=== design 1 ===
Fig. 1: design 1, routed clock nets over the placement
Scale bar: 50 um.
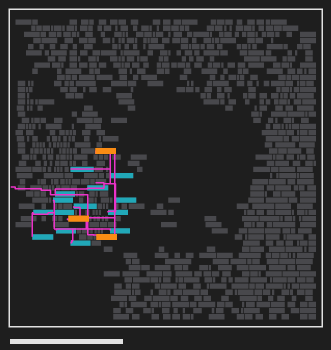

===== config.mk =====
export PLATFORM = sky130hd
export DESIGN_NAME = ahb_bridge_arbiter_flat
export DESIGN_NICKNAME = d
export VERILOG_FILES = /design/src/rtl/ahb_bridge_arbiter_if.sv /design/src/rtl/ahb_bridge_arbiter.sv /design/src/flat_wrapper.sv
export SDC_FILE = /design/constraint.sdc
export NUM_CORES = 1
export LEC_CHECK = 0
export ABC_AREA = 1
export CAP_MARGIN = 30
export CORE_AREA = 2 2 136 138
export DETAILED_ROUTE_END_ITERATION = 10
export DIE_AREA = 0 0 138 140
export PLACE_DENSITY = 0.66
export SLEW_MARGIN = 20
export SYNTH_ARGS = -nofsm -noshare
export SYNTH_HDL_FRONTEND = slang
export SYNTH_SLANG_ARGS = --single-unit

===== constraint.sdc =====
create_clock -name hclk -period 1.5 [get_ports hclk]
set_input_delay 0.45 -clock hclk [delete_from_list [all_inputs] [get_ports hclk]]
set_output_delay 0.45 -clock hclk [all_outputs]
set_load 0.1 [all_outputs]

===== src/rtl/ahb_bridge_arbiter_if.sv =====
// Bundle of requester-side and bridge-side signals around ahb_bridge_arbiter.
// The slave modport is the arbiter's view. The master modport is the view of the
// environment, which is the requesters plus the bridge.
interface ahb_bridge_arbiter_if #(
  parameter int NM = 3
);
  logic [NM-1:0]      hbusreq;
  logic [NM-1:0]      hlock;
  logic [2*NM-1:0]    m_htrans;
  logic [32*NM-1:0]   m_haddr;
  logic [NM-1:0]      m_hwrite;
  logic [32*NM-1:0]   m_hwdata;
  logic [NM-1:0]      hgrant;
  logic [1:0]         hmaster;
  logic               m_hready;
  logic [31:0]        m_hrdata;
  logic [1:0]         htrans;
  logic [31:0]        haddr;
  logic               hwrite;
  logic [31:0]        hwdata;
  logic               hready_in;
  logic               hr_readyout;
  logic [31:0]        hr_data;

  modport slave (
    input  hbusreq, hlock, m_htrans, m_haddr, m_hwrite, m_hwdata, hr_readyout, hr_data,
    output hgrant, hmaster, m_hready, m_hrdata, htrans, haddr, hwrite, hwdata, hready_in
  );

  modport master (
    output hbusreq, hlock, m_htrans, m_haddr, m_hwrite, m_hwdata, hr_readyout, hr_data,
    input  hgrant, hmaster, m_hready, m_hrdata, htrans, haddr, hwrite, hwdata, hready_in
  );
endinterface


===== src/rtl/ahb_bridge_arbiter.sv =====
// Round-robin arbiter that shares the AHB slave port of the AHB-to-APB bridge
// between NM requesters. It owns the grant, the address-phase and data-phase
// muxing, and the per-tenure beat limit.
// Optional feature: define ARB_HLOCK_EN so that hlock suppresses preemption.
// NM must match the NM parameter of the connected interface instance.
module ahb_bridge_arbiter #(
  parameter int NM        = 3,
  parameter int MAX_BEATS = 8
) (
  input  logic                 hclk,
  input  logic                 hresetn,
  ahb_bridge_arbiter_if.slave  bus
);
  localparam int CW = $clog2(MAX_BEATS + 1);

  typedef enum logic {IDLE, OWN} state_t;

  state_t          state_reg;
  logic [NM-1:0]   hgrant_reg;
  logic [1:0]      hmaster_reg;
  logic [1:0]      data_owner_reg;
  logic [1:0]      start_reg;      // first index examined by the next search
  logic [CW-1:0]   count_reg;

  logic [1:0]      own_htrans;
  logic [31:0]     own_haddr;
  logic            own_hwrite;
  logic            own_req;
  logic            own_lock;
  logic [NM-1:0]   own_mask;
  logic            others_req;
  logic            beat;
  logic            limit_hit;
  logic            arb;
  logic            found;
  logic [1:0]      winner;

  assign own_htrans = bus.m_htrans[2*int'(hmaster_reg) +: 2];
  assign own_haddr  = bus.m_haddr[32*int'(hmaster_reg) +: 32];
  assign own_hwrite = bus.m_hwrite[hmaster_reg];
  assign own_req    = bus.hbusreq[hmaster_reg];
  assign own_mask   = {{(NM-1){1'b0}}, 1'b1} << hmaster_reg;
  assign others_req = (bus.hbusreq & ~own_mask) != '0;

`ifdef ARB_HLOCK_EN
  // A locked owner that still requests cannot be displaced by idle cycles or by the beat limit.
  assign own_lock = bus.hlock[hmaster_reg] & own_req;
`else
  logic unused_hlock;
  assign unused_hlock = ^bus.hlock;
  assign own_lock     = 1'b0;
`endif

  // A beat is an accepted NONSEQ/SEQ address phase of the current owner.
  assign beat = (state_reg == OWN) && own_htrans[1];

  // The limit includes the beat that is accepted in this cycle. This way the
  // grant moves right after the MAX_BEATS-th beat, and the next beat never
  // reaches the bridge.
  assign limit_hit = (count_reg == CW'(MAX_BEATS)) ||
                     (beat && (count_reg == CW'(MAX_BEATS - 1)));

  assign arb = bus.hr_readyout &&
               ((state_reg == IDLE) || !own_req ||
                ((own_htrans == 2'b00) && !own_lock) ||
                (limit_hit && others_req && !own_lock));

  // Circular search for the first request, starting at start_reg.
  always_comb begin
    found  = 1'b0;
    winner = start_reg;
    for (int k = 0; k < NM; k++) begin
      if (!found && bus.hbusreq[(int'(start_reg) + k) % NM]) begin
        found  = 1'b1;
        winner = 2'((int'(start_reg) + k) % NM);
      end
    end
  end

  // Grant FSM, data-phase owner and beat counter. Everything holds during wait states.
  always_ff @(posedge hclk or negedge hresetn) begin
    if (!hresetn) begin
      state_reg      <= IDLE;
      hgrant_reg     <= '0;
      hmaster_reg    <= 2'd0;
      data_owner_reg <= 2'd0;
      start_reg      <= 2'd0;
      count_reg      <= '0;
    end else if (bus.hr_readyout) begin
      data_owner_reg <= hmaster_reg;
      if (arb) begin
        count_reg <= '0;
        if (found) begin
          state_reg   <= OWN;
          hgrant_reg  <= {{(NM-1){1'b0}}, 1'b1} << winner;
          hmaster_reg <= winner;
          start_reg   <= (int'(winner) == NM - 1) ? 2'd0 : winner + 2'd1;
        end else begin
          state_reg  <= IDLE;
          hgrant_reg <= '0;
        end
      end else if (beat && (count_reg != CW'(MAX_BEATS))) begin
        count_reg <= count_reg + CW'(1);
      end
    end
  end

  assign bus.hgrant    = hgrant_reg;
  assign bus.hmaster   = hmaster_reg;
  assign bus.m_hready  = bus.hr_readyout;
  assign bus.m_hrdata  = bus.hr_data;
  assign bus.hready_in = bus.hr_readyout;
  assign bus.htrans    = (state_reg == OWN) ? own_htrans : 2'b00;
  assign bus.haddr     = (state_reg == OWN) ? own_haddr  : 32'd0;
  assign bus.hwrite    = (state_reg == OWN) ? own_hwrite : 1'b0;
  assign bus.hwdata    = bus.m_hwdata[32*int'(data_owner_reg) +: 32];
endmodule


===== src/flat_wrapper.sv =====
// flat-port wrapper written by rule: the top's interface ports become plain ports
module ahb_bridge_arbiter_flat 
#(
  parameter int NM        = 3,
  parameter int MAX_BEATS = 8
)
  (hclk, hresetn, bus_hbusreq, bus_hlock, bus_m_htrans, bus_m_haddr, bus_m_hwrite, bus_m_hwdata, bus_hr_readyout, bus_hr_data, bus_hgrant, bus_hmaster, bus_m_hready, bus_m_hrdata, bus_htrans, bus_haddr, bus_hwrite, bus_hwdata, bus_hready_in);
  ahb_bridge_arbiter_if #(.NM(NM)) bus_i ();
  input  logic hclk;
  input  logic hresetn;
  input wire logic [$bits(bus_i.hbusreq)-1:0] bus_hbusreq;
  input wire logic [$bits(bus_i.hlock)-1:0] bus_hlock;
  input wire logic [$bits(bus_i.m_htrans)-1:0] bus_m_htrans;
  input wire logic [$bits(bus_i.m_haddr)-1:0] bus_m_haddr;
  input wire logic [$bits(bus_i.m_hwrite)-1:0] bus_m_hwrite;
  input wire logic [$bits(bus_i.m_hwdata)-1:0] bus_m_hwdata;
  input wire logic [$bits(bus_i.hr_readyout)-1:0] bus_hr_readyout;
  input wire logic [$bits(bus_i.hr_data)-1:0] bus_hr_data;
  output wire logic [$bits(bus_i.hgrant)-1:0] bus_hgrant;
  output wire logic [$bits(bus_i.hmaster)-1:0] bus_hmaster;
  output wire logic [$bits(bus_i.m_hready)-1:0] bus_m_hready;
  output wire logic [$bits(bus_i.m_hrdata)-1:0] bus_m_hrdata;
  output wire logic [$bits(bus_i.htrans)-1:0] bus_htrans;
  output wire logic [$bits(bus_i.haddr)-1:0] bus_haddr;
  output wire logic [$bits(bus_i.hwrite)-1:0] bus_hwrite;
  output wire logic [$bits(bus_i.hwdata)-1:0] bus_hwdata;
  output wire logic [$bits(bus_i.hready_in)-1:0] bus_hready_in;
  assign bus_i.hbusreq = bus_hbusreq;
  assign bus_i.hlock = bus_hlock;
  assign bus_i.m_htrans = bus_m_htrans;
  assign bus_i.m_haddr = bus_m_haddr;
  assign bus_i.m_hwrite = bus_m_hwrite;
  assign bus_i.m_hwdata = bus_m_hwdata;
  assign bus_i.hr_readyout = bus_hr_readyout;
  assign bus_i.hr_data = bus_hr_data;
  assign bus_hgrant = bus_i.hgrant;
  assign bus_hmaster = bus_i.hmaster;
  assign bus_m_hready = bus_i.m_hready;
  assign bus_m_hrdata = bus_i.m_hrdata;
  assign bus_htrans = bus_i.htrans;
  assign bus_haddr = bus_i.haddr;
  assign bus_hwrite = bus_i.hwrite;
  assign bus_hwdata = bus_i.hwdata;
  assign bus_hready_in = bus_i.hready_in;
  ahb_bridge_arbiter #(.NM(NM), .MAX_BEATS(MAX_BEATS)) u_core (.hclk(hclk), .hresetn(hresetn), .bus(bus_i));
endmodule

=== design 2 ===
`config.mk`:
```
export PLATFORM = sky130hd
export DESIGN_NAME = mem_stage_lsu
export DESIGN_NICKNAME = d
export VERILOG_FILES = /design/src/rtl/mem_stage_lsu.sv
export SDC_FILE = /design/constraint.sdc
export NUM_CORES = 1
export LEC_CHECK = 0
export CORE_MARGIN = 5
export CORE_UTILIZATION = 48
export CTS_BUF_LIST = sky130_fd_sc_hd__clkbuf_16
export CTS_CLUSTER_SIZE = 28
export DETAILED_ROUTE_END_ITERATION = 8
export PLACE_DENSITY_LB_ADDON = 0.1
export SLEW_MARGIN = 20
export SYNTH_ARGS = -nofsm -noshare
export SYNTH_HDL_FRONTEND = slang
export SYNTH_SLANG_ARGS = --single-unit
export TNS_END_PERCENT = 1
```
`constraint.sdc`:
```
create_clock -name clk -period 5.3 [get_ports clk]
set_input_delay 0.795 -clock clk [delete_from_list [all_inputs] [get_ports clk]]
set_output_delay 0.795 -clock clk [all_outputs]
set_load 0.03 [all_outputs]
```
`src/rtl/mem_stage_lsu.sv`:
```
// mem_stage_lsu
//   MEM-stage load/store unit. Converts the EX/MEM memory-access fields into a
//   request/grant/response transaction on the data-memory port. It sign- or
//   zero-extends load data into MEM_dm_dataout, stalls the front of the
//   pipeline while an access is outstanding, and flags misaligned, illegal
//   and timed-out accesses.
// Ports
//   clk, rst                      : clock (rising edge), synchronous active-high reset
//   MEM_mem_read / MEM_mem_write  : load / store present in MEM
//   MEM_func3                     : access type (0=B 1=H 2=W 4=BU 5=HU)
//   MEM_alu_result                : byte address
//   MEM_rs2_data                  : store data
//   dm_req/we/addr/wstrb/wdata    : registered request fields to data memory
//   dm_gnt, dm_rvalid, dm_rdata   : memory grant / read response
//   MEM_dm_dataout                : extended load result (held between loads)
//   lsu_stall                     : hold IF/ID/EX/MEM registers this cycle
//   lsu_done, lsu_err             : one-cycle completion / error pulses
module mem_stage_lsu #(
  parameter int unsigned TIMEOUT_CYCLES = 255
) (
  input  logic        clk,
  input  logic        rst,
  input  logic        MEM_mem_read,
  input  logic        MEM_mem_write,
  input  logic [2:0]  MEM_func3,
  input  logic [31:0] MEM_alu_result,
  input  logic [31:0] MEM_rs2_data,
  output logic        dm_req,
  output logic        dm_we,
  output logic [31:0] dm_addr,
  output logic [3:0]  dm_wstrb,
  output logic [31:0] dm_wdata,
  input  logic        dm_gnt,
  input  logic        dm_rvalid,
  input  logic [31:0] dm_rdata,
  output logic [31:0] MEM_dm_dataout,
  output logic        lsu_stall,
  output logic        lsu_done,
  output logic        lsu_err
);

  localparam logic [9:0] LP_TMO = 10'(TIMEOUT_CYCLES);

  typedef enum logic [1:0] {S_IDLE, S_REQ, S_RESP, S_DONE} state_t;

  state_t      r_state;
  logic [9:0]  r_cnt;
  logic        r_req;
  logic        r_we;
  logic [31:0] r_addr;
  logic [3:0]  r_wstrb;
  logic [31:0] r_wdata;
  logic [2:0]  r_func3;
  logic [1:0]  r_off;
  logic [31:0] r_dout;
  logic        r_done;
  logic        r_err;

  logic        w_access;
  logic        w_illegal;
  logic        w_misalign;
  logic        w_start_ok;
  logic        w_start_bad;
  logic        w_tmo;
  logic [3:0]  w_wstrb;
  logic [31:0] w_wdata;
  logic [31:0] w_shifted;
  logic [31:0] w_ldata;

  assign w_access = MEM_mem_read | MEM_mem_write;

  always_comb begin
    w_illegal = 1'b0;
    case (MEM_func3)
      3'd0, 3'd1, 3'd2: w_illegal = 1'b0;
      3'd4, 3'd5:       w_illegal = MEM_mem_write;   // no unsigned stores
      default:          w_illegal = 1'b1;
    endcase
  end

  // func3[1:0] gives the access size for every legal encoding.
  assign w_misalign = ((MEM_func3[1:0] == 2'b01) &  MEM_alu_result[0]) |
                      ((MEM_func3[1:0] == 2'b10) & |MEM_alu_result[1:0]);

  assign w_start_ok  = (r_state == S_IDLE) & w_access & ~(w_illegal | w_misalign);
  assign w_start_bad = (r_state == S_IDLE) & w_access &  (w_illegal | w_misalign);

  assign w_tmo = ((r_state == S_REQ) | (r_state == S_RESP)) & (r_cnt == LP_TMO);

  always_comb begin
    w_wstrb = '0;
    w_wdata = MEM_rs2_data;
    case (MEM_func3[1:0])
      2'b00: begin
        w_wstrb = 4'b0001 << MEM_alu_result[1:0];
        w_wdata = {4{MEM_rs2_data[7:0]}};
      end
      2'b01: begin
        w_wstrb = MEM_alu_result[1] ? 4'b1100 : 4'b0011;
        w_wdata = {2{MEM_rs2_data[15:0]}};
      end
      default: begin
        w_wstrb = 4'b1111;
        w_wdata = MEM_rs2_data;
      end
    endcase
  end

  // Bring the addressed byte/half down to bit 0, then extend.
  assign w_shifted = dm_rdata >> {r_off, 3'b000};

  always_comb begin
    w_ldata = w_shifted;
    case (r_func3)
      3'd0:    w_ldata = {{24{w_shifted[7]}},  w_shifted[7:0]};
      3'd1:    w_ldata = {{16{w_shifted[15]}}, w_shifted[15:0]};
      3'd4:    w_ldata = {24'd0, w_shifted[7:0]};
      3'd5:    w_ldata = {16'd0, w_shifted[15:0]};
      default: w_ldata = dm_rdata;
    endcase
  end

  always_ff @(posedge clk) begin
    if (rst) begin
      r_state <= S_IDLE;
      r_cnt   <= '0;
      r_req   <= 1'b0;
      r_we    <= 1'b0;
      r_addr  <= '0;
      r_wstrb <= '0;
      r_wdata <= '0;
      r_func3 <= '0;
      r_off   <= '0;
      r_dout  <= '0;
      r_done  <= 1'b0;
      r_err   <= 1'b0;
    end else begin
      r_done <= 1'b0;
      r_err  <= 1'b0;
      case (r_state)
        S_IDLE: begin
          if (w_start_ok) begin
            r_state <= S_REQ;
            r_cnt   <= '0;
            r_req   <= 1'b1;
            r_we    <= MEM_mem_write;
            r_addr  <= {MEM_alu_result[31:2], 2'b00};
            r_wstrb <= MEM_mem_write ? w_wstrb : 4'b0000;
            r_wdata <= w_wdata;
            r_func3 <= MEM_func3;
            r_off   <= MEM_alu_result[1:0];
          end else if (w_start_bad) begin
            r_err  <= 1'b1;
            r_dout <= '0;
          end
        end
        S_REQ: begin
          r_cnt <= r_cnt + 10'd1;
          // A grant in the timeout cycle still completes the access.
          if (dm_gnt) begin
            r_req   <= 1'b0;
            r_state <= r_we ? S_DONE : S_RESP;
            r_done  <= r_we;
          end else if (w_tmo) begin
            r_req   <= 1'b0;
            r_state <= S_DONE;
            r_done  <= 1'b1;
            r_err   <= 1'b1;
            r_dout  <= '0;
          end
        end
        S_RESP: begin
          r_cnt <= r_cnt + 10'd1;
          if (dm_rvalid) begin
            r_dout  <= w_ldata;
            r_state <= S_DONE;
            r_done  <= 1'b1;
          end else if (w_tmo) begin
            r_state <= S_DONE;
            r_done  <= 1'b1;
            r_err   <= 1'b1;
            r_dout  <= '0;
          end
        end
        default: begin
          r_state <= S_IDLE;
        end
      endcase
    end
  end

  assign dm_req         = r_req & ~w_tmo;
  assign dm_we          = r_we;
  assign dm_addr        = r_addr;
  assign dm_wstrb       = r_wstrb;
  assign dm_wdata       = r_wdata;
  assign MEM_dm_dataout = r_dout;
  assign lsu_done       = r_done;
  assign lsu_err        = r_err;
  assign lsu_stall      = (r_state == S_REQ) | (r_state == S_RESP) | w_start_ok;

endmodule

```
Fig. 2: design 2, routed clock nets over the placement
Scale bar: 20 um.
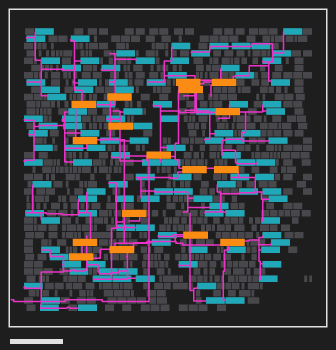
legend:
  cyan:
    item: flip-flops
    count: 119
  magenta:
    item: clock wires
    length: 1490 um
  orange:
    item: clock-net drivers
    count: 17
flops lie: spread over the die
routed clock nets: 18
clock share of power: 35.6%
clk latency late pin: 0.40 ns

==> impl_metrics.tcl, design 2 <==
# collected from the flow reports
set metrics [dict create \
    global_route.overflow_total 0 \
    root_driver "clkbuf_16" \
    yosys_cells 690 \
    timing.critical_path.cells "clkdlybuf4s50_1, buf_4, nor4_1, o21ai_4, nand2_1, clkdlybuf4s50_1" \
    total_tool_warning_count 30 \
    die_width_um 118 \
    post-synth-top-area-fraction_pct 42.4 \
    layout.cells.non_filler 1019 \
    asyncSetResetFlopFracSynth_pct 0 \
    ctsLongestPathBuffers 2 \
    cell_variety_after_synth 54 \
    yosysTopAreaCell "dfxtp_1" \
    number_of_vias_in_the_routed_layout 5867 \
    most_common_cell_after_layout_fill_and_taps_aside "clkdlybuf4s50_1" \
    power.clock.total_mw 1.07 \
    final_antenna_diode_count 0 \
    min_delay_worst_endpoint "dm_wstrb[2]" \
    synth_cells 690 \
    crit_path_max_fanout 24 \
    worstSetupStartpoint "MEM_func3[0]" \
    worst_r2r_path_depth 7 \
    edf_count 0 \
    hold-worst-slack_ns 0.453 \
    post_route_cells_drive_above_1_share_pct 5.14 \
    netSwitchingFraction_pct 34.4 \
    global_routing_usage_on_met3_pct 10.8 \
    area_growth_pct 46.0 \
    holdPathStages 2 \
    chip_area_um2 14000 \
    worst_reg2reg_endpoint "MEM_dm_dataout[27]" \
    clk_pin_slew_ns 0.05 \
    synth_adder_area_share_pct 1.34 \
    hold_startpoint "dm_wstrb[2]" \
    slew_headroom_pct 43.6 \
    met2_usage_pct 41.2 \
    ff2ff_setup_slack_ns 2.02 \
    leakage_nw 2.89 \
    run_status "completed" \
    grt_pass1_vias 5887 \
]
design 2: cell usage after synthesis, types with 9 or more instances:
| cell | count |
|---|---|
| o32ai_1 | 33 |
| buf_2 | 12 |
| a211oi_1 | 10 |
| nand2_1 | 130 |
| dfxtp_1 | 119 |
| inv_1 | 23 |
| mux2i_1 | 29 |
| clkbuf_1 | 29 |
| o21ai_0 | 28 |
| nor2b_1 | 9 |
| nand2b_1 | 25 |
| nor2_1 | 47 |
| a21oi_1 | 66 |
| o22ai_1 | 17 |
| buf_4 | 9 |
design 2: stage by stage:
step	setup slack [ns]	utilization [%]
floorplan	2.41	-
global placement	1.35	66.7
detailed placement	1.21	66.7
CTS	1.57	71.5
global route	1.50	71.6
finish	1.56	71.6
design 2: flip-flops by register name (all words and copies together) (netlist names), 2 cells and up:
register,count
dm_wstrb,4
dm_addr,30
r_state,2
r_func3,3
r_cnt,10
r_off,2
MEM_dm_dataout,32
dm_wdata,32
design 2: layout make-up:
type | instances | share of cell area (%)
multi-input cells | 489 | 35.2
repair buffers | 212 | 25.7
clock buffers | 17 | 5.18
clock inverters | 15 | 1.62
flip-flops and latches | 119 | 29.0
inverters | 24 | 1.10
well taps | 143 | 2.18
Fig. 3: design 1, routed metal per tile
The die is cut into 28 by 28 equal tiles; dark blue is low, red is high, scaled to the fullest tile. Values are wire area over tile area, all layers added.
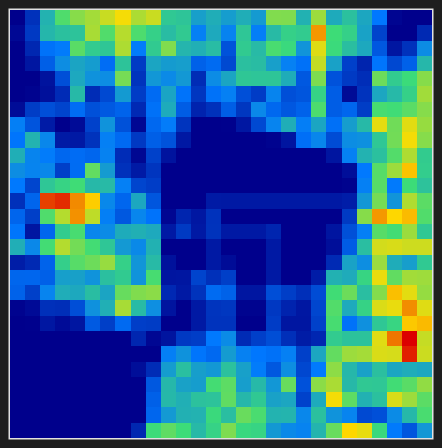
mean over tiles: 0.14
nearly empty tiles: 21%
fullest tile: 0.54
densest ninth of the die: lower right
tiles over half the peak: 18%
DRT Wirelength: 17.2 mm
GRT Total Usage: 16.3%
detailed-route wire length per cell: 15.9 um
number of vias in the routed layout: 4676

Notes on Fig. 1 above:
legend:
  orange:
    item: clock-net drivers
    count: 3
  cyan:
    item: flip-flops
    count: 14
  magenta:
    item: clock wires
    length: 291 um
routed clock nets: 4

==> impl_metrics.tcl, design 1 <==
# collected from the flow reports
set metrics [dict create \
    run_status "finished, violations left" \
    violations "negative setup slack" \
    grt_setup_unrepaired "yes" \
    clock_network_share_of_area_pct 0.972 \
    critical_path.endpoint "bus_haddr[18]" \
    internal-power_mw 8.78 \
    pin_count_of_the_biggest_net_entering_global_routing 35 \
    leakage_nw 3.74 \
    synth-area-yosys_um2 2880 \
    seq_pwr_mw 0.773 \
    power.group.top "combinational cells" \
    critPathCaptureType "primary output" \
    post-synth-top-area-fraction_pct 24.1 \
    clkbuf_count 4 \
    setup_tns_after_final_layout_ns -43.21 \
    drtAntennaViolNets 0 \
    slew_headroom_pct 82.1 \
    floorplan.die.height_um 140 \
    synth.cells.most_frequent "nand2_1 (185), nand3_1 (87), nor2_1 (73), inv_1 (49), buf_4 (34)" \
    comb.multi_input.count 408 \
    grt_pass1_wl_mm 25.7 \
    cp_data_required_time_ns 1.05 \
    clock.fmax_mhz 466 \
    drt-initial-drc-count 148 \
    clock_sinks 14 \
    worst_reg2reg_endpoint "u_core.start_reg[1]" \
    rr_startpoint "u_core.bus.hmaster[0]" \
    crit_path_max_fanout 18 \
    sh_comb_area_pct 35.8 \
    postLayoutSetupSlackWorst_ns -0.647 \
    yosys_cells 542 \
    edf_count 0 \
    setup_violations 81 \
    chip_area_um2 19300 \
    clock_insertion_delay_worst_skew_ns 0.25 \
    design.core.area_um2 17800 \
    clk_pin_slew_ns 0.05 \
]
-- design 1: stage by stage --
step | hold WS [ns] | instance area (um2) | util [%] | cells
floorplan | 0.154 | 3940 | - | 542
global placement | 0.533 | 7690 | 43.3 | 1030
detailed placement | 0.540 | 7690 | 43.3 | 1030
CTS | 0.513 | 8620 | 48.5 | 1060
global route | 0.519 | 9140 | 51.4 | 1082
finish | 0.505 | 9140 | 51.4 | 1082
-- design 1: per-layer routing --
metal / up-vias / share of wire [%]
met5: - / 0
met4: 0 / 0.97
met3: 11 / 7.4
met2: 187 / 54
met1: 2167 / 38
li1: 2311 / -
-- design 1: worst max-delay path: stages (launching register included) --
cell and delay (ns):
dfrtp_4 0.53, inv_8 0.05, nor2_8 0.19, buf_12 0.21, nand2_2 0.07, nand3_2 0.06
nand2_2 0.06, clkinvlp_4 0.10, buf_12 0.17
-- design 1: cells by family (layout without fill, tap and decap cells) --
kind of cell / after synthesis / count (layout) / synth area share [%]
xor gates and xnor gates: 1 / 1 / 0.304
DFF: 14 / 14 / 12.2
adders and majority gates: 5 / 5 / 2.17
AOI/OAI and AO/OA: 40 / 40 / 9.82
buffers and inverters: 121 / 431 / 21.0
and+or+nand+nor: 361 / 362 / 54.5

==> screenshots <==
Where the registers sit.
Plate I
Scale bar: 50 um. Other sequential cells in the stronger gray, the rest of the logic in the fainter gray.
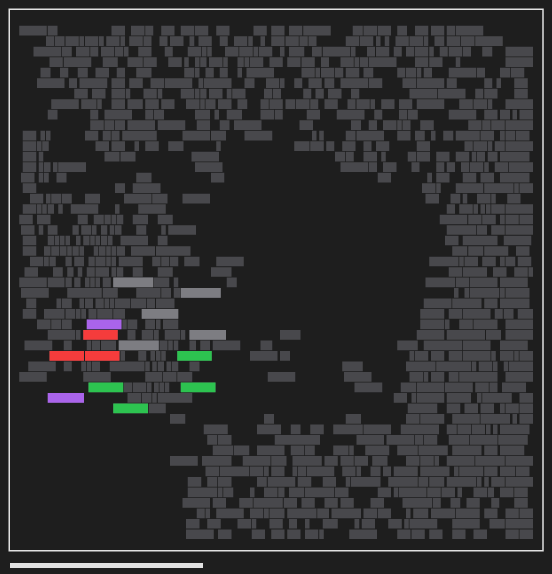
Plate II
Scale bar: 20 um. Other sequential cells in the stronger gray, the rest of the logic in the fainter gray.
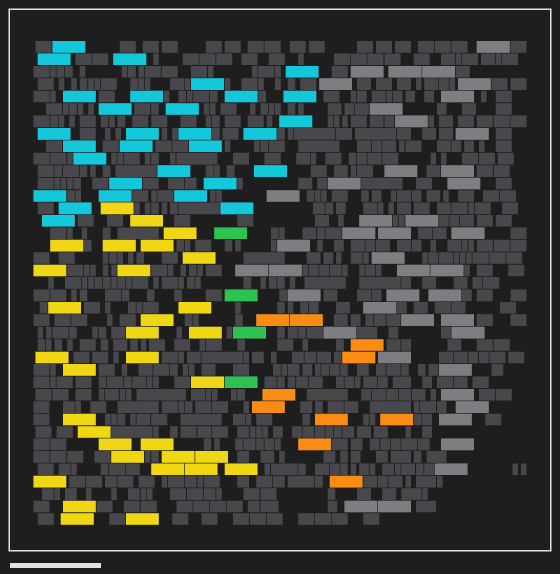
Of these, most sequential cells: Plate II
Of these, largest die: Plate I
- Plate II = design 2
- Plate I = design 1


=== design 3 ===
Fig. 4: design 3, cell outlines without signal wires
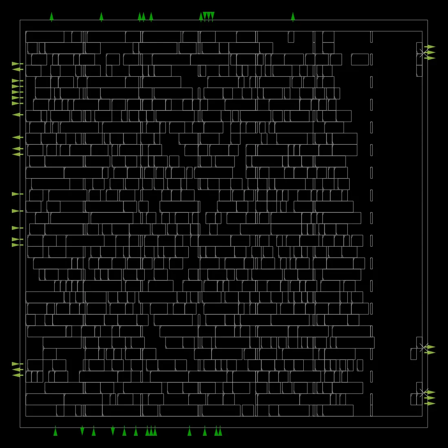

[config.mk]
export PLATFORM = sky130hd
export DESIGN_NAME = sound_channel
export DESIGN_NICKNAME = d
export VERILOG_FILES = /design/src/rtl/sound_pkg.sv /design/src/rtl/sound_duty_thr.sv /design/src/rtl/sound_channel.sv
export SDC_FILE = /design/constraint.sdc
export NUM_CORES = 1
export LEC_CHECK = 0
export ABC_AREA = 0
export CAP_MARGIN = 40
export CORE_UTILIZATION = 53
export DETAILED_ROUTE_END_ITERATION = 7
export PLACE_DENSITY = 0.78
export SLEW_MARGIN = 30
export SYNTH_ARGS = -nofsm -noshare
export SYNTH_HDL_FRONTEND = slang
export SYNTH_SLANG_ARGS = --single-unit
[constraint.sdc]
create_clock -name clk -period 5 [get_ports clk]
set_input_delay 1.25 -clock clk [delete_from_list [all_inputs] [get_ports clk]]
set_output_delay 1.25 -clock clk [all_outputs]
set_load 0.005 [all_outputs]
[src/rtl/sound_pkg.sv]
// Shared widths, constants and types for the tone channels of the sound generator.
package sound_pkg;

    localparam int unsigned PERIOD_W  = 16;
    localparam int unsigned VOL_W     = 5;
    localparam int unsigned WIDTH_W   = 3;
    localparam int unsigned SAMPLE_W  = 24;
    localparam int unsigned AMP_SHIFT = 16;
    localparam int unsigned PROD_W    = PERIOD_W + WIDTH_W;

    typedef logic [PERIOD_W-1:0] period_t;
    typedef logic [VOL_W-1:0]    vol_t;
    typedef logic [WIDTH_W-1:0]  width_t;
    typedef logic [SAMPLE_W-1:0] sample_t;

    localparam period_t IDLE_PERIOD = '0;

    // 31 << 16 keeps the four-channel sum inside 24-bit signed range
    function automatic sample_t vol_to_amp(input vol_t v);
        return sample_t'(v) << AMP_SHIFT;
    endfunction

endpackage

[src/rtl/sound_duty_thr.sv]
// Combinational duty threshold: period * (width + 1) / 8, truncated to the period width.
module sound_duty_thr
    import sound_pkg::*;
(
    input  logic [PERIOD_W-1:0] period,
    input  logic [WIDTH_W-1:0]  width,
    output logic [PERIOD_W-1:0] thr
);

    logic [WIDTH_W:0]  mult;
    logic [PROD_W-1:0] prod;

    always_comb begin
        mult = {1'b0, width} + (WIDTH_W + 1)'(1);
        prod = PROD_W'(period) * PROD_W'(mult);
        thr  = period_t'(prod >> WIDTH_W);
    end

endmodule

[src/rtl/sound_channel.sv]
// Square/pulse tone channel producing a registered signed 24-bit sample.
// Optional macro SOUND_CHANNEL_VOL_RAMP_EN: volume slews by one step per period wrap.
module sound_channel
    import sound_pkg::*;
(
    input  logic                clk,
    input  logic                resetn,
    input  logic [PERIOD_W-1:0] period,
    input  logic [VOL_W-1:0]    volume,
    input  logic [WIDTH_W-1:0]  width,
    output logic [SAMPLE_W-1:0] sample
);

    period_t period_q;
    period_t counter;
    width_t  width_q;
    period_t thr;
    sample_t amp;
    logic    idle;
    logic    wrap;

    sound_duty_thr u_thr (
        .period (period_q),
        .width  (width_q),
        .thr    (thr)
    );

    always_comb begin
        idle = (period_q == IDLE_PERIOD);
        wrap = (counter == period_q - period_t'(1));
    end

`ifdef SOUND_CHANNEL_VOL_RAMP_EN
    vol_t vol_q;

    always_ff @(posedge clk or negedge resetn) begin
        if (!resetn) begin
            vol_q <= '0;
        end else if (idle) begin
            vol_q <= '0;
        end else if (wrap) begin
            if (vol_q < volume)
                vol_q <= vol_q + vol_t'(1);
            else if (vol_q > volume)
                vol_q <= vol_q - vol_t'(1);
        end
    end

    always_comb amp = vol_to_amp(vol_q);
`else
    always_comb amp = vol_to_amp(volume);
`endif

    // period/width are only sampled while idle or at a wrap, so tone changes stay glitch-free
    always_ff @(posedge clk or negedge resetn) begin
        if (!resetn) begin
            period_q <= '0;
            width_q  <= '0;
            counter  <= '0;
            sample   <= '0;
        end else if (idle) begin
            period_q <= period;
            width_q  <= width;
            counter  <= '0;
            sample   <= '0;
        end else begin
            sample <= (counter < thr) ? amp : -amp;
            if (wrap) begin
                counter  <= '0;
                period_q <= period;
                width_q  <= width;
            end else begin
                counter <= counter + period_t'(1);
            end
        end
    end

endmodule

=== design 4 ===
### src/rtl/sy_ppl_fet_ibuf.sv
// Fetch-stage instruction buffer: circular FIFO feeding decode over a vld/rdy handshake.
// Optional SY_IBUF_BYPASS_EN macro enables a 0-cycle empty-buffer bypass from fetch to decode.
module sy_ppl_fet_ibuf #(
    parameter int unsigned DEPTH = 4,
    parameter int unsigned AWTH  = 32,
    parameter int unsigned IWTH  = 32,
    parameter int unsigned EWTH  = 6,
    localparam int unsigned PTR_W = $clog2(DEPTH) + 1
) (
    input  logic             clk_i,
    input  logic             rst_i,
    input  logic             flush_i,
    input  logic             fet_ibuf__vld_i,
    output logic             ibuf_fet__rdy_o,
    input  logic [AWTH-1:0]  fet_ibuf__pc_i,
    input  logic [AWTH-1:0]  fet_ibuf__npc_i,
    input  logic [IWTH-1:0]  fet_ibuf__instr_i,
    input  logic             fet_ibuf__is_c_i,
    input  logic [EWTH-1:0]  fet_ibuf__excp_i,
    output logic             fet_dec__vld_o,
    input  logic             dec_fet__rdy_i,
    output logic [AWTH-1:0]  fet_dec__pc_o,
    output logic [AWTH-1:0]  fet_dec__npc_o,
    output logic [IWTH-1:0]  fet_dec__instr_o,
    output logic             fet_dec__is_compressed_o,
    output logic [EWTH-1:0]  fet_dec__excp_o,
    output logic [PTR_W-1:0] ibuf_cnt_o
);

    localparam int unsigned IDX_W = PTR_W - 1;
    localparam int unsigned ENT_W = 2 * AWTH + IWTH + 1 + EWTH;

    logic [ENT_W-1:0] mem [DEPTH];
    logic [PTR_W-1:0] wr_ptr;
    logic [PTR_W-1:0] rd_ptr;
    logic [IDX_W-1:0] wr_idx;
    logic [IDX_W-1:0] rd_idx;
    logic [ENT_W-1:0] in_ent;
    logic [ENT_W-1:0] head;
    logic             empty;
    logic             full;
    logic             push;
    logic             pop;
    logic             wr_en;
    logic             rd_adv;

    assign wr_idx = wr_ptr[IDX_W-1:0];
    assign rd_idx = rd_ptr[IDX_W-1:0];
    assign empty  = (wr_ptr == rd_ptr);
    assign full   = (wr_ptr[PTR_W-1] != rd_ptr[PTR_W-1]) && (wr_idx == rd_idx);

    assign ibuf_fet__rdy_o = ~full;
    assign push   = fet_ibuf__vld_i & ~full & ~flush_i;
    assign in_ent = {fet_ibuf__pc_i, fet_ibuf__npc_i, fet_ibuf__instr_i,
                     fet_ibuf__is_c_i, fet_ibuf__excp_i};

`ifdef SY_IBUF_BYPASS_EN
    logic byp;
    // A bypassed entry that decode takes immediately never touches storage.
    assign byp            = empty & fet_ibuf__vld_i & ~flush_i & ~rst_i;
    assign fet_dec__vld_o = (~empty & ~flush_i) | byp;
    assign head           = byp ? in_ent : mem[rd_idx];
    assign pop            = fet_dec__vld_o & dec_fet__rdy_i;
    assign wr_en          = push & ~(byp & dec_fet__rdy_i);
    assign rd_adv         = pop & ~byp;
`else
    assign fet_dec__vld_o = ~empty & ~flush_i;
    assign head           = mem[rd_idx];
    assign pop            = fet_dec__vld_o & dec_fet__rdy_i;
    assign wr_en          = push;
    assign rd_adv         = pop;
`endif

    assign {fet_dec__pc_o, fet_dec__npc_o, fet_dec__instr_o,
            fet_dec__is_compressed_o, fet_dec__excp_o} = head;

    assign ibuf_cnt_o = wr_ptr - rd_ptr;

    always_ff @(posedge clk_i or posedge rst_i) begin
        if (rst_i) begin
            wr_ptr <= '0;
            rd_ptr <= '0;
        end else if (flush_i) begin
            rd_ptr <= wr_ptr;
        end else begin
            wr_ptr <= wr_ptr + PTR_W'(wr_en);
            rd_ptr <= rd_ptr + PTR_W'(rd_adv);
        end
    end

    always_ff @(posedge clk_i or posedge rst_i) begin
        if (rst_i) begin
            for (int unsigned i = 0; i < DEPTH; i++) begin
                mem[i] <= '0;
            end
        end else if (wr_en) begin
            mem[wr_idx] <= in_ent;
        end
    end

endmodule

### config.mk
export PLATFORM = sky130hd
export DESIGN_NAME = sy_ppl_fet_ibuf
export DESIGN_NICKNAME = d
export VERILOG_FILES = /design/src/rtl/sy_ppl_fet_ibuf.sv
export SDC_FILE = /design/constraint.sdc
export NUM_CORES = 1
export LEC_CHECK = 0
export CORE_MARGIN = 4
export CORE_UTILIZATION = 40
export CTS_CLUSTER_SIZE = 10
export DETAILED_ROUTE_END_ITERATION = 10
export PLACE_DENSITY = 0.6
export SYNTH_ARGS = -nofsm -noshare
export SYNTH_HDL_FRONTEND = slang
export SYNTH_SLANG_ARGS = --single-unit
### constraint.sdc
create_clock -name clk_i -period 20.1 [get_ports clk_i]
set_clock_uncertainty 0.2 [all_clocks]
set_input_delay 4.02 -clock clk_i [delete_from_list [all_inputs] [get_ports clk_i]]
set_output_delay 4.02 -clock clk_i [all_outputs]
set_load 0.03 [all_outputs]
=== design 5 ===
**src/rtl/traffic_seq_ctrl.sv**
```systemverilog
// Traffic-light sequencing engine: timed red/green/yellow cycling, flashing red/yellow
// modes and profile-selected timing sets, with registered lamp and status outputs.
module traffic_seq_ctrl #(
    parameter int unsigned TICK_DIV    = 16,
    parameter int unsigned BLINK_TICKS = 2
) (
    input  logic        pclk,
    input  logic        preset,
    input  logic        mod_en,
    input  logic        blink_yellow,
    input  logic        blink_red,
    input  logic        profile,
    input  logic [31:0] timer_0,
    input  logic [31:0] timer_1,
    output logic        lamp_red,
    output logic        lamp_yellow,
    output logic        lamp_green,
    output logic [1:0]  state,
    output logic        blink_active,
    output logic        phase_done
);

    localparam int unsigned PW = $clog2(TICK_DIV);
    localparam int unsigned BW = (BLINK_TICKS > 1) ? $clog2(BLINK_TICKS) : 1;

    typedef enum logic [2:0] {
        S_OFF,
        S_RED,
        S_GREEN,
        S_YELLOW,
        S_FLASH_R,
        S_FLASH_Y
    } fsm_t;

    fsm_t          fsm_q, fsm_d;
    logic [PW-1:0] presc_q, presc_d;
    logic [11:0]   phase_cnt_q, phase_cnt_d;
    logic [BW-1:0] blink_cnt_q, blink_cnt_d;
    logic          lamp_red_q, lamp_red_d;
    logic          lamp_yellow_q, lamp_yellow_d;
    logic          lamp_green_q, lamp_green_d;
    logic [1:0]    state_q, state_d;
    logic          blink_active_q, blink_active_d;
    logic          phase_done_q, phase_done_d;

    logic          tick;
    logic          phase_end;
    logic          entering;
    logic          blink_toggle;
    logic [31:0]   tsel;
    logic [11:0]   g2y, r2g, y2r;

    function automatic logic is_normal(input fsm_t s);
        return (s == S_RED) || (s == S_GREEN) || (s == S_YELLOW);
    endfunction

    function automatic logic [11:0] at_least_one(input logic [11:0] v);
        return (v == 12'd0) ? 12'd1 : v;
    endfunction

    always_comb begin
        tick      = (fsm_q != S_OFF) && (presc_q == PW'(TICK_DIV - 1));
        phase_end = tick && (phase_cnt_q == 12'd1);
        tsel      = profile ? timer_1 : timer_0;
        g2y       = tsel[31:20];
        r2g       = tsel[19:8];
        y2r       = {4'd0, tsel[7:0]};

        fsm_d = fsm_q;
        if (!mod_en) begin
            fsm_d = S_OFF;
        end else if (blink_red) begin
            fsm_d = S_FLASH_R;
        end else if (blink_yellow) begin
            fsm_d = S_FLASH_Y;
        end else begin
            case (fsm_q)
                S_OFF, S_FLASH_R, S_FLASH_Y: fsm_d = S_RED;
                S_RED:    if (phase_end) fsm_d = S_GREEN;
                S_GREEN:  if (phase_end) fsm_d = S_YELLOW;
                S_YELLOW: if (phase_end) fsm_d = S_RED;
                default:  fsm_d = S_OFF;
            endcase
        end
        entering = (fsm_d != fsm_q);

        // Any state change restarts the prescaler so every phase begins on a tick boundary.
        if (entering || (fsm_q == S_OFF) || tick) begin
            presc_d = '0;
        end else begin
            presc_d = presc_q + 1'b1;
        end

        phase_cnt_d = phase_cnt_q;
        if (entering) begin
            case (fsm_d)
                S_RED:    phase_cnt_d = at_least_one(r2g);
                S_GREEN:  phase_cnt_d = at_least_one(g2y);
                S_YELLOW: phase_cnt_d = at_least_one(y2r);
                default:  phase_cnt_d = phase_cnt_q;
            endcase
        end else if (tick && is_normal(fsm_q) && (phase_cnt_q != 12'd1)) begin
            phase_cnt_d = phase_cnt_q - 12'd1;
        end

        blink_toggle = 1'b0;
        blink_cnt_d  = blink_cnt_q;
        if (entering) begin
            blink_cnt_d = '0;
        end else if (tick) begin
            if (blink_cnt_q == BW'(BLINK_TICKS - 1)) begin
                blink_cnt_d  = '0;
                blink_toggle = 1'b1;
            end else begin
                blink_cnt_d = blink_cnt_q + 1'b1;
            end
        end

        lamp_red_d     = 1'b0;
        lamp_yellow_d  = 1'b0;
        lamp_green_d   = 1'b0;
        state_d        = 2'b00;
        blink_active_d = 1'b0;
        case (fsm_d)
            S_RED: begin
                lamp_red_d = 1'b1;
                state_d    = 2'b01;
            end
            S_GREEN: begin
                lamp_green_d = 1'b1;
                state_d      = 2'b10;
            end
            S_YELLOW: begin
                lamp_yellow_d = 1'b1;
                state_d       = 2'b11;
            end
            S_FLASH_R: begin
                lamp_red_d     = entering ? 1'b1 : (lamp_red_q ^ blink_toggle);
                state_d        = 2'b01;
                blink_active_d = 1'b1;
            end
            S_FLASH_Y: begin
                lamp_yellow_d  = entering ? 1'b1 : (lamp_yellow_q ^ blink_toggle);
                state_d        = 2'b11;
                blink_active_d = 1'b1;
            end
            default: state_d = 2'b00;
        endcase

        phase_done_d = entering && is_normal(fsm_q) && is_normal(fsm_d);
    end

    always_ff @(posedge pclk) begin
        if (preset) begin
            fsm_q          <= S_OFF;
            presc_q        <= '0;
            phase_cnt_q    <= '0;
            blink_cnt_q    <= '0;
            lamp_red_q     <= 1'b0;
            lamp_yellow_q  <= 1'b0;
            lamp_green_q   <= 1'b0;
            state_q        <= 2'b00;
            blink_active_q <= 1'b0;
            phase_done_q   <= 1'b0;
        end else begin
            fsm_q          <= fsm_d;
            presc_q        <= presc_d;
            phase_cnt_q    <= phase_cnt_d;
            blink_cnt_q    <= blink_cnt_d;
            lamp_red_q     <= lamp_red_d;
            lamp_yellow_q  <= lamp_yellow_d;
            lamp_green_q   <= lamp_green_d;
            state_q        <= state_d;
            blink_active_q <= blink_active_d;
            phase_done_q   <= phase_done_d;
        end
    end

    assign lamp_red     = lamp_red_q;
    assign lamp_yellow  = lamp_yellow_q;
    assign lamp_green   = lamp_green_q;
    assign state        = state_q;
    assign blink_active = blink_active_q;
    assign phase_done   = phase_done_q;

endmodule

```
**config.mk**
```make
export PLATFORM = sky130hd
export DESIGN_NAME = traffic_seq_ctrl
export DESIGN_NICKNAME = d
export VERILOG_FILES = /design/src/rtl/traffic_seq_ctrl.sv
export SDC_FILE = /design/constraint.sdc
export NUM_CORES = 1
export LEC_CHECK = 0
export ABC_AREA = 1
export ABC_CLOCK_PERIOD_IN_PS = 1900
export CORE_MARGIN = 1.5
export CORE_UTILIZATION = 30
export CTS_CLUSTER_SIZE = 28
export DETAILED_ROUTE_END_ITERATION = 8
export PLACE_DENSITY = 0.61
export SKIP_CTS_REPAIR_TIMING = 1
export SYNTH_ARGS = -nofsm -noshare
export SYNTH_HDL_FRONTEND = slang
export SYNTH_SLANG_ARGS = --single-unit
```
**constraint.sdc**
```tcl
create_clock -name pclk -period 1.9 [get_ports pclk]
set_input_delay 0.38 -clock pclk [delete_from_list [all_inputs] [get_ports pclk]]
set_output_delay 0.38 -clock pclk [all_outputs]
set_load 0.03 [all_outputs]
```
Fig. 5: design 4, cell sizes after repair
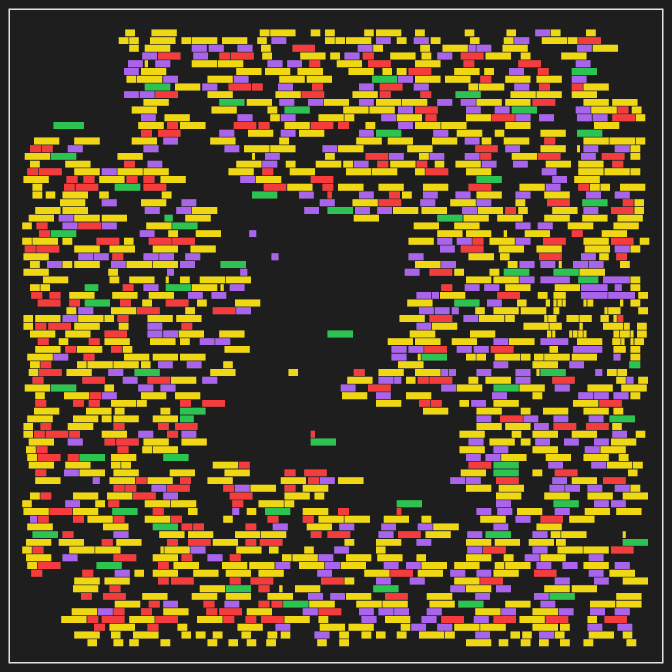
legend:
  red:
    size: x2
    cells: 239
    share: 19%
    most_used: mux2_2
  green:
    size: x6 and larger
    cells: 57
    share: 4.5%
    most_used: clkbuf_16
  yellow:
    size: x1 and smaller
    cells: 677
    share: 53%
    most_used: dfrtp_1
  purple:
    size: x3 and x4
    cells: 304
    share: 24%
    most_used: mux2_4
crit path setup slack, layout: 10.27 ns
Non-clk bufs: 232
synth-to-layout area growth: 18.9%
finished layout cell area: 23400 um2

Fig. 6: design 4, where the registers sit
Scale bar: 50 um. Other sequential cells in the stronger gray, the rest of the logic in the fainter gray.
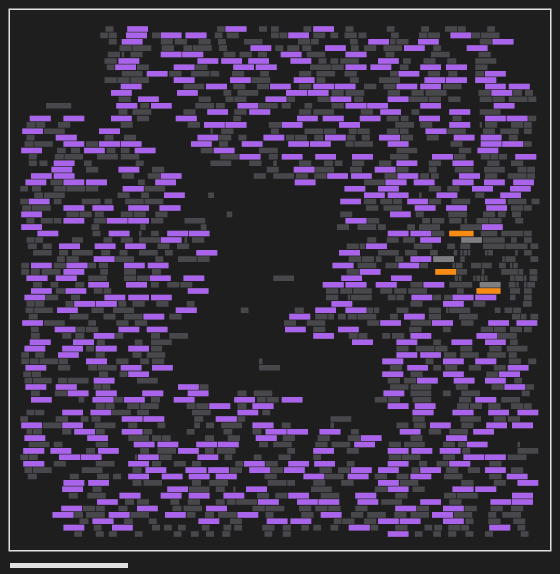
legend:
  orange:
    netlist_name: rd_ptr
    placed_flops: 3
  purple:
    netlist_name: mem
    placed_flops: 412
    where: spread over the die
not colored: 3
proportion of cell area occupied by registers: 44.8%
Seq. pwr: 1.49 mW
sequential cell area: 10500 um2
utilization after layout: 48.6%

==> impl_metrics.tcl, design 4 <==
# collected from the flow reports
set metrics [dict create \
    detailedPlacementHpwl_mm 24.5 \
    setup_tns_after_final_layout_ns 0 \
    setup_violations 0 \
    remaining_drc_errors 0 \
    run_status "completed" \
    crit_buf_inv 2 \
    switchingPower_mw 1.48 \
    post_route_cells_drive_above_1_share_pct 47.0 \
    crit_path_frequent_cell "clkdlybuf4s50_1" \
    yosys_cells 1043 \
    final_hold_viol_count 0 \
    clock_sinks 418 \
    global_route.overflow_total 0 \
    worstSetupStartpoint "flush_i" \
    post_dp_cell_area_um2 22000 \
    cell_variety_after_synth 25 \
    total_tool_warning_count 31 \
    ir_drop_worst_vdd_mv 0.0886 \
    cp_data_arrival_time_ns 5.61 \
    comb.multi_input.count 546 \
    cts_hold_repair_buffers 0 \
]
## design 4: placed cells by master, fill, tap and decap left out
cell type	instances
clkbuf_1	12
or2_2	1
nor2_1	1
and3b_1	1
dfrtp_1	416
mux2_4	280
xnor2_1	3
mux4_2	103
nand2_1	4
nor2b_1	1
inv_1	9
o2111ai_4	4
xnor2_4	1
a31oi_1	1
nand2b_1	1
clkdlybuf4s50_1	215
clkinv_2	3
fa_1	1
clkbuf_16	51
inv_8	1
mux2_2	132
o21ai_0	5
and2_1	1
bufinv_16	1
clkbuf_8	2
clkinvlp_4	1
buf_4	16
dfrtp_4	2
ha_1	6
inv_6	1
buf_12	1
## design 4: cells by family (layout without fill, tap and decap cells)
family / after synthesis / in the layout / synth area share (%)
DFF: 418 / 418 / 53.2
adders and majority gates: 7 / 7 / 0.483
AOI/OAI and AO/OA: 10 / 10 / 0.693
muxes: 515 / 515 / 40.7
xor gates and xnor gates: 4 / 4 / 0.274
and+or+nand+nor: 10 / 10 / 0.267
buffers and inverters: 79 / 313 / 4.38
Fig. 7: design 5, routed clock nets over the placement
Scale bar: 20 um.
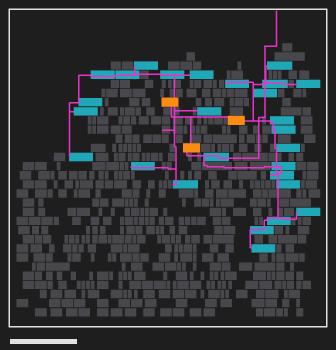
legend:
  magenta:
    item: clock wires
    length: 376 um
  cyan:
    item: flip-flops
    count: 27
  orange:
    item: clock-net drivers
    count: 3
routed clock nets: 4
clk pwr: 0.341 mW
clk latency late pin: 0.28 ns

Fig. 8: design 5, where the registers sit
Scale bar: 20 um. Other sequential cells in the stronger gray, the rest of the logic in the fainter gray.
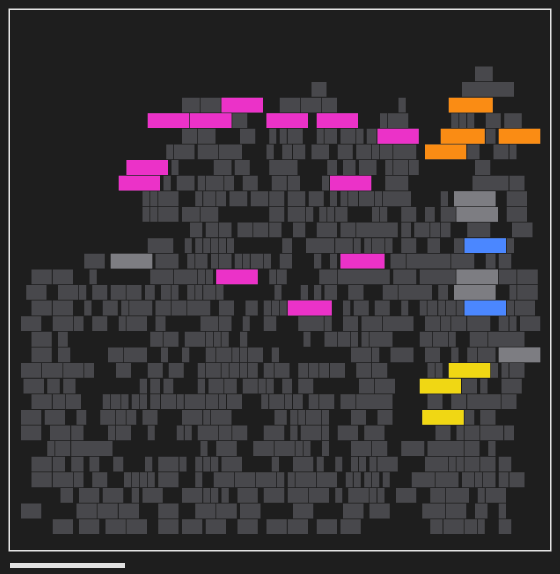
legend:
  orange:
    netlist_name: presc_q
    placed_flops: 4
    where: upper right
  yellow:
    netlist_name: fsm_q
    placed_flops: 3
  blue:
    netlist_name: state
    placed_flops: 2
  magenta:
    netlist_name: phase_cnt_q
    placed_flops: 12
not colored: 6
proportion of cell area occupied by registers: 12.7%
sequential cell area: 546 um2
utilization after layout: 53.0%
Seq. pwr: 0.604 mW

==> impl_metrics.tcl, design 5 <==
# collected from the flow reports
set metrics [dict create \
    synth-area-yosys_um2 2490 \
    crit_path_max_fanout 8 \
    cell_variety_after_synth 38 \
    worst_reg2reg_endpoint "phase_cnt_q[3]" \
    pin_count_of_the_biggest_net_entering_global_routing 22 \
    tightestPinTransition_ns 0.345 \
    total_tool_warning_count 28 \
    maxSlewViolCount 0 \
    grt_total_usage_pct 18.9 \
    setup_violations 22 \
    slew_headroom_pct 76.8 \
    cts_max_level 1 \
    violations "negative setup slack" \
    grt_setup_unrepaired "yes" \
    drt-vias-per-instance 4.77 \
    worstSetupStartpoint "phase_cnt_q[1]" \
    power_mw 1.77 \
    detail_route.wirelength_mm 8.50 \
    yosys_cells 386 \
    postLayoutSetupSlackWorst_ns -0.365 \
    chip_area_um2 8850 \
    netSwitchingFraction_pct 33.6 \
    crit_cells 19 \
    layout.nets 620 \
    use_met1_pct 23.2 \
    met3_wirelength_um 348 \
    grt_most_used_layer "met2" \
    pwr-share-seq_pct 34.0 \
    remaining_drc_errors 0 \
    final_design_area_no_fill_um2 4310 \
    critical-path-top-delay-family "simple AND/OR/NAND/NOR gates" \
    run_status "finished, violations left" \
    boundaryPins 77 \
    tritoncts "built" \
    detailroute.wirelength.met2_mm 4.40 \
]
==> design 5: flip-flops by register name, summed over array words and instances, names as in the netlist <==
register	flops
blink_active	1
presc_q	4
lamp_green	1
blink_cnt_q	1
fsm_q	3
phase_cnt_q	12
state	2
phase_done	1
lamp_red	1
lamp_yellow	1
==> design 5: tightest hold or removal path: stages (launching register included) <==
cell     delay [ns]
dfxtp_1        0.35
o21ai_1        0.07
nor2_1         0.07
==> design 5: kinds of logic after synthesis <==
logic type      count (synthesis)  synth area share (%)
mux                             9                  3.62
simple gates                  252                  50.7
xor+xnor                       14                  5.23
compound gates                 33                  8.25
flops                          27                  21.7
buf+inv                        48                  8.95
fa+ha+maj                       3                  1.51
==> design 5: metrics by stage <==
stage               setup slack [ns]  setup TNS [ns]
floorplan                    0.00130               0
global placement              -0.387           -6.19
detailed placement            -0.486           -6.68
CTS                           -0.421           -7.07
global route                  -0.479           -8.96
finish                        -0.365           -6.02
==> design 5: layout make-up <==
class / instances / area share, %
clock buffer: 3 / 0.958
sequential: 27 / 12.7
clock inverter: 1 / 0.174
inverter: 32 / 2.84
multi-input combinational: 312 / 44.8
timing repair buffer: 171 / 35.5
tap: 105 / 3.05
Fig. 9: design 3, routed clock nets over the placement
Scale bar: 20 um.
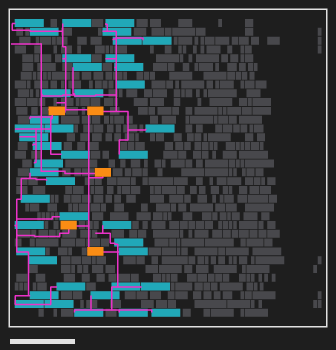
legend:
  cyan:
    item: flip-flops
    count: 43
  orange:
    item: clock-net drivers
    count: 5
  magenta:
    item: clock wires
    length: 555 um
routed clock nets: 6
clk latency late pin: 0.30 ns
clk pwr: 0.217 mW
clock share of power: 14.7%
Setup Skew: 0.00677 ns

Fig. 10: design 3, where the registers sit
Scale bar: 20 um. Other sequential cells in the stronger gray, the rest of the logic in the fainter gray.
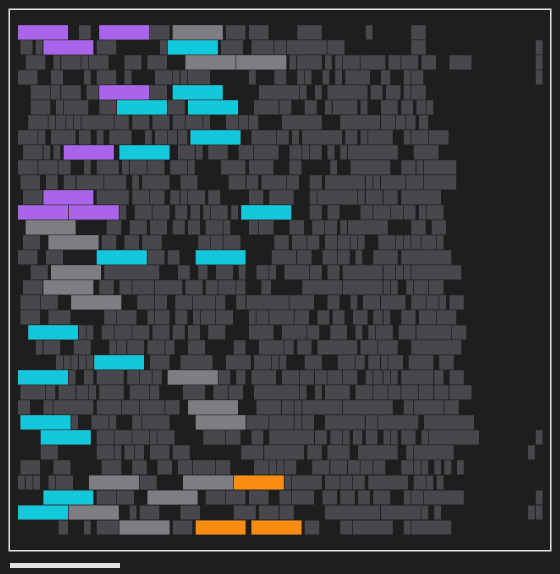
legend:
  cyan:
    netlist_name: counter
    placed_flops: 16
  orange:
    netlist_name: width_q
    placed_flops: 3
  purple:
    netlist_name: sample
    placed_flops: 8
    where: upper left
not colored: 16
proportion of cell area occupied by registers: 18.4%
utilization after layout: 66.3%

About Fig. 4:
final std cells w/o fill: 715
well-tap cell count: 108
FF+latch count: 43
number of rows in the core area: 34
Floorplan Core Area: 8810 um2

==> impl_metrics.tcl, design 3 <==
# collected from the flow reports
set metrics [dict create \
    dp.cells 703 \
    detail_route.wirelength_mm 12.0 \
    grt_total_usage_pct 26.4 \
    final-seq-area_um2 1080 \
    worst_r2r_path_depth 22 \
    setup_violations 0 \
    cts_made_buffers 5 \
    detail_route.wl_per_cell_um 16.8 \
    clk_pin_slew_ns 0.08 \
    violations "design-rule violations" \
    synth_cells 551 \
    remaining_drc_errors 3 \
    critical-path-slowest-cell "fa_1" \
    synth.cells.most_frequent "inv_1 (59), dfrtp_1 (43), and2_1 (40), ha_1 (40), nor2_1 (32)" \
    hold_path_class "flip-flop to flip-flop" \
    clkbuf_count 7 \
    critical-path-top-delay-family "adder cells" \
    largest_cell_class "logic gates" \
    edf_count 0 \
    crit_buf_inv 5 \
    setup_tns_after_final_layout_ns 0 \
    grt_pass1_wl_mm 20.3 \
    post_route_cells_drive_above_1_share_pct 18.0 \
    final_design_area_no_fill_um2 5840 \
    routabilityCongestion 0.950 \
    buffers_inserted_by_post_cts_timing_repair 0 \
    n_all_inverters 59 \
    cts_hold_repair_buffers 0 \
    cell_variety_after_synth 61 \
    critical_path_s_largest_stage_delay_ns 0.52 \
    run_status "finished, violations left" \
]
-- design 3: routing by layer --
| layer | global-route usage [%] | wire (um) |
|---|---|---|
| met3 | 3.94 | 610 |
| met4 | 8.39 | 290 |
| met2 | 47.2 | 5960 |
| met1 | 32.6 | 5130 |
| met5 | 0 | 0 |
-- design 3: worst max-delay path by stage --
stage,start,to,slack (ns)
CTS,width_q[0],sample[23],0.009
finish,width_q[1],sample[20],0.17
detailed placement,width_q[0],sample[23],-0.24
floorplan,width_q[0],sample[22],0.08
global placement,width_q[0],sample[22],-0.04
global route,width_q[1],sample[17],-0.01
-- design 3: power by group --
group          internal [mW]  switching, mW  leakage [nW]
clock                 0.0982          0.119        0.0422
combinational          0.390          0.425          2.17
sequential             0.377         0.0652         0.537
-- design 3: cells by family after synthesis --
| logic type | share of synthesized area, % |
|---|---|
| AND-OR/OR-AND | 12.4 |
| AND/OR/NAND/NOR | 21.6 |
| other | 0.0769 |
| adder cells (fa/ha/maj) | 21.8 |
| flip-flops | 22.1 |
| multiplexers | 3.13 |
| XOR/XNOR | 9.53 |
| buffers and inverters | 9.37 |
-- design 3: sequential cells by signal (all words and copies together), names as in the netlist --
register / count
counter: 16
period_q: 16
sample: 8
width_q: 3

=== design 6 ===
Fig. 11: design 6, routed clock nets over the placement
Scale bar: 20 um.
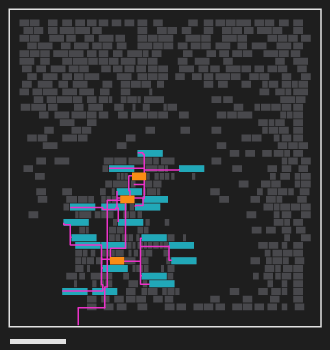

==> src/rtl/scratch_pad_pkg.sv <==
// rtl/scratch_pad_pkg.sv - shared widths and encodings for the scratch-pad arbiter
package scratch_pad_pkg;

    localparam int SP_DATA_W = 32;
    localparam int SP_BE_W   = 4;
    localparam int SP_AW     = 16;

    // An all-zero byte-enable vector marks a read access.
    localparam logic [SP_BE_W-1:0] SP_WEN_READ = '0;

    typedef logic [SP_BE_W-1:0]   sp_be_t;
    typedef logic [SP_DATA_W-1:0] sp_data_t;

    function automatic logic sp_is_read(input sp_be_t wen);
        return wen == SP_WEN_READ;
    endfunction

endpackage

==> src/rtl/sat_counter.sv <==
// rtl/sat_counter.sv - saturating up-counter with synchronous clear
module sat_counter #(
    parameter int           W   = 4,
    parameter logic [W-1:0] MAX = '1
) (
    input  logic         HCLK,
    input  logic         HRESET,
    input  logic         inc,
    input  logic         clr,
    output logic [W-1:0] cnt
);

    always_ff @(posedge HCLK or posedge HRESET) begin
        if (HRESET) begin
            cnt <= '0;
        end else if (clr) begin
            cnt <= '0;
        end else if (inc && (cnt != MAX)) begin
            cnt <= cnt + 1'b1;
        end
    end

endmodule

==> src/rtl/scratch_pad_arbiter.sv <==
// rtl/scratch_pad_arbiter.sv - bus/engine arbiter for one single-port scratch-pad SRAM
module scratch_pad_arbiter
    import scratch_pad_pkg::*;
#(
    parameter int AW       = SP_AW,
    parameter int MAX_WAIT = 4,
    parameter int CW       = 16
) (
    input  logic          HCLK,
    input  logic          HRESET,
    input  logic          bus_en,
    input  sp_be_t        bus_wen,
    input  logic [AW-1:0] bus_addr,
    input  sp_data_t      bus_wdata,
    output sp_data_t      bus_rdata,
    output logic          bus_ready,
    input  logic          eng_req,
    input  sp_be_t        eng_wen,
    input  logic [AW-1:0] eng_addr,
    input  sp_data_t      eng_wdata,
    output logic          eng_gnt,
    output logic          eng_rvalid,
    output sp_data_t      eng_rdata,
    output logic          mem_en,
    output sp_be_t        mem_wen,
    output logic [AW-1:0] mem_addr,
    output sp_data_t      mem_wdata,
    input  sp_data_t      mem_rdata,
    output logic [CW-1:0] conflict_cnt
);

    localparam int SW = 4;

    logic [SW-1:0] starve_cnt;
    logic          force_gnt;
    logic          bus_take;
    logic          rd_eng;

    // The bus wins unless the engine has lost MAX_WAIT times in a row.
    assign force_gnt = (starve_cnt == SW'(MAX_WAIT));
    assign eng_gnt   = eng_req & (~bus_en | force_gnt);
    assign bus_take  = bus_en & ~eng_gnt;
    assign bus_ready = ~(bus_en & eng_gnt);

    assign mem_en    = bus_take | eng_gnt;
    assign mem_wen   = eng_gnt ? eng_wen : (bus_take ? bus_wen : SP_WEN_READ);
    assign mem_addr  = eng_gnt ? eng_addr  : bus_addr;
    assign mem_wdata = eng_gnt ? eng_wdata : bus_wdata;

    sat_counter #(
        .W   (SW),
        .MAX (SW'(MAX_WAIT))
    ) u_starve (
        .HCLK   (HCLK),
        .HRESET (HRESET),
        .inc    (eng_req & bus_take),
        .clr    (eng_gnt | ~eng_req),
        .cnt    (starve_cnt)
    );

    sat_counter #(
        .W   (CW),
        .MAX ({CW{1'b1}})
    ) u_conflict (
        .HCLK   (HCLK),
        .HRESET (HRESET),
        .inc    (bus_en & eng_req),
        .clr    (1'b0),
        .cnt    (conflict_cnt)
    );

    // Owner tag for the word coming back next cycle; the bus side needs none.
    always_ff @(posedge HCLK or posedge HRESET) begin
        if (HRESET) begin
            rd_eng <= 1'b0;
        end else begin
            rd_eng <= eng_gnt & sp_is_read(eng_wen);
        end
    end

    assign eng_rvalid = rd_eng;
    assign eng_rdata  = rd_eng ? mem_rdata : '0;
    assign bus_rdata  = mem_rdata;

endmodule

==> config.mk <==
export PLATFORM = sky130hd
export DESIGN_NAME = scratch_pad_arbiter
export DESIGN_NICKNAME = d
export VERILOG_FILES = /design/src/rtl/scratch_pad_pkg.sv /design/src/rtl/sat_counter.sv /design/src/rtl/scratch_pad_arbiter.sv
export SDC_FILE = /design/constraint.sdc
export NUM_CORES = 1
export LEC_CHECK = 0
export CAP_MARGIN = 20
export CORE_AREA = 3 3 107 109
export CTS_CLUSTER_SIZE = 20
export DETAILED_ROUTE_END_ITERATION = 10
export DIE_AREA = 0 0 110 112
export HOLD_SLACK_MARGIN = 0.05
export PLACE_DENSITY = 0.7
export SYNTH_ARGS = -nofsm -noshare
export SYNTH_HDL_FRONTEND = slang
export SYNTH_HIERARCHICAL = 1
export SYNTH_SLANG_ARGS = --single-unit
export TNS_END_PERCENT = 20
==> constraint.sdc <==
create_clock -name HCLK -period 3.8 [get_ports HCLK]
set_clock_uncertainty 0.2 [all_clocks]
set_input_delay 0.57 -clock HCLK [delete_from_list [all_inputs] [get_ports HCLK]]
set_output_delay 0.57 -clock HCLK [all_outputs]
set_load 0.01 [all_outputs]
=== design 7 ===
<file path="src/rtl/ttt_game_ctrl_if.sv">
`default_nettype none
// ---------------------------------------------------------------------------
// ttt_game_ctrl_if : move request / new-game / ack-nack handshake bundle
// Rev 1.0
// ---------------------------------------------------------------------------
interface ttt_game_ctrl_if;
  logic       i_move_vld;
  logic [1:0] i_move_row;
  logic [1:0] i_move_col;
  logic       i_new_game;
  logic       o_move_ack;
  logic       o_move_nack;

  modport master (
    output i_move_vld, i_move_row, i_move_col, i_new_game,
    input  o_move_ack, o_move_nack
  );

  modport slave (
    input  i_move_vld, i_move_row, i_move_col, i_new_game,
    output o_move_ack, o_move_nack
  );
endinterface
`default_nettype wire

</file>
<file path="src/rtl/ttt_game_ctrl.sv">
`default_nettype none
// ---------------------------------------------------------------------------
// ttt_game_ctrl : tic-tac-toe move arbiter, win/draw detector, score keeper
// Macro TTT_SCORE_EN enables the saturating per-player win counters.
// Rev 1.0
// ---------------------------------------------------------------------------
module ttt_game_ctrl #(
  parameter logic FIRST_PLAYER = 1'b0
) (
  input  logic             CLK,
  input  logic             rst,
  ttt_game_ctrl_if.slave   mv,
  output logic [8:0]       o_board_p1,
  output logic [8:0]       o_board_p2,
  output logic             o_player,
  output logic [1:0]       o_state,
  output logic [1:0]       o_winner,
  output logic [7:0]       o_win_line,
  output logic [3:0]       o_score_p1,
  output logic [3:0]       o_score_p2
);

  typedef enum logic [1:0] {
    ST_PLAY  = 2'b00,
    ST_CHECK = 2'b01,
    ST_OVER  = 2'b10
  } state_t;

  state_t     state_q, state_d;
  logic [8:0] board_p1_q, board_p1_d;
  logic [8:0] board_p2_q, board_p2_d;
  logic       player_q, player_d;
  logic [1:0] winner_q, winner_d;
  logic [7:0] win_line_q, win_line_d;
  logic       ack_q, ack_d;
  logic       nack_q, nack_d;
`ifdef TTT_SCORE_EN
  logic [3:0] score_p1_q, score_p1_d;
  logic [3:0] score_p2_q, score_p2_d;
`endif

  logic       coord_ok;
  logic [3:0] move_idx;
  logic [8:0] move_mask;
  logic [8:0] mover_board;
  logic [7:0] lines;

  assign coord_ok    = (mv.i_move_row != 2'd0) && (mv.i_move_col != 2'd0);
  assign move_idx    = ({2'b00, mv.i_move_row - 2'd1} * 4'd3) + {2'b00, mv.i_move_col - 2'd1};
  assign move_mask   = 9'd1 << move_idx;
  assign mover_board = player_q ? board_p2_q : board_p1_q;

  // Only the mover can have completed a line, so the other board is ignored.
  assign lines[0] = &{mover_board[0], mover_board[1], mover_board[2]};
  assign lines[1] = &{mover_board[3], mover_board[4], mover_board[5]};
  assign lines[2] = &{mover_board[6], mover_board[7], mover_board[8]};
  assign lines[3] = &{mover_board[0], mover_board[3], mover_board[6]};
  assign lines[4] = &{mover_board[1], mover_board[4], mover_board[7]};
  assign lines[5] = &{mover_board[2], mover_board[5], mover_board[8]};
  assign lines[6] = &{mover_board[0], mover_board[4], mover_board[8]};
  assign lines[7] = &{mover_board[2], mover_board[4], mover_board[6]};

  always_comb begin
    state_d    = state_q;
    board_p1_d = board_p1_q;
    board_p2_d = board_p2_q;
    player_d   = player_q;
    winner_d   = winner_q;
    win_line_d = win_line_q;
    ack_d      = 1'b0;
    nack_d     = 1'b0;
`ifdef TTT_SCORE_EN
    score_p1_d = score_p1_q;
    score_p2_d = score_p2_q;
`endif
    if (mv.i_new_game) begin
      state_d    = ST_PLAY;
      board_p1_d = 9'd0;
      board_p2_d = 9'd0;
      player_d   = FIRST_PLAYER;
      winner_d   = 2'b00;
      win_line_d = 8'd0;
    end else begin
      case (state_q)
        ST_PLAY: begin
          if (mv.i_move_vld) begin
            if (coord_ok && ((board_p1_q | board_p2_q) & move_mask) == 9'd0) begin
              if (player_q) board_p2_d = board_p2_q | move_mask;
              else          board_p1_d = board_p1_q | move_mask;
              ack_d   = 1'b1;
              state_d = ST_CHECK;
            end else begin
              nack_d = 1'b1;
            end
          end
        end
        ST_CHECK: begin
          nack_d = mv.i_move_vld;
          if (|lines) begin
            state_d    = ST_OVER;
            winner_d   = player_q ? 2'b10 : 2'b01;
            win_line_d = lines;
`ifdef TTT_SCORE_EN
            if (player_q) begin
              if (score_p2_q != 4'hF) score_p2_d = score_p2_q + 4'd1;
            end else begin
              if (score_p1_q != 4'hF) score_p1_d = score_p1_q + 4'd1;
            end
`endif
          end else if (&(board_p1_q | board_p2_q)) begin
            state_d    = ST_OVER;
            winner_d   = 2'b11;
            win_line_d = 8'd0;
          end else begin
            player_d = ~player_q;
            state_d  = ST_PLAY;
          end
        end
        ST_OVER: nack_d = mv.i_move_vld;
        default: state_d = ST_PLAY;
      endcase
    end
  end

  always_ff @(posedge CLK) begin
    if (rst) begin
      state_q    <= ST_PLAY;
      board_p1_q <= 9'd0;
      board_p2_q <= 9'd0;
      player_q   <= FIRST_PLAYER;
      winner_q   <= 2'b00;
      win_line_q <= 8'd0;
      ack_q      <= 1'b0;
      nack_q     <= 1'b0;
`ifdef TTT_SCORE_EN
      score_p1_q <= 4'd0;
      score_p2_q <= 4'd0;
`endif
    end else begin
      state_q    <= state_d;
      board_p1_q <= board_p1_d;
      board_p2_q <= board_p2_d;
      player_q   <= player_d;
      winner_q   <= winner_d;
      win_line_q <= win_line_d;
      ack_q      <= ack_d;
      nack_q     <= nack_d;
`ifdef TTT_SCORE_EN
      score_p1_q <= score_p1_d;
      score_p2_q <= score_p2_d;
`endif
    end
  end

  assign o_board_p1     = board_p1_q;
  assign o_board_p2     = board_p2_q;
  assign o_player       = player_q;
  assign o_state        = state_q;
  assign o_winner       = winner_q;
  assign o_win_line     = win_line_q;
  assign mv.o_move_ack  = ack_q;
  assign mv.o_move_nack = nack_q;
`ifdef TTT_SCORE_EN
  assign o_score_p1 = score_p1_q;
  assign o_score_p2 = score_p2_q;
`else
  assign o_score_p1 = 4'd0;
  assign o_score_p2 = 4'd0;
`endif

endmodule
`default_nettype wire

</file>
<file path="src/flat_wrapper.sv">
// flat-port wrapper written by rule: the top's interface ports become plain ports
module ttt_game_ctrl_flat 
#(
  parameter logic FIRST_PLAYER = 1'b0
)
  (CLK, rst, o_board_p1, o_board_p2, o_player, o_state, o_winner, o_win_line, o_score_p1, o_score_p2, mv_i_move_vld, mv_i_move_row, mv_i_move_col, mv_i_new_game, mv_o_move_ack, mv_o_move_nack);
  ttt_game_ctrl_if mv_i ();
  input  logic CLK;
  input  logic rst;
  output logic [8:0] o_board_p1;
  output logic [8:0] o_board_p2;
  output logic o_player;
  output logic [1:0] o_state;
  output logic [1:0] o_winner;
  output logic [7:0] o_win_line;
  output logic [3:0] o_score_p1;
  output logic [3:0] o_score_p2;
  input wire logic [$bits(mv_i.i_move_vld)-1:0] mv_i_move_vld;
  input wire logic [$bits(mv_i.i_move_row)-1:0] mv_i_move_row;
  input wire logic [$bits(mv_i.i_move_col)-1:0] mv_i_move_col;
  input wire logic [$bits(mv_i.i_new_game)-1:0] mv_i_new_game;
  output wire logic [$bits(mv_i.o_move_ack)-1:0] mv_o_move_ack;
  output wire logic [$bits(mv_i.o_move_nack)-1:0] mv_o_move_nack;
  assign mv_i.i_move_vld = mv_i_move_vld;
  assign mv_i.i_move_row = mv_i_move_row;
  assign mv_i.i_move_col = mv_i_move_col;
  assign mv_i.i_new_game = mv_i_new_game;
  assign mv_o_move_ack = mv_i.o_move_ack;
  assign mv_o_move_nack = mv_i.o_move_nack;
  ttt_game_ctrl #(.FIRST_PLAYER(FIRST_PLAYER)) u_core (.CLK(CLK), .rst(rst), .mv(mv_i), .o_board_p1(o_board_p1), .o_board_p2(o_board_p2), .o_player(o_player), .o_state(o_state), .o_winner(o_winner), .o_win_line(o_win_line), .o_score_p1(o_score_p1), .o_score_p2(o_score_p2));
endmodule
</file>
<file path="config.mk">
export PLATFORM = sky130hd
export DESIGN_NAME = ttt_game_ctrl_flat
export DESIGN_NICKNAME = d
export VERILOG_FILES = /design/src/rtl/ttt_game_ctrl_if.sv /design/src/rtl/ttt_game_ctrl.sv /design/src/flat_wrapper.sv
export SDC_FILE = /design/constraint.sdc
export NUM_CORES = 1
export LEC_CHECK = 0
export ABC_AREA = 1
export CAP_MARGIN = 10
export CORE_MARGIN = 5
export CORE_UTILIZATION = 49
export CTS_CLUSTER_DIAMETER = 30
export DETAILED_ROUTE_END_ITERATION = 10
export PLACE_DENSITY = 0.76
export REMOVE_ABC_BUFFERS = 1
export SLEW_MARGIN = 10
export SYNTH_ARGS = -nofsm -noshare
export SYNTH_HDL_FRONTEND = slang
export SYNTH_SLANG_ARGS = --single-unit
</file>
<file path="constraint.sdc">
create_clock -name CLK -period 4.12 [get_ports CLK]
set_input_delay 0.618 -clock CLK [delete_from_list [all_inputs] [get_ports CLK]]
set_output_delay 0.618 -clock CLK [all_outputs]
set_load 0.01 [all_outputs]
</file>
Fig. 12: design 6, cell outlines without signal wires
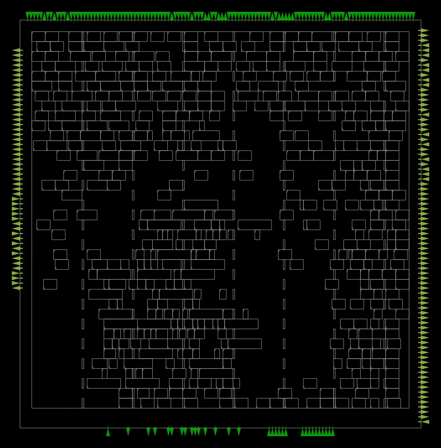
final std cells w/o fill: 647
FF+latch count: 21
utilization after layout: 49.2%
number of rows in the core area: 38

About Fig. 11:
legend:
  orange:
    item: clock-net drivers
    count: 3
  magenta:
    item: clock wires
    length: 295 um
  cyan:
    item: flip-flops
    count: 21
routed clock nets: 4

==> impl_metrics.tcl, design 6 <==
# collected from the flow reports
set metrics [dict create \
    run_status "completed" \
    sh_comb_area_pct 31.9 \
    maxUsedRoutingLayer "met5" \
    critical-path-slowest-cell "clkdlybuf4s50_1" \
    use_met1_pct 30.9 \
    grt_total_usage_pct 22.7 \
    flop_cell "dfrtp_1" \
    synthAoiAreaFrac_pct 8.59 \
    drt-initial-drc-count 246 \
    topCombFamilyByArea "multiplexers" \
    chip_area_um2 12300 \
    met3_wirelength_mm 2.20 \
    grt_pass1_wl_mm 20.2 \
    initial_core_utilization_pct 24.1 \
    fillerInstances 1005 \
    postLayoutSetupSlackWorst_ns 0.401 \
    largest_cell_class "buffers" \
    buffers_inserted_by_post_cts_timing_repair 0 \
    floorplan.die.height_um 112 \
    synth-area-yosys_um2 2580 \
    timing.final.crit_share_pct 89.4 \
    maxSlewViolCount 0 \
    synth_nets 409 \
    min_period_ns 3.40 \
    area.combinational_um2 1680 \
    number_of_vias_in_the_routed_layout 3036 \
    dp.cells 640 \
    design.core.area_um2 10700 \
    clock.fmax_mhz 294 \
    tritoncts "built" \
    synth-xor-area-share_pct 0 \
    final-seq-area_um2 526 \
    clock_network_share_of_area_pct 0.880 \
    cell_variety_after_synth 41 \
    n_all_inverters 11 \
    asyncSetResetFlopFracSynth_pct 100 \
    grt_most_used_layer "met2" \
    grt_pass1_vias 3067 \
    area_growth_pct 104 \
]
-- design 6: path summary, 6_finish.rpt --
check | start | end | slack [ns] | cells past startpoint
worst max-delay path | bus_en | mem_wdata[7] | 0.40 | 6
worst min-delay path | HRESET | eng_rvalid | 0.33 | 2
worst max register to register | u_starve/cnt[1] | u_starve/cnt[0] | 1.55 | 5
worst min register to register | u_conflict/cnt[14] | u_conflict/cnt[14] | 0.37 | 2
max in group asynchronous | HRESET | u_conflict/cnt[1] | 2.42 | 2
min in group HCLK | u_conflict/cnt[14] | u_conflict/cnt[14] | 0.37 | 2
-- design 6: where the power goes --
| part | total, mW | internal, mW | switching (mW) |
|---|---|---|---|
| registers | 0.229 | 0.225 | 0.00356 |
| logic | 0.464 | 0.305 | 0.159 |
| clock network | 0.149 | 0.0731 | 0.0758 |
-- design 6: sequential cells by signal, summed over array words and instances, names as in the netlist --
name and cells:
u_conflict/cnt 16, u_starve/cnt 4, eng_rvalid 1
Fig. 13: design 7, routed clock nets over the placement
Scale bar: 20 um.
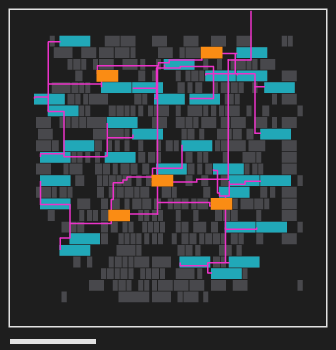
legend:
  cyan:
    item: flip-flops
    count: 33
  magenta:
    item: clock wires
    length: 455 um
  orange:
    item: clock-net drivers
    count: 5
routed clock nets: 6
Setup Skew: 0.00536 ns
clk latency late pin: 0.29 ns
clk pwr: 0.225 mW
clock share of power: 33.3%

Fig. 14: design 7, cell outlines without signal wires
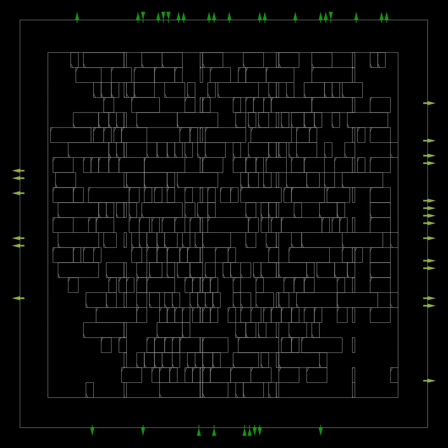
filler instances: 390
FF+latch count: 33
utilization after layout: 61.9%
number of rows in the core area: 23

==> impl_metrics.tcl, design 7 <==
# collected from the flow reports
set metrics [dict create \
    run_status "completed" \
    internal-power_mw 0.475 \
    slew_headroom_pct 52.8 \
    total_tool_warning_count 28 \
    sh_comb_area_pct 43.3 \
    flop_cell "dfxtp_1" \
    crit_path_frequent_cell "nand2_1" \
    timing.final.crit_share_pct 90.0 \
    n_all_inverters 49 \
    switchingPower_mw 0.201 \
    use_met1_pct 25.2 \
    layout.nets 348 \
    syn_area_um2 2000 \
    grt_pass1_vias 1772 \
    detailedPlacementHpwl_mm 3.55 \
    grt_total_usage_pct 18.9 \
    synth_cells 291 \
    ctsLongestPathBuffers 2 \
    largest_cell_class "logic gates" \
    synth.cells.most_frequent "nand2_1 (47), inv_1 (43), nor2_1 (38), dfxtp_1 (33), nand3_1 (28)" \
    clock_sinks 33 \
    worst_setup_path_start_kind "input port" \
    critPathCaptureType "flip-flop" \
    power.group.top "registers" \
    area.combinational_um2 1060 \
    critical_path_s_largest_stage_delay_ns 0.51 \
]
## design 7: flip-flops by register name, indices dropped and copies added (netlist names)
signal / flops
u_core.o_state: 2
u_core.o_board_p2: 9
u_core.mv.o_move_ack: 1
u_core.mv.o_move_nack: 1
u_core.o_win_line: 8
u_core.o_winner: 2
u_core.o_board_p1: 9
u_core.o_player: 1
## design 7: per-stage QoR
stage,util (%),cell area (um2)
2_1_floorplan,-,1910
4_1_cts,61.9,2460
5_1_grt,61.9,2460
3_3_place_gp,60.0,2380
3_5_place_dp,60.0,2380
6_report,61.9,2460
## design 7: worst max-delay path by stage
stage | startpoint | end | slack (ns) | depth (start not counted)
finish | mv_i_move_row[0] | u_core.o_board_p2[7] | 0.41 | 24
global route | mv_i_move_row[0] | u_core.o_board_p1[8] | 0.03 | 24
CTS | mv_i_move_row[0] | u_core.o_board_p2[7] | 0.44 | 24
detailed placement | mv_i_move_row[0] | u_core.o_board_p2[8] | 0.15 | 24
global placement | mv_i_move_row[0] | u_core.o_board_p1[0] | 0.22 | 24
floorplan | mv_i_move_row[0] | u_core.o_board_p1[0] | 1.01 | 23

==> notes/layouts.md <==
Pictures saved along the way, in no particular order.

Routed metal per tile.
picture 1
The die is cut into 22 by 22 equal tiles; dark blue is low, red is high, scaled to the fullest tile. Values are wire area over tile area, all layers added.
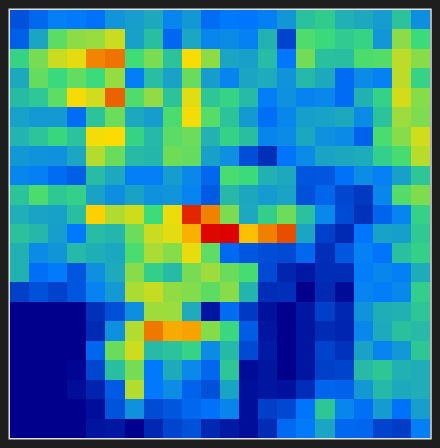
picture 2
The die is cut into 15 by 15 equal tiles; dark blue is low, red is high, scaled to the fullest tile. Values are wire area over tile area, all layers added.
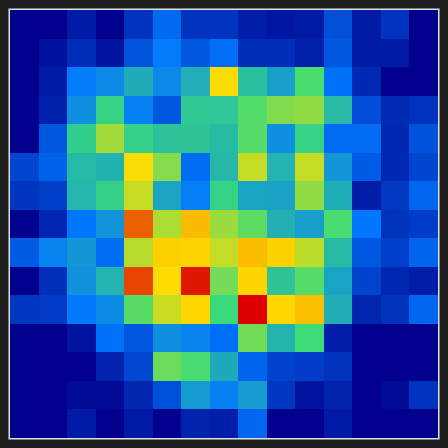
Picture 1 is design 6.
Picture 2 is design 7.

Key to picture 2:
nearly empty tiles: 16%
fullest tile: 0.50
densest ninth of the die: center
tiles over half the peak: 19%
mean over tiles: 0.13
emptiest ninth of the die: lower left


=== design 8 ===
Fig. 15: design 8, routed clock nets over the placement
Scale bar: 20 um.
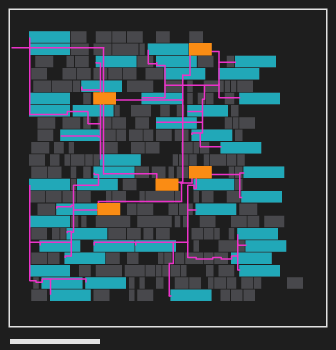

<file path="config.mk">
export PLATFORM = sky130hd
export DESIGN_NAME = laser_bit_sampler
export DESIGN_NICKNAME = d
export VERILOG_FILES = /design/src/rtl/laser_pkg.sv /design/src/rtl/laser_sync_edge.sv /design/src/rtl/laser_bit_sampler.sv
export SDC_FILE = /design/constraint.sdc
export NUM_CORES = 1
export LEC_CHECK = 0
export CAP_MARGIN = 25
export CORE_MARGIN = 4
export CORE_UTILIZATION = 60
export CTS_CLUSTER_DIAMETER = 100
export CTS_CLUSTER_SIZE = 10
export DETAILED_ROUTE_END_ITERATION = 10
export PLACE_DENSITY = 0.83
export SETUP_SLACK_MARGIN = 0.3
export SYNTH_ARGS = -nofsm -noshare
export SYNTH_HDL_FRONTEND = slang
export SYNTH_SLANG_ARGS = --single-unit
</file>
<file path="constraint.sdc">
create_clock -name CLOCK_50 -period 4.9 [get_ports CLOCK_50]
set_clock_uncertainty 0.1 [all_clocks]
set_input_delay 0.98 -clock CLOCK_50 [delete_from_list [all_inputs] [get_ports CLOCK_50]]
set_output_delay 0.98 -clock CLOCK_50 [all_outputs]
set_load 0.01 [all_outputs]
</file>
<file path="src/rtl/laser_pkg.sv">
// Shared types and bit-timing helpers for the laser link, used by the
// transmit clock divider and the receive bit sampler.
package laser_pkg;

  localparam int unsigned PHASE_W = 9;
  localparam int unsigned DIV_W   = 8;

  typedef enum logic {IDLE, TRACK} rx_state_t;

  // Half bit period in cycles: divider+1, carried at PHASE_W so 255 -> 256 fits.
  function automatic logic [PHASE_W-1:0] half_period(input logic [DIV_W-1:0] divider);
    return PHASE_W'(divider) + PHASE_W'(1);
  endfunction

  // Last phase index of a full bit period: 2*(divider+1)-1 == {divider, 1}.
  function automatic logic [PHASE_W-1:0] period_max(input logic [DIV_W-1:0] divider);
    return {divider, 1'b1};
  endfunction

endpackage

</file>
<file path="src/rtl/laser_sync_edge.sv">
// rx_in synchronizer and transition detector for the bit sampler.
// Optional LASER_GLITCH_FILTER_EN requires a new level to hold two cycles.
module laser_sync_edge #(
  parameter int unsigned SYNC_STAGES = 2
) (
  input  logic CLOCK_50,
  input  logic reset,
  input  logic rx_in,
  output logic s,
  output logic edge_det
);

  logic [SYNC_STAGES-1:0] sync_q, sync_d;
  logic                   s_dly_q, s_dly_d;

  always_comb begin
    sync_d  = {sync_q[SYNC_STAGES-2:0], rx_in};
    s       = sync_q[SYNC_STAGES-1];
    s_dly_d = s;
  end

  always_ff @(posedge CLOCK_50 or posedge reset) begin
    if (reset) begin
      sync_q  <= '0;
      s_dly_q <= 1'b0;
    end else begin
      sync_q  <= sync_d;
      s_dly_q <= s_dly_d;
    end
  end

`ifdef LASER_GLITCH_FILTER_EN
  // s_dd holds the last accepted level, so a one-cycle pulse returning to it
  // never satisfies s_d != s_dd once it has settled again.
  logic s_dd_q, s_dd_d;

  always_comb begin
    edge_det = (s == s_dly_q) && (s_dly_q != s_dd_q);
    s_dd_d   = edge_det ? s_dly_q : s_dd_q;
  end

  always_ff @(posedge CLOCK_50 or posedge reset) begin
    if (reset) s_dd_q <= 1'b0;
    else       s_dd_q <= s_dd_d;
  end
`else
  always_comb begin
    edge_det = (s != s_dly_q);
  end
`endif

endmodule

</file>
<file path="src/rtl/laser_bit_sampler.sv">
// Receive bit sampler: re-phases a local bit counter on every data transition
// and strobes one mid-bit sample per period; drops lock after MAX_RUN idle periods.
module laser_bit_sampler
  import laser_pkg::*;
#(
  parameter int unsigned SYNC_STAGES = 2,
  parameter int unsigned MAX_RUN     = 8
) (
  input  logic             CLOCK_50,
  input  logic             reset,
  input  logic             en,
  input  logic [DIV_W-1:0] divider,
  input  logic             rx_in,
  output logic             rx_bit,
  output logic             bit_valid,
  output logic             locked,
  output logic             lock_lost
);

  localparam logic [7:0] RUN_LAST = 8'(MAX_RUN - 1);

  logic s, edge_det;

  laser_sync_edge #(.SYNC_STAGES(SYNC_STAGES)) u_sync_edge (
    .CLOCK_50 (CLOCK_50),
    .reset    (reset),
    .rx_in    (rx_in),
    .s        (s),
    .edge_det (edge_det)
  );

  rx_state_t           state_q, state_d;
  logic [PHASE_W-1:0]  phase_q, phase_d;
  logic [PHASE_W-1:0]  half_q, half_d;
  logic [PHASE_W-1:0]  pmax_q, pmax_d;
  logic [7:0]          run_q, run_d;
  logic                rx_bit_q, rx_bit_d;
  logic                bit_valid_q, bit_valid_d;
  logic                locked_q, locked_d;
  logic                lock_lost_q, lock_lost_d;

  always_comb begin
    state_d     = state_q;
    phase_d     = phase_q;
    half_d      = half_q;
    pmax_d      = pmax_q;
    run_d       = run_q;
    rx_bit_d    = rx_bit_q;
    bit_valid_d = 1'b0;
    locked_d    = locked_q;
    lock_lost_d = 1'b0;

    if (!en) begin
      state_d  = IDLE;
      phase_d  = '0;
      run_d    = '0;
      locked_d = 1'b0;
    end else begin
      case (state_q)
        IDLE: begin
          locked_d = 1'b0;
          if (edge_det) begin
            state_d  = TRACK;
            phase_d  = '0;
            run_d    = '0;
            locked_d = 1'b1;
            half_d   = half_period(divider);
            pmax_d   = period_max(divider);
          end
        end
        TRACK: begin
          // A transition re-phases the counter and suppresses any coincident sample.
          if (edge_det) begin
            phase_d = '0;
            run_d   = '0;
          end else begin
            if (phase_q == half_q) begin
              rx_bit_d    = s;
              bit_valid_d = 1'b1;
            end
            if (phase_q == pmax_q) begin
              phase_d = '0;
              if (run_q == RUN_LAST) begin
                state_d     = IDLE;
                locked_d    = 1'b0;
                lock_lost_d = 1'b1;
                run_d       = '0;
              end else begin
                run_d = run_q + 1'b1;
              end
            end else begin
              phase_d = phase_q + 1'b1;
            end
          end
        end
        default: state_d = IDLE;
      endcase
    end
  end

  always_ff @(posedge CLOCK_50 or posedge reset) begin
    if (reset) begin
      state_q     <= IDLE;
      phase_q     <= '0;
      half_q      <= '0;
      pmax_q      <= '0;
      run_q       <= '0;
      rx_bit_q    <= 1'b0;
      bit_valid_q <= 1'b0;
      locked_q    <= 1'b0;
      lock_lost_q <= 1'b0;
    end else begin
      state_q     <= state_d;
      phase_q     <= phase_d;
      half_q      <= half_d;
      pmax_q      <= pmax_d;
      run_q       <= run_d;
      rx_bit_q    <= rx_bit_d;
      bit_valid_q <= bit_valid_d;
      locked_q    <= locked_d;
      lock_lost_q <= lock_lost_d;
    end
  end

  always_comb begin
    rx_bit    = rx_bit_q;
    bit_valid = bit_valid_q;
    locked    = locked_q;
    lock_lost = lock_lost_q;
  end

endmodule

</file>
=== design 9 ===
File: config.mk
export PLATFORM = sky130hd
export DESIGN_NAME = uart_tx
export DESIGN_NICKNAME = d
export VERILOG_FILES = /design/src/rtl/uart_pkg.sv /design/src/rtl/baud_tick_detect.sv /design/src/rtl/uart_tx.sv
export SDC_FILE = /design/constraint.sdc
export NUM_CORES = 1
export LEC_CHECK = 0
export CAP_MARGIN = 15
export CORE_MARGIN = 4
export CORE_UTILIZATION = 40
export CTS_CLUSTER_DIAMETER = 120
export DETAILED_ROUTE_END_ITERATION = 6
export SYNTH_ARGS = -nofsm -noshare
export SYNTH_HDL_FRONTEND = slang
export SYNTH_HIERARCHICAL = 1
export SYNTH_SLANG_ARGS = --single-unit
export TNS_END_PERCENT = 50
File: constraint.sdc
create_clock -name high_clk_in -period 2.4 [get_ports high_clk_in]
set_input_delay 0.48 -clock high_clk_in [delete_from_list [all_inputs] [get_ports high_clk_in]]
set_output_delay 0.48 -clock high_clk_in [all_outputs]
set_load 0.02 [all_outputs]
File: src/rtl/uart_pkg.sv
// -----------------------------------------------------------------------------
// uart_pkg
// Shared definitions for the UART transmitter (and the future receiver):
//   - tx_state_e : transmitter FSM states
//   - LINE_IDLE / START_LVL : serial line levels
//   - legal parameter ranges checked at elaboration time
// -----------------------------------------------------------------------------
package uart_pkg;

    typedef enum logic [2:0] {
        IDLE   = 3'd0,
        ARMED  = 3'd1,
        START  = 3'd2,
        DATA   = 3'd3,
        PARITY = 3'd4,
        STOP   = 3'd5
    } tx_state_e;

    localparam logic LINE_IDLE = 1'b1;
    localparam logic START_LVL = 1'b0;

    localparam int DATA_BITS_MIN = 5;
    localparam int DATA_BITS_MAX = 8;
    localparam int STOP_BITS_MIN = 1;
    localparam int STOP_BITS_MAX = 2;

endpackage

File: src/rtl/baud_tick_detect.sv
// -----------------------------------------------------------------------------
// baud_tick_detect
// Rising-edge detector for the baud square wave. The baud clock comes from the
// same clock domain, so it is treated as plain synchronous data (no
// synchronizer). The previous-value register resets high, matching the baud
// generator's reset level, so no spurious tick appears when reset releases.
// Ports:
//   clk_i   in  system clock
//   rst_i   in  asynchronous active-high reset
//   baud_i  in  baud square wave
//   tick_o  out one-cycle pulse in the cycle where baud_i is high after being low
// -----------------------------------------------------------------------------
module baud_tick_detect (
    input  logic clk_i,
    input  logic rst_i,
    input  logic baud_i,
    output logic tick_o
);

    logic baud_prev_q;

    always_ff @(posedge clk_i or posedge rst_i) begin
        if (rst_i) begin
            baud_prev_q <= 1'b1;
        end else begin
            baud_prev_q <= baud_i;
        end
    end

    assign tick_o = baud_i & ~baud_prev_q;

endmodule

File: src/rtl/uart_tx.sv
// -----------------------------------------------------------------------------
// uart_tx
// Asynchronous-serial transmitter: start bit, LSB-first data, optional parity,
// one or two stop bits. Every bit boundary is a rising edge of baud_clk_in.
// Parameters:
//   DATA_BITS  data bits per frame (5..8)
//   PARITY_EN  1 inserts a parity bit after the data
//   PARITY_ODD 0 even parity, 1 odd parity
//   STOP_BITS  stop bits per frame (1 or 2)
// Ports:
//   high_clk_in  in  system clock
//   reset        in  asynchronous active-high reset
//   baud_clk_in  in  baud square wave, one period per bit
//   tx_data      in  byte to send, sampled on accept only
//   tx_valid     in  upstream has data
//   tx_ready     out block can accept (only in IDLE)
//   tx_out       out serial line, idles high
//   tx_done      out one-cycle pulse when the last stop bit completes
//   state_dbg_o  out current FSM state (tx_state_e encoding)
//
// Handshake: a byte is accepted in any cycle where tx_valid and tx_ready are
// both high at the clock edge; tx_data is captured in that same edge and the
// upstream may change it freely afterwards.
// -----------------------------------------------------------------------------
module uart_tx
    import uart_pkg::*;
#(
    parameter int DATA_BITS  = 8,
    parameter int PARITY_EN  = 0,
    parameter int PARITY_ODD = 0,
    parameter int STOP_BITS  = 1
) (
    input  logic                 high_clk_in,
    input  logic                 reset,
    input  logic                 baud_clk_in,
    input  logic [DATA_BITS-1:0] tx_data,
    input  logic                 tx_valid,
    output logic                 tx_ready,
    output logic                 tx_out,
    output logic                 tx_done,
    output logic [2:0]           state_dbg_o
);

    if (DATA_BITS < DATA_BITS_MIN || DATA_BITS > DATA_BITS_MAX) begin : g_bad_data_bits
        $error("uart_tx: DATA_BITS must be within 5..8");
    end

    if (STOP_BITS < STOP_BITS_MIN || STOP_BITS > STOP_BITS_MAX) begin : g_bad_stop_bits
        $error("uart_tx: STOP_BITS must be 1 or 2");
    end

    localparam logic [2:0] LAST_BIT  = 3'(DATA_BITS - 1);
    localparam logic       LAST_STOP = (STOP_BITS == 2);
    localparam logic       PAR_ODD   = (PARITY_ODD != 0);
    localparam logic       PAR_EN    = (PARITY_EN != 0);

    tx_state_e              state_q, state_d;
    logic [DATA_BITS-1:0]   shift_q, shift_d;
    logic                   parity_q, parity_d;
    logic [2:0]             bit_cnt_q, bit_cnt_d;
    logic                   stop_cnt_q, stop_cnt_d;
    logic                   tx_out_q, tx_out_d;
    logic                   tx_ready_q, tx_ready_d;
    logic                   tx_done_q, tx_done_d;
    logic                   tick;

    baud_tick_detect u_tick (
        .clk_i  (high_clk_in),
        .rst_i  (reset),
        .baud_i (baud_clk_in),
        .tick_o (tick)
    );

    always_ff @(posedge high_clk_in or posedge reset) begin
        if (reset) begin
            state_q    <= IDLE;
            shift_q    <= '0;
            parity_q   <= 1'b0;
            bit_cnt_q  <= 3'd0;
            stop_cnt_q <= 1'b0;
            tx_out_q   <= LINE_IDLE;
            tx_ready_q <= 1'b1;
            tx_done_q  <= 1'b0;
        end else begin
            state_q    <= state_d;
            shift_q    <= shift_d;
            parity_q   <= parity_d;
            bit_cnt_q  <= bit_cnt_d;
            stop_cnt_q <= stop_cnt_d;
            tx_out_q   <= tx_out_d;
            tx_ready_q <= tx_ready_d;
            tx_done_q  <= tx_done_d;
        end
    end

    // Each tick moves to the next state and registers the line level of the
    // state being entered, so the level changes on the edge after the tick.
    always_comb begin
        state_d    = state_q;
        shift_d    = shift_q;
        parity_d   = parity_q;
        bit_cnt_d  = bit_cnt_q;
        stop_cnt_d = stop_cnt_q;
        tx_out_d   = tx_out_q;
        tx_done_d  = 1'b0;

        case (state_q)
            IDLE: begin
                // A tick arriving together with the accept is deliberately
                // ignored; the start bit waits for the next tick.
                if (tx_valid && tx_ready_q) begin
                    shift_d  = tx_data;
                    parity_d = (^tx_data) ^ PAR_ODD;
                    state_d  = ARMED;
                end
            end
            ARMED: begin
                if (tick) begin
                    state_d  = START;
                    tx_out_d = START_LVL;
                end
            end
            START: begin
                if (tick) begin
                    state_d   = DATA;
                    tx_out_d  = shift_q[0];
                    bit_cnt_d = 3'd0;
                end
            end
            DATA: begin
                if (tick) begin
                    if (bit_cnt_q != LAST_BIT) begin
                        // shift_q[0] is on the line now; bit 1 goes out next.
                        shift_d   = shift_q >> 1;
                        tx_out_d  = shift_q[1];
                        bit_cnt_d = bit_cnt_q + 3'd1;
                    end else if (PAR_EN) begin
                        state_d  = PARITY;
                        tx_out_d = parity_q;
                    end else begin
                        state_d    = STOP;
                        tx_out_d   = LINE_IDLE;
                        stop_cnt_d = 1'b0;
                    end
                end
            end
            PARITY: begin
                if (tick) begin
                    state_d    = STOP;
                    tx_out_d   = LINE_IDLE;
                    stop_cnt_d = 1'b0;
                end
            end
            STOP: begin
                if (tick) begin
                    if (stop_cnt_q != LAST_STOP) begin
                        stop_cnt_d = 1'b1;
                    end else begin
                        state_d   = IDLE;
                        tx_done_d = 1'b1;
                    end
                end
            end
            default: begin
                state_d  = IDLE;
                tx_out_d = LINE_IDLE;
            end
        endcase

        tx_ready_d = (state_d == IDLE);
    end

    assign tx_ready    = tx_ready_q;
    assign tx_out      = tx_out_q;
    assign tx_done     = tx_done_q;
    assign state_dbg_o = state_q;

endmodule

=== design 10 ===
**src/rtl/gesture_pkg.sv**
```systemverilog
// Shared types for the gesture score accumulator: FSM states,
// class-index type and gesture class encodings.
package gesture_pkg;

  typedef enum logic [2:0] {
    S_IDLE,
    S_SWEEP,
    S_DRAIN,
    S_COMPARE,
    S_DONE
  } state_t;

  typedef logic [1:0] class_idx_t;

  localparam class_idx_t CLS_UP    = 2'd0;
  localparam class_idx_t CLS_DOWN  = 2'd1;
  localparam class_idx_t CLS_LEFT  = 2'd2;
  localparam class_idx_t CLS_RIGHT = 2'd3;

endpackage

```
**src/rtl/mac_lane.sv**
```systemverilog
// One saturating multiply-accumulate lane: acc += zext(cell) * weight.
// Ports: clk, rst (async high), clr_i, en_i, cell_i, weight_i, acc_o.
module mac_lane #(
  parameter int CELL_BITS   = 8,
  parameter int WEIGHT_BITS = 8,
  parameter int ACC_BITS    = 24
) (
  input  logic                          clk,
  input  logic                          rst,
  input  logic                          clr_i,
  input  logic                          en_i,
  input  logic [CELL_BITS-1:0]          cell_i,
  input  logic signed [WEIGHT_BITS-1:0] weight_i,
  output logic signed [ACC_BITS-1:0]    acc_o
);

  // Product width holds the zero-extended cell times a signed weight.
  // Sum is one bit wider than either addend so overflow is visible.
  localparam int PW = CELL_BITS + WEIGHT_BITS + 1;
  localparam int SW = ((ACC_BITS > PW) ? ACC_BITS : PW) + 1;

  localparam logic signed [SW-1:0] MAX_S =
    {{(SW-ACC_BITS+1){1'b0}}, {(ACC_BITS-1){1'b1}}};
  localparam logic signed [SW-1:0] MIN_S =
    {{(SW-ACC_BITS+1){1'b1}}, {(ACC_BITS-1){1'b0}}};

  logic signed [PW-1:0]       cell_s;
  logic signed [PW-1:0]       wt_s;
  logic signed [PW-1:0]       prod;
  logic signed [SW-1:0]       sum;
  logic signed [ACC_BITS-1:0] acc_q;
  logic signed [ACC_BITS-1:0] acc_d;

  always_comb begin
    cell_s = PW'({1'b0, cell_i});
    wt_s   = PW'(weight_i);
    prod   = cell_s * wt_s;
    sum    = SW'(acc_q) + SW'(prod);
    if (sum > MAX_S) begin
      acc_d = MAX_S[ACC_BITS-1:0];
    end else if (sum < MIN_S) begin
      acc_d = MIN_S[ACC_BITS-1:0];
    end else begin
      acc_d = sum[ACC_BITS-1:0];
    end
  end

  always_ff @(posedge clk or posedge rst) begin
    if (rst) begin
      acc_q <= '0;
    end else if (clr_i) begin
      acc_q <= '0;
    end else if (en_i) begin
      acc_q <= acc_d;
    end
  end

  assign acc_o = acc_q;

endmodule

```
**src/rtl/score_accumulator.sv**
```systemverilog
// Gesture classifier back end: sweeps a gradient map against per-class
// weight RAMs, accumulates saturating scores, then picks the best class.
// Ports: clk, rst (async high), start, busy, cell_addr, cell_val, w_data,
//        result_valid, result_class, result_score, result_confident.
// Option: define SCORE_MARGIN_EN to track the second-best score and
//         report confidence as (best - second) >= MARGIN_THRESH.
module score_accumulator #(
  parameter int NUM_CLASSES   = 4,
  parameter int NUM_CELLS     = 256,
  parameter int WEIGHT_BITS   = 8,
  parameter int CELL_BITS     = 8,
  parameter int ACC_BITS      = 24,
  parameter int MARGIN_THRESH = 64
) (
  input  logic                                clk,
  input  logic                                rst,
  input  logic                                start,
  output logic                                busy,
  output logic [$clog2(NUM_CELLS)-1:0]        cell_addr,
  input  logic [CELL_BITS-1:0]                cell_val,
  input  logic [NUM_CLASSES*WEIGHT_BITS-1:0]  w_data,
  output logic                                result_valid,
  output logic [$clog2(NUM_CLASSES)-1:0]      result_class,
  output logic signed [ACC_BITS-1:0]          result_score,
  output logic                                result_confident
);

  import gesture_pkg::*;

  localparam int AW = $clog2(NUM_CELLS);
  localparam int CW = $clog2(NUM_CLASSES);
  localparam logic [AW-1:0] LAST_ADDR = AW'(NUM_CELLS - 1);
  localparam logic [CW-1:0] LAST_CLS  = CW'(NUM_CLASSES - 1);

  state_t        state_q, state_d;
  logic [AW-1:0] addr_q, addr_d;
  logic [CW-1:0] idx_q;

  logic acc_clr;
  logic acc_en;
  logic scan;
  logic load;

  logic signed [ACC_BITS-1:0] acc [NUM_CLASSES];
  logic signed [ACC_BITS-1:0] cur;
  logic signed [ACC_BITS-1:0] best_q;
  logic [CW-1:0]              best_idx_q;

  logic                       valid_q;
  logic [CW-1:0]              res_class_q;
  logic signed [ACC_BITS-1:0] res_score_q;
  logic                       conf_q;

  for (genvar c = 0; c < NUM_CLASSES; c++) begin : g_lane
    mac_lane #(
      .CELL_BITS   (CELL_BITS),
      .WEIGHT_BITS (WEIGHT_BITS),
      .ACC_BITS    (ACC_BITS)
    ) u_lane (
      .clk      (clk),
      .rst      (rst),
      .clr_i    (acc_clr),
      .en_i     (acc_en),
      .cell_i   (cell_val),
      .weight_i (w_data[c*WEIGHT_BITS +: WEIGHT_BITS]),
      .acc_o    (acc[c])
    );
  end

  always_ff @(posedge clk or posedge rst) begin
    if (rst) begin
      state_q <= S_IDLE;
      addr_q  <= '0;
    end else begin
      state_q <= state_d;
      addr_q  <= addr_d;
    end
  end

  always_comb begin
    state_d = state_q;
    addr_d  = addr_q;
    unique case (state_q)
      S_IDLE: begin
        if (start) begin
          state_d = S_SWEEP;
          addr_d  = '0;
        end
      end
      S_SWEEP: begin
        if (addr_q == LAST_ADDR) begin
          state_d = S_DRAIN;
        end else begin
          addr_d = addr_q + 1'b1;
        end
      end
      S_DRAIN:   state_d = S_COMPARE;
      S_COMPARE: begin
        if (idx_q == LAST_CLS) begin
          state_d = S_DONE;
        end
      end
      S_DONE:    state_d = S_IDLE;
      default:   state_d = S_IDLE;
    endcase
  end

  // Data returns one cycle behind the address, so the first sweep
  // cycle carries nothing and the drain cycle carries the last cell.
  always_comb begin
    busy    = (state_q != S_IDLE);
    acc_clr = (state_q == S_IDLE) && start;
    acc_en  = ((state_q == S_SWEEP) && (addr_q != '0))
              || (state_q == S_DRAIN);
    scan    = (state_q == S_COMPARE);
    load    = (state_q == S_DONE);
  end

  assign cur = acc[idx_q];

`ifdef SCORE_MARGIN_EN
  localparam logic signed [ACC_BITS-1:0] ACC_MIN =
    {1'b1, {(ACC_BITS-1){1'b0}}};
  localparam logic signed [ACC_BITS:0] THRESH =
    (ACC_BITS+1)'(MARGIN_THRESH);

  logic signed [ACC_BITS-1:0] second_q;
  logic signed [ACC_BITS:0]   margin;

  assign margin = (ACC_BITS+1)'(best_q) - (ACC_BITS+1)'(second_q);
`endif

  // Strict greater-than keeps the lower index on ties.
  always_ff @(posedge clk or posedge rst) begin
    if (rst) begin
      idx_q      <= '0;
      best_q     <= '0;
      best_idx_q <= '0;
`ifdef SCORE_MARGIN_EN
      second_q   <= '0;
`endif
    end else begin
      if (state_q == S_DRAIN) begin
        idx_q <= '0;
      end else if (scan) begin
        idx_q <= idx_q + 1'b1;
      end
      if (scan) begin
        if ((idx_q == '0) || (cur > best_q)) begin
          best_q     <= cur;
          best_idx_q <= idx_q;
`ifdef SCORE_MARGIN_EN
          second_q   <= (idx_q == '0) ? ACC_MIN : best_q;
        end else if (cur > second_q) begin
          second_q   <= cur;
`endif
        end
      end
    end
  end

  always_ff @(posedge clk or posedge rst) begin
    if (rst) begin
      valid_q     <= 1'b0;
      res_class_q <= CW'(CLS_UP);
      res_score_q <= '0;
      conf_q      <= 1'b0;
    end else begin
      valid_q <= load;
      if (load) begin
        res_class_q <= best_idx_q;
        res_score_q <= best_q;
`ifdef SCORE_MARGIN_EN
        conf_q      <= (margin >= THRESH);
`else
        conf_q      <= 1'b1;
`endif
      end
    end
  end

  assign cell_addr        = addr_q;
  assign result_valid     = valid_q;
  assign result_class     = res_class_q;
  assign result_score     = res_score_q;
  assign result_confident = conf_q;

endmodule
```
**config.mk**
```make
export PLATFORM = sky130hd
export DESIGN_NAME = score_accumulator
export DESIGN_NICKNAME = d
export VERILOG_FILES = /design/src/rtl/gesture_pkg.sv /design/src/rtl/mac_lane.sv /design/src/rtl/score_accumulator.sv
export SDC_FILE = /design/constraint.sdc
export NUM_CORES = 1
export LEC_CHECK = 0
export ABC_CLOCK_PERIOD_IN_PS = 6550
export CORE_ASPECT_RATIO = 1.5
export CORE_UTILIZATION = 50
export DETAILED_ROUTE_END_ITERATION = 8
export GPL_ROUTABILITY_DRIVEN = 0
export PLACE_DENSITY = 0.74
export SETUP_SLACK_MARGIN = 0.15
export SLEW_MARGIN = 25
export SYNTH_ARGS = -nofsm -noshare
export SYNTH_HDL_FRONTEND = slang
export SYNTH_SLANG_ARGS = --single-unit
```
**constraint.sdc**
```tcl
create_clock -name clk -period 6.55 [get_ports clk]
set_input_delay 0.655 -clock clk [delete_from_list [all_inputs] [get_ports clk]]
set_output_delay 0.655 -clock clk [all_outputs]
set_load 0.03 [all_outputs]
```

## Gallery

Cell outlines without signal wires.
panel A
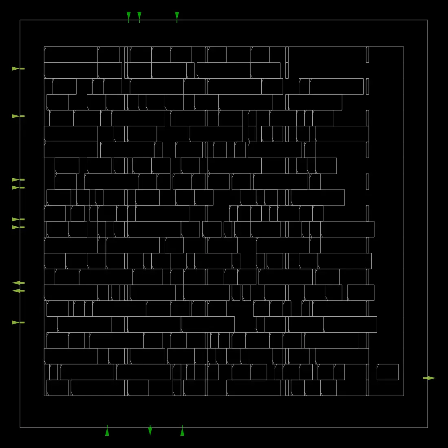
panel B
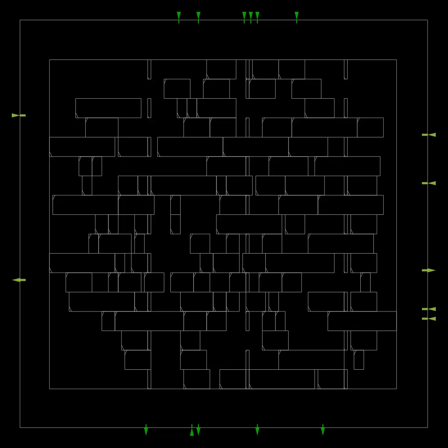
panel C
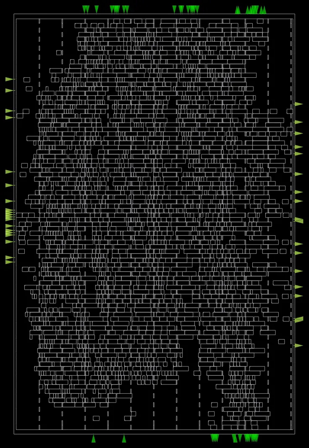
Of these, fewest sequential cells: panel B
Of these, most cells: panel C
design 9: panel B
design 8: panel A
design 10: panel C

Fig. 16: design 8, where the registers sit
Scale bar: 20 um. Other sequential cells in the stronger gray, the rest of the logic in the fainter gray.
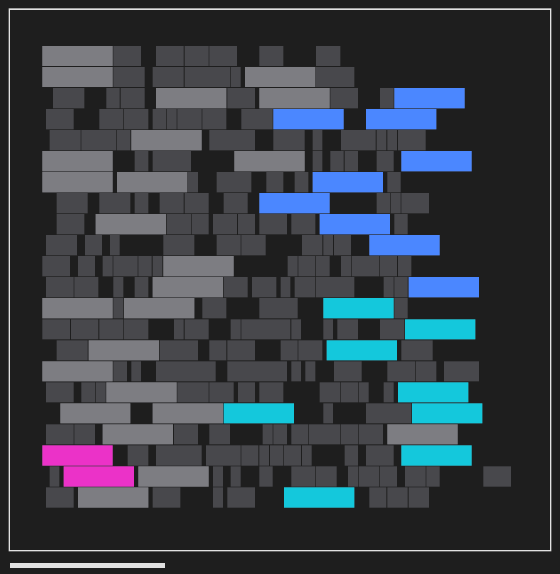
legend:
  cyan:
    netlist_name: run_q
    placed_flops: 8
  magenta:
    netlist_name: u_sync_edge.sync_q
    placed_flops: 2
  blue:
    netlist_name: phase_q
    placed_flops: 9

Fig. 17: design 8, routed metal per tile
The die is cut into 14 by 14 equal tiles; dark blue is low, red is high, scaled to the fullest tile. Values are wire area over tile area, all layers added.
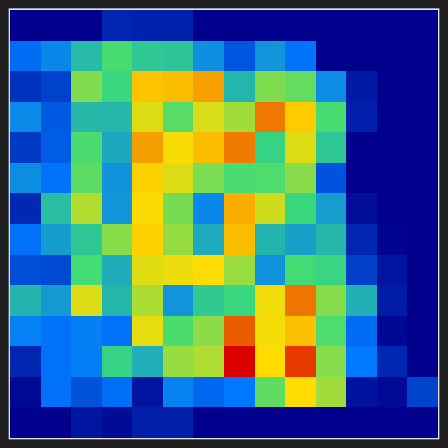
tiles over half the peak: 32%
densest ninth of the die: center
nearly empty tiles: 23%
emptiest ninth of the die: upper right
fullest tile: 0.40

About Fig. 15:
legend:
  orange:
    item: clock-net drivers
    count: 5
  magenta:
    item: clock wires
    length: 493 um
  cyan:
    item: flip-flops
    count: 43
flops lie: spread over the die
routed clock nets: 6
clock share of power: 27.5%
clk latency late pin: 0.29 ns

==> impl_metrics.tcl, design 8 <==
# collected from the flow reports
set metrics [dict create \
    run_status "completed" \
    cp_data_required_time_ns 4.98 \
    antenna_found_initial 0 \
    area_growth_pct 11.1 \
    boundaryPins 16 \
    post-synth-top-area-fraction_pct 46.8 \
    yosys.cell_count.top_type "dfrtp_1" \
    drtAntennaViolNets 0 \
    max_cap_violation_count 0 \
    global_route.overflow_total 0 \
    combPwrFrac_pct 17.8 \
    seq_area_frac_synth_pct 46.8 \
    internal-power_mw 0.562 \
    synthAoiAreaFrac_pct 9.48 \
    critical-path-slowest-cell "clkdlybuf4s50_1" \
    final_hold_viol_count 0 \
    wl_met1_mm 2.02 \
    setup_tns_after_final_layout_ns 0 \
    cts_made_buffers 5 \
    clk_pin_slew_ns 0.08 \
    rr_startpoint "phase_q[1]" \
    synth_warnings 0 \
    synth-simple-area-share_pct 20.0 \
    min_period_ns 2.47 \
    post_route_cells_drive_above_1_share_pct 17.9 \
    detail_route.wirelength_mm 4.23 \
    most_common_cell_after_layout_fill_and_taps_aside "dfrtp_1" \
    clock.fmax_mhz 405 \
    chip_area_um2 4880 \
    pin_count_of_the_biggest_net_entering_global_routing 44 \
    timing.critical_path.cells "clkdlybuf4s50_1, and3_1, nand4_1, nor4_4, mux2_1" \
    worst_r2r_path_depth 5 \
    initial_core_utilization_pct 62.3 \
    yosysTopAreaCell "dfrtp_1" \
]
## design 8: metal layers
layer	track usage, %	vias up
li1	-	768
met1	25.8	786
met2	29.6	20
met3	4.46	5
met4	5.74	0
met5	0	-
## design 8: critical path: cells and delay by family
kind	cells	cell delay, ns
and+or+nand+nor	3	0.69
buffers and inverters	1	0.54
muxes	1	0.34
## design 8: sequential cells by signal, indices dropped and copies added (netlist names)
signal	cells
phase_q	9
rx_bit	1
u_sync_edge.s_dly_q	1
run_q	8
lock_lost	1
locked	1
state_q	1
half_q	9
pmax_q	9
bit_valid	1
u_sync_edge.sync_q	2
## design 8: stage by stage
step           hold WS, ns  utilization (%)
2_1_floorplan        0.231                -
3_3_place_gp         0.239             67.0
3_5_place_dp         0.244             67.0
4_1_cts              0.261             69.2
5_1_grt              0.262             69.2
6_report             0.258             69.2
## design 8: final cells by class
cell class | count | area [um2]
clock buffers | 7 | 76.3
clock inverters | 1 | 5.00
fillers | 284 | 1140
inverters | 5 | 18.8
multi-input cells | 151 | 1150
flip-flops and latches | 43 | 1080
well taps | 48 | 60.1
repair buffers | 17 | 165
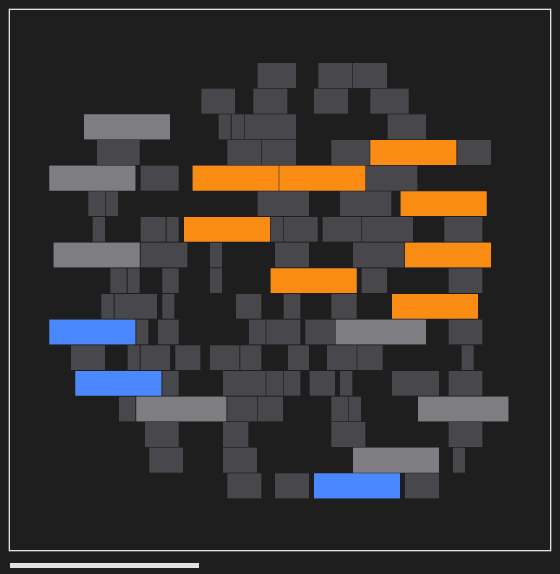
Fig. 18. Where the registers sit (design 9).
Scale bar: 20 um. Other sequential cells in the stronger gray, the rest of the logic in the fainter gray.
legend:
  blue:
    netlist_name: state_dbg_o
    placed_flops: 3
  orange:
    netlist_name: shift_q
    placed_flops: 8
proportion of cell area occupied by registers: 37.9%
sequential cell area: 454 um2
Seq. pwr: 0.497 mW

Fig. 19: design 9, routed clock nets over the placement
Scale bar: 20 um.
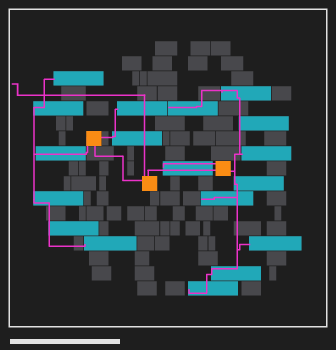
legend:
  cyan:
    item: flip-flops
    count: 18
  orange:
    item: clock-net drivers
    count: 3
  magenta:
    item: clock wires
    length: 231 um
routed clock nets: 4

==> impl_metrics.tcl, design 9 <==
# collected from the flow reports
set metrics [dict create \
    run_status "completed" \
    power.group.top "combinational cells" \
    final_design_area_no_fill_um2 1200 \
    clock_network_share_of_area_pct 3.03 \
    fillerInstances 210 \
    met3_wirelength_um 64 \
    tightestPinTransition_ns 0.628 \
    synth-simple-area-share_pct 13.7 \
    n_tap_cell 28 \
    numSequentialCells 18 \
    synth.avg_cell_area_um2 11.4 \
    global_routing_usage_on_met3_pct 4.52 \
    final_layout_top_logic_cells "clkdlybuf4s50_1 (17), dfrtp_1 (15), nand2_1 (9)" \
    cell_variety_after_synth 31 \
    layout.nets 118 \
    post_route_cells_drive_above_1_share_pct 18.4 \
    grt_setup_unrepaired "no" \
    detailedPlace.worstSlack_ns 0.192 \
    most_common_cell_after_layout_fill_and_taps_aside "clkdlybuf4s50_1" \
    use_met1_pct 15.1 \
    syn_area_um2 971 \
    hold_path_class "input port to async pin" \
    synth_nets 99 \
    wl_met1_um 841 \
    clk_pin_slew_ns 0.10 \
]
==> design 9: flip-flops by register name, indices dropped and copies added (netlist names) <==
register	flops
tx_ready	1
bit_cnt_q	3
state_dbg_o	3
u_tick/baud_prev_q	1
shift_q	8
tx_done	1
tx_out	1
==> design 9: synthesized netlist by cell type, drive strengths merged <==
cell | n | area, um2
and4 | 1 | 8.76
nor3 | 2 | 10.0
a211o | 1 | 8.76
clkbuf | 4 | 15.0
nand2 | 9 | 33.8
nor3b | 1 | 7.51
a311o | 1 | 10.0
o21ai | 3 | 15.0
o211ai | 1 | 7.51
nand2b | 1 | 6.26
nand3 | 1 | 5.00
and4bb | 1 | 12.5
and2b | 1 | 7.51
mux2i | 4 | 40.0
mux2 | 13 | 169
nor2b | 1 | 13.8
dfrtp | 15 | 375
inv | 5 | 18.8
and4b | 1 | 10.0
nand4 | 1 | 6.26
ha | 2 | 25.0
a2bb2oi | 1 | 8.76
a31oi | 1 | 6.26
dfstp | 3 | 78.8
a21oi | 4 | 20.0
buf | 2 | 22.5
xor2 | 2 | 17.5
nor2 | 3 | 11.3
Fig. 20: design 10, cell sizes after repair
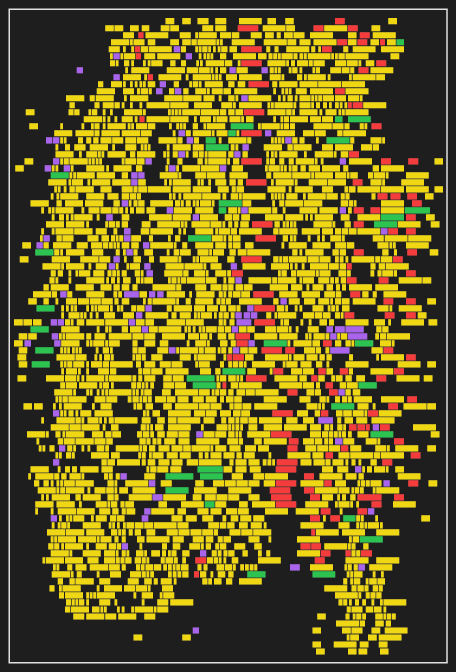
legend:
  green:
    size: x6 and larger
    cells: 37
    share: 1.6%
    most_used: clkbuf_16
  red:
    size: x2
    cells: 125
    share: 5.5%
    most_used: mux2_2
  purple:
    size: x3 and x4
    cells: 100
    share: 4.4%
    most_used: buf_4
  yellow:
    size: x1 and smaller
    cells: 2005
    share: 88%
    most_used: ha_1
synth-to-layout area growth: 12.9%
Non-clk bufs: 178

==> impl_metrics.tcl, design 10 <==
# collected from the flow reports
set metrics [dict create \
    port-buffer-count 79 \
    synth_cells 2133 \
    seq_area_frac_synth_pct 19.4 \
    number_of_rows_in_the_core_area 91 \
    critical-path-top-delay-family "adder cells" \
    global_route.overflow_total 0 \
    grt_most_used_layer "met2" \
    design.core.area_um2 41300 \
    root_driver "clkbuf_16" \
    cts_hold_repair_buffers 0 \
    hold-worst-slack_ns 0.488 \
    syn_area_um2 21000 \
    area.combinational_um2 15500 \
    max_cap_violation_count 0 \
    clock_insertion_delay_worst_skew_ns 0.46 \
    global_routing_usage_on_met3_pct 2.99 \
    worst_setup_path_start_kind "input port" \
    synth-area-yosys_um2 21000 \
    run_status "completed" \
    power.group.top "combinational cells" \
    detail_route.wirelength_mm 53.6 \
    critical_path.endpoint "g_lane[0].u_lane.acc_o[21]" \
    dp.cells 2788 \
    clk_pin_slew_ns 0.08 \
    critical_path_s_largest_stage_delay_ns 0.70 \
    ir_drop_worst_vdd_mv 0.384 \
    yosysTopAreaCell "ha_1" \
    maxUsedRoutingLayer "met4" \
    leakage_nw 12.0 \
    asyncSetResetFlopFracSynth_pct 100 \
    crit_cells 18 \
    fillerInstances 3468 \
    synth_warnings 0 \
    final_hold_viol_count 0 \
    post-synth-top-area-fraction_pct 20.2 \
    comb_cell_power_mw 11.1 \
    ctsResizeCount 0 \
]
-- design 10: final cells by class --
type / instances / area share, %
inverter: 324 / 5.14
sequential: 163 / 17.2
antenna: 1 / 0.0105
tap: 558 / 2.94
multi-input combinational: 1570 / 65.1
timing repair buffer: 178 / 7.11
clock inverter: 14 / 0.643
clock buffer: 18 / 1.85
-- design 10: cells by family after synthesis --
logic type / count (synthesis) / share of synthesized area, %
fa+ha+maj: 548 / 40.0
mux: 79 / 5.49
buf+inv: 400 / 7.31
xor+xnor: 72 / 3.00
flops: 163 / 19.4
simple gates: 485 / 11.6
compound gates: 386 / 13.2
-- design 10: metrics by stage --
step | setup slack (ns) | cell area (um2) | util (%) | power (mW) | setup TNS [ns]
after detailed placement | -0.306 | 23100 | 55.8 | 12.6 | -11.03
after floorplan | 0.619 | 21000 | - | 9.85 | 0
after global placement | -0.159 | 23000 | 55.7 | 12.1 | -4.08
after global routing | 0.167 | 23800 | 57.5 | 15.2 | 0
final | 0.399 | 23800 | 57.5 | 13.9 | 0
after CTS | 0.163 | 23700 | 57.2 | 13.7 | 0


## Gallery

Cell outlines without signal wires.
shot_01.png
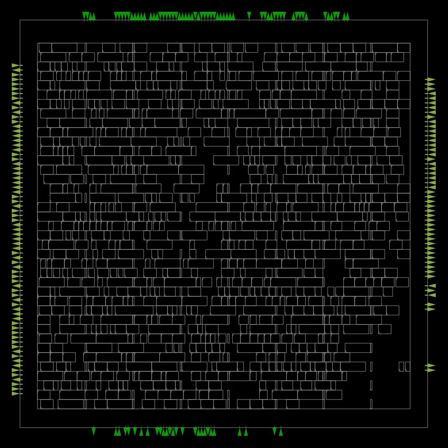
shot_02.png
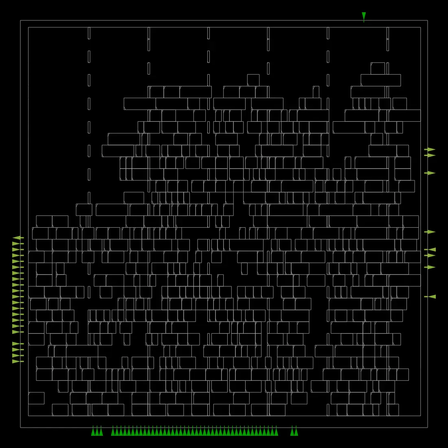
shot_03.png
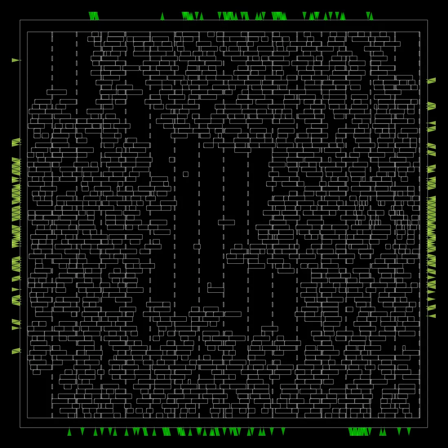
shot_04.png
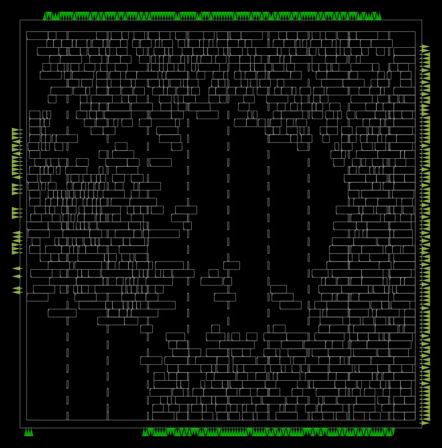
| picture | from |
|---|---|
| shot_02.png | design 5 |
| shot_01.png | design 2 |
| shot_03.png | design 4 |
| shot_04.png | design 1 |
Of these, most cells: shot_03.png
Of these, fewest sequential cells: shot_04.png


==> screenshots <==
Routed metal per tile.
(a)
The die is cut into 11 by 11 equal tiles; dark blue is low, red is high, scaled to the fullest tile. Values are wire area over tile area, all layers added.
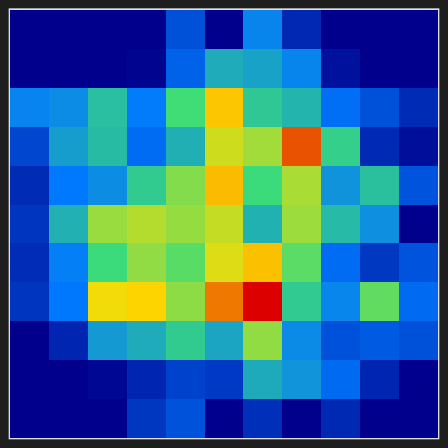
(b)
The die is cut into 20 by 20 equal tiles; dark blue is low, red is high, scaled to the fullest tile. Values are wire area over tile area, all layers added.
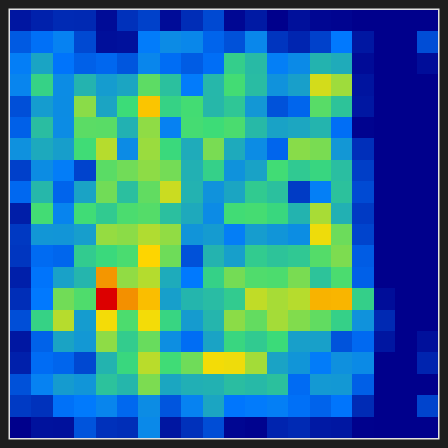
(c)
The die is cut into 23 by 23 equal tiles; dark blue is low, red is high, scaled to the fullest tile. Values are wire area over tile area, all layers added.
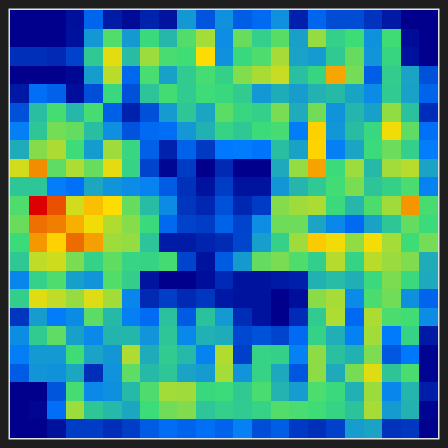
(d)
The die is cut into 17 by 25 equal tiles; dark blue is low, red is high, scaled to the fullest tile. Values are wire area over tile area, all layers added.
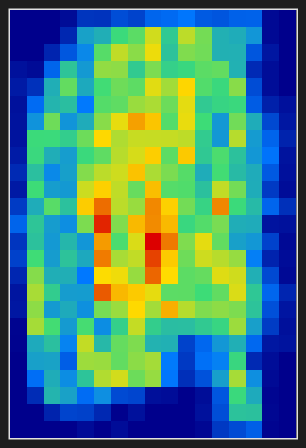
(e)
The die is cut into 19 by 19 equal tiles; dark blue is low, red is high, scaled to the fullest tile. Values are wire area over tile area, all layers added.
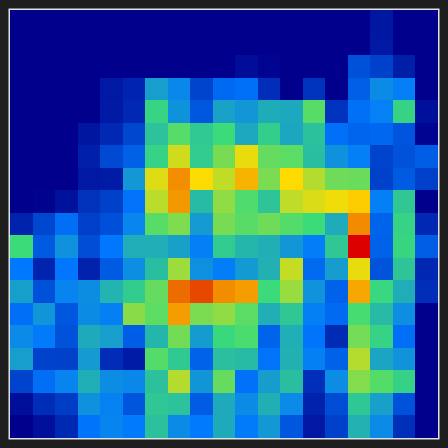
(f)
The die is cut into 24 by 24 equal tiles; dark blue is low, red is high, scaled to the fullest tile. Values are wire area over tile area, all layers added.
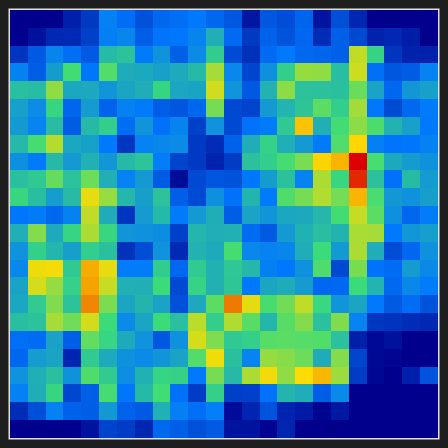
(c) comes from design 4.
(b) comes from design 3.
(d) comes from design 10.
(f) comes from design 2.
(a) comes from design 9.
(e) comes from design 5.

Key to (f):
mean over tiles: 0.22
tiles over half the peak: 18%
fullest tile: 0.67
nearly empty tiles: 7.3%
emptiest ninth of the die: lower right

Power figures rest on the tool's default switching activity, not on a simulated workload.
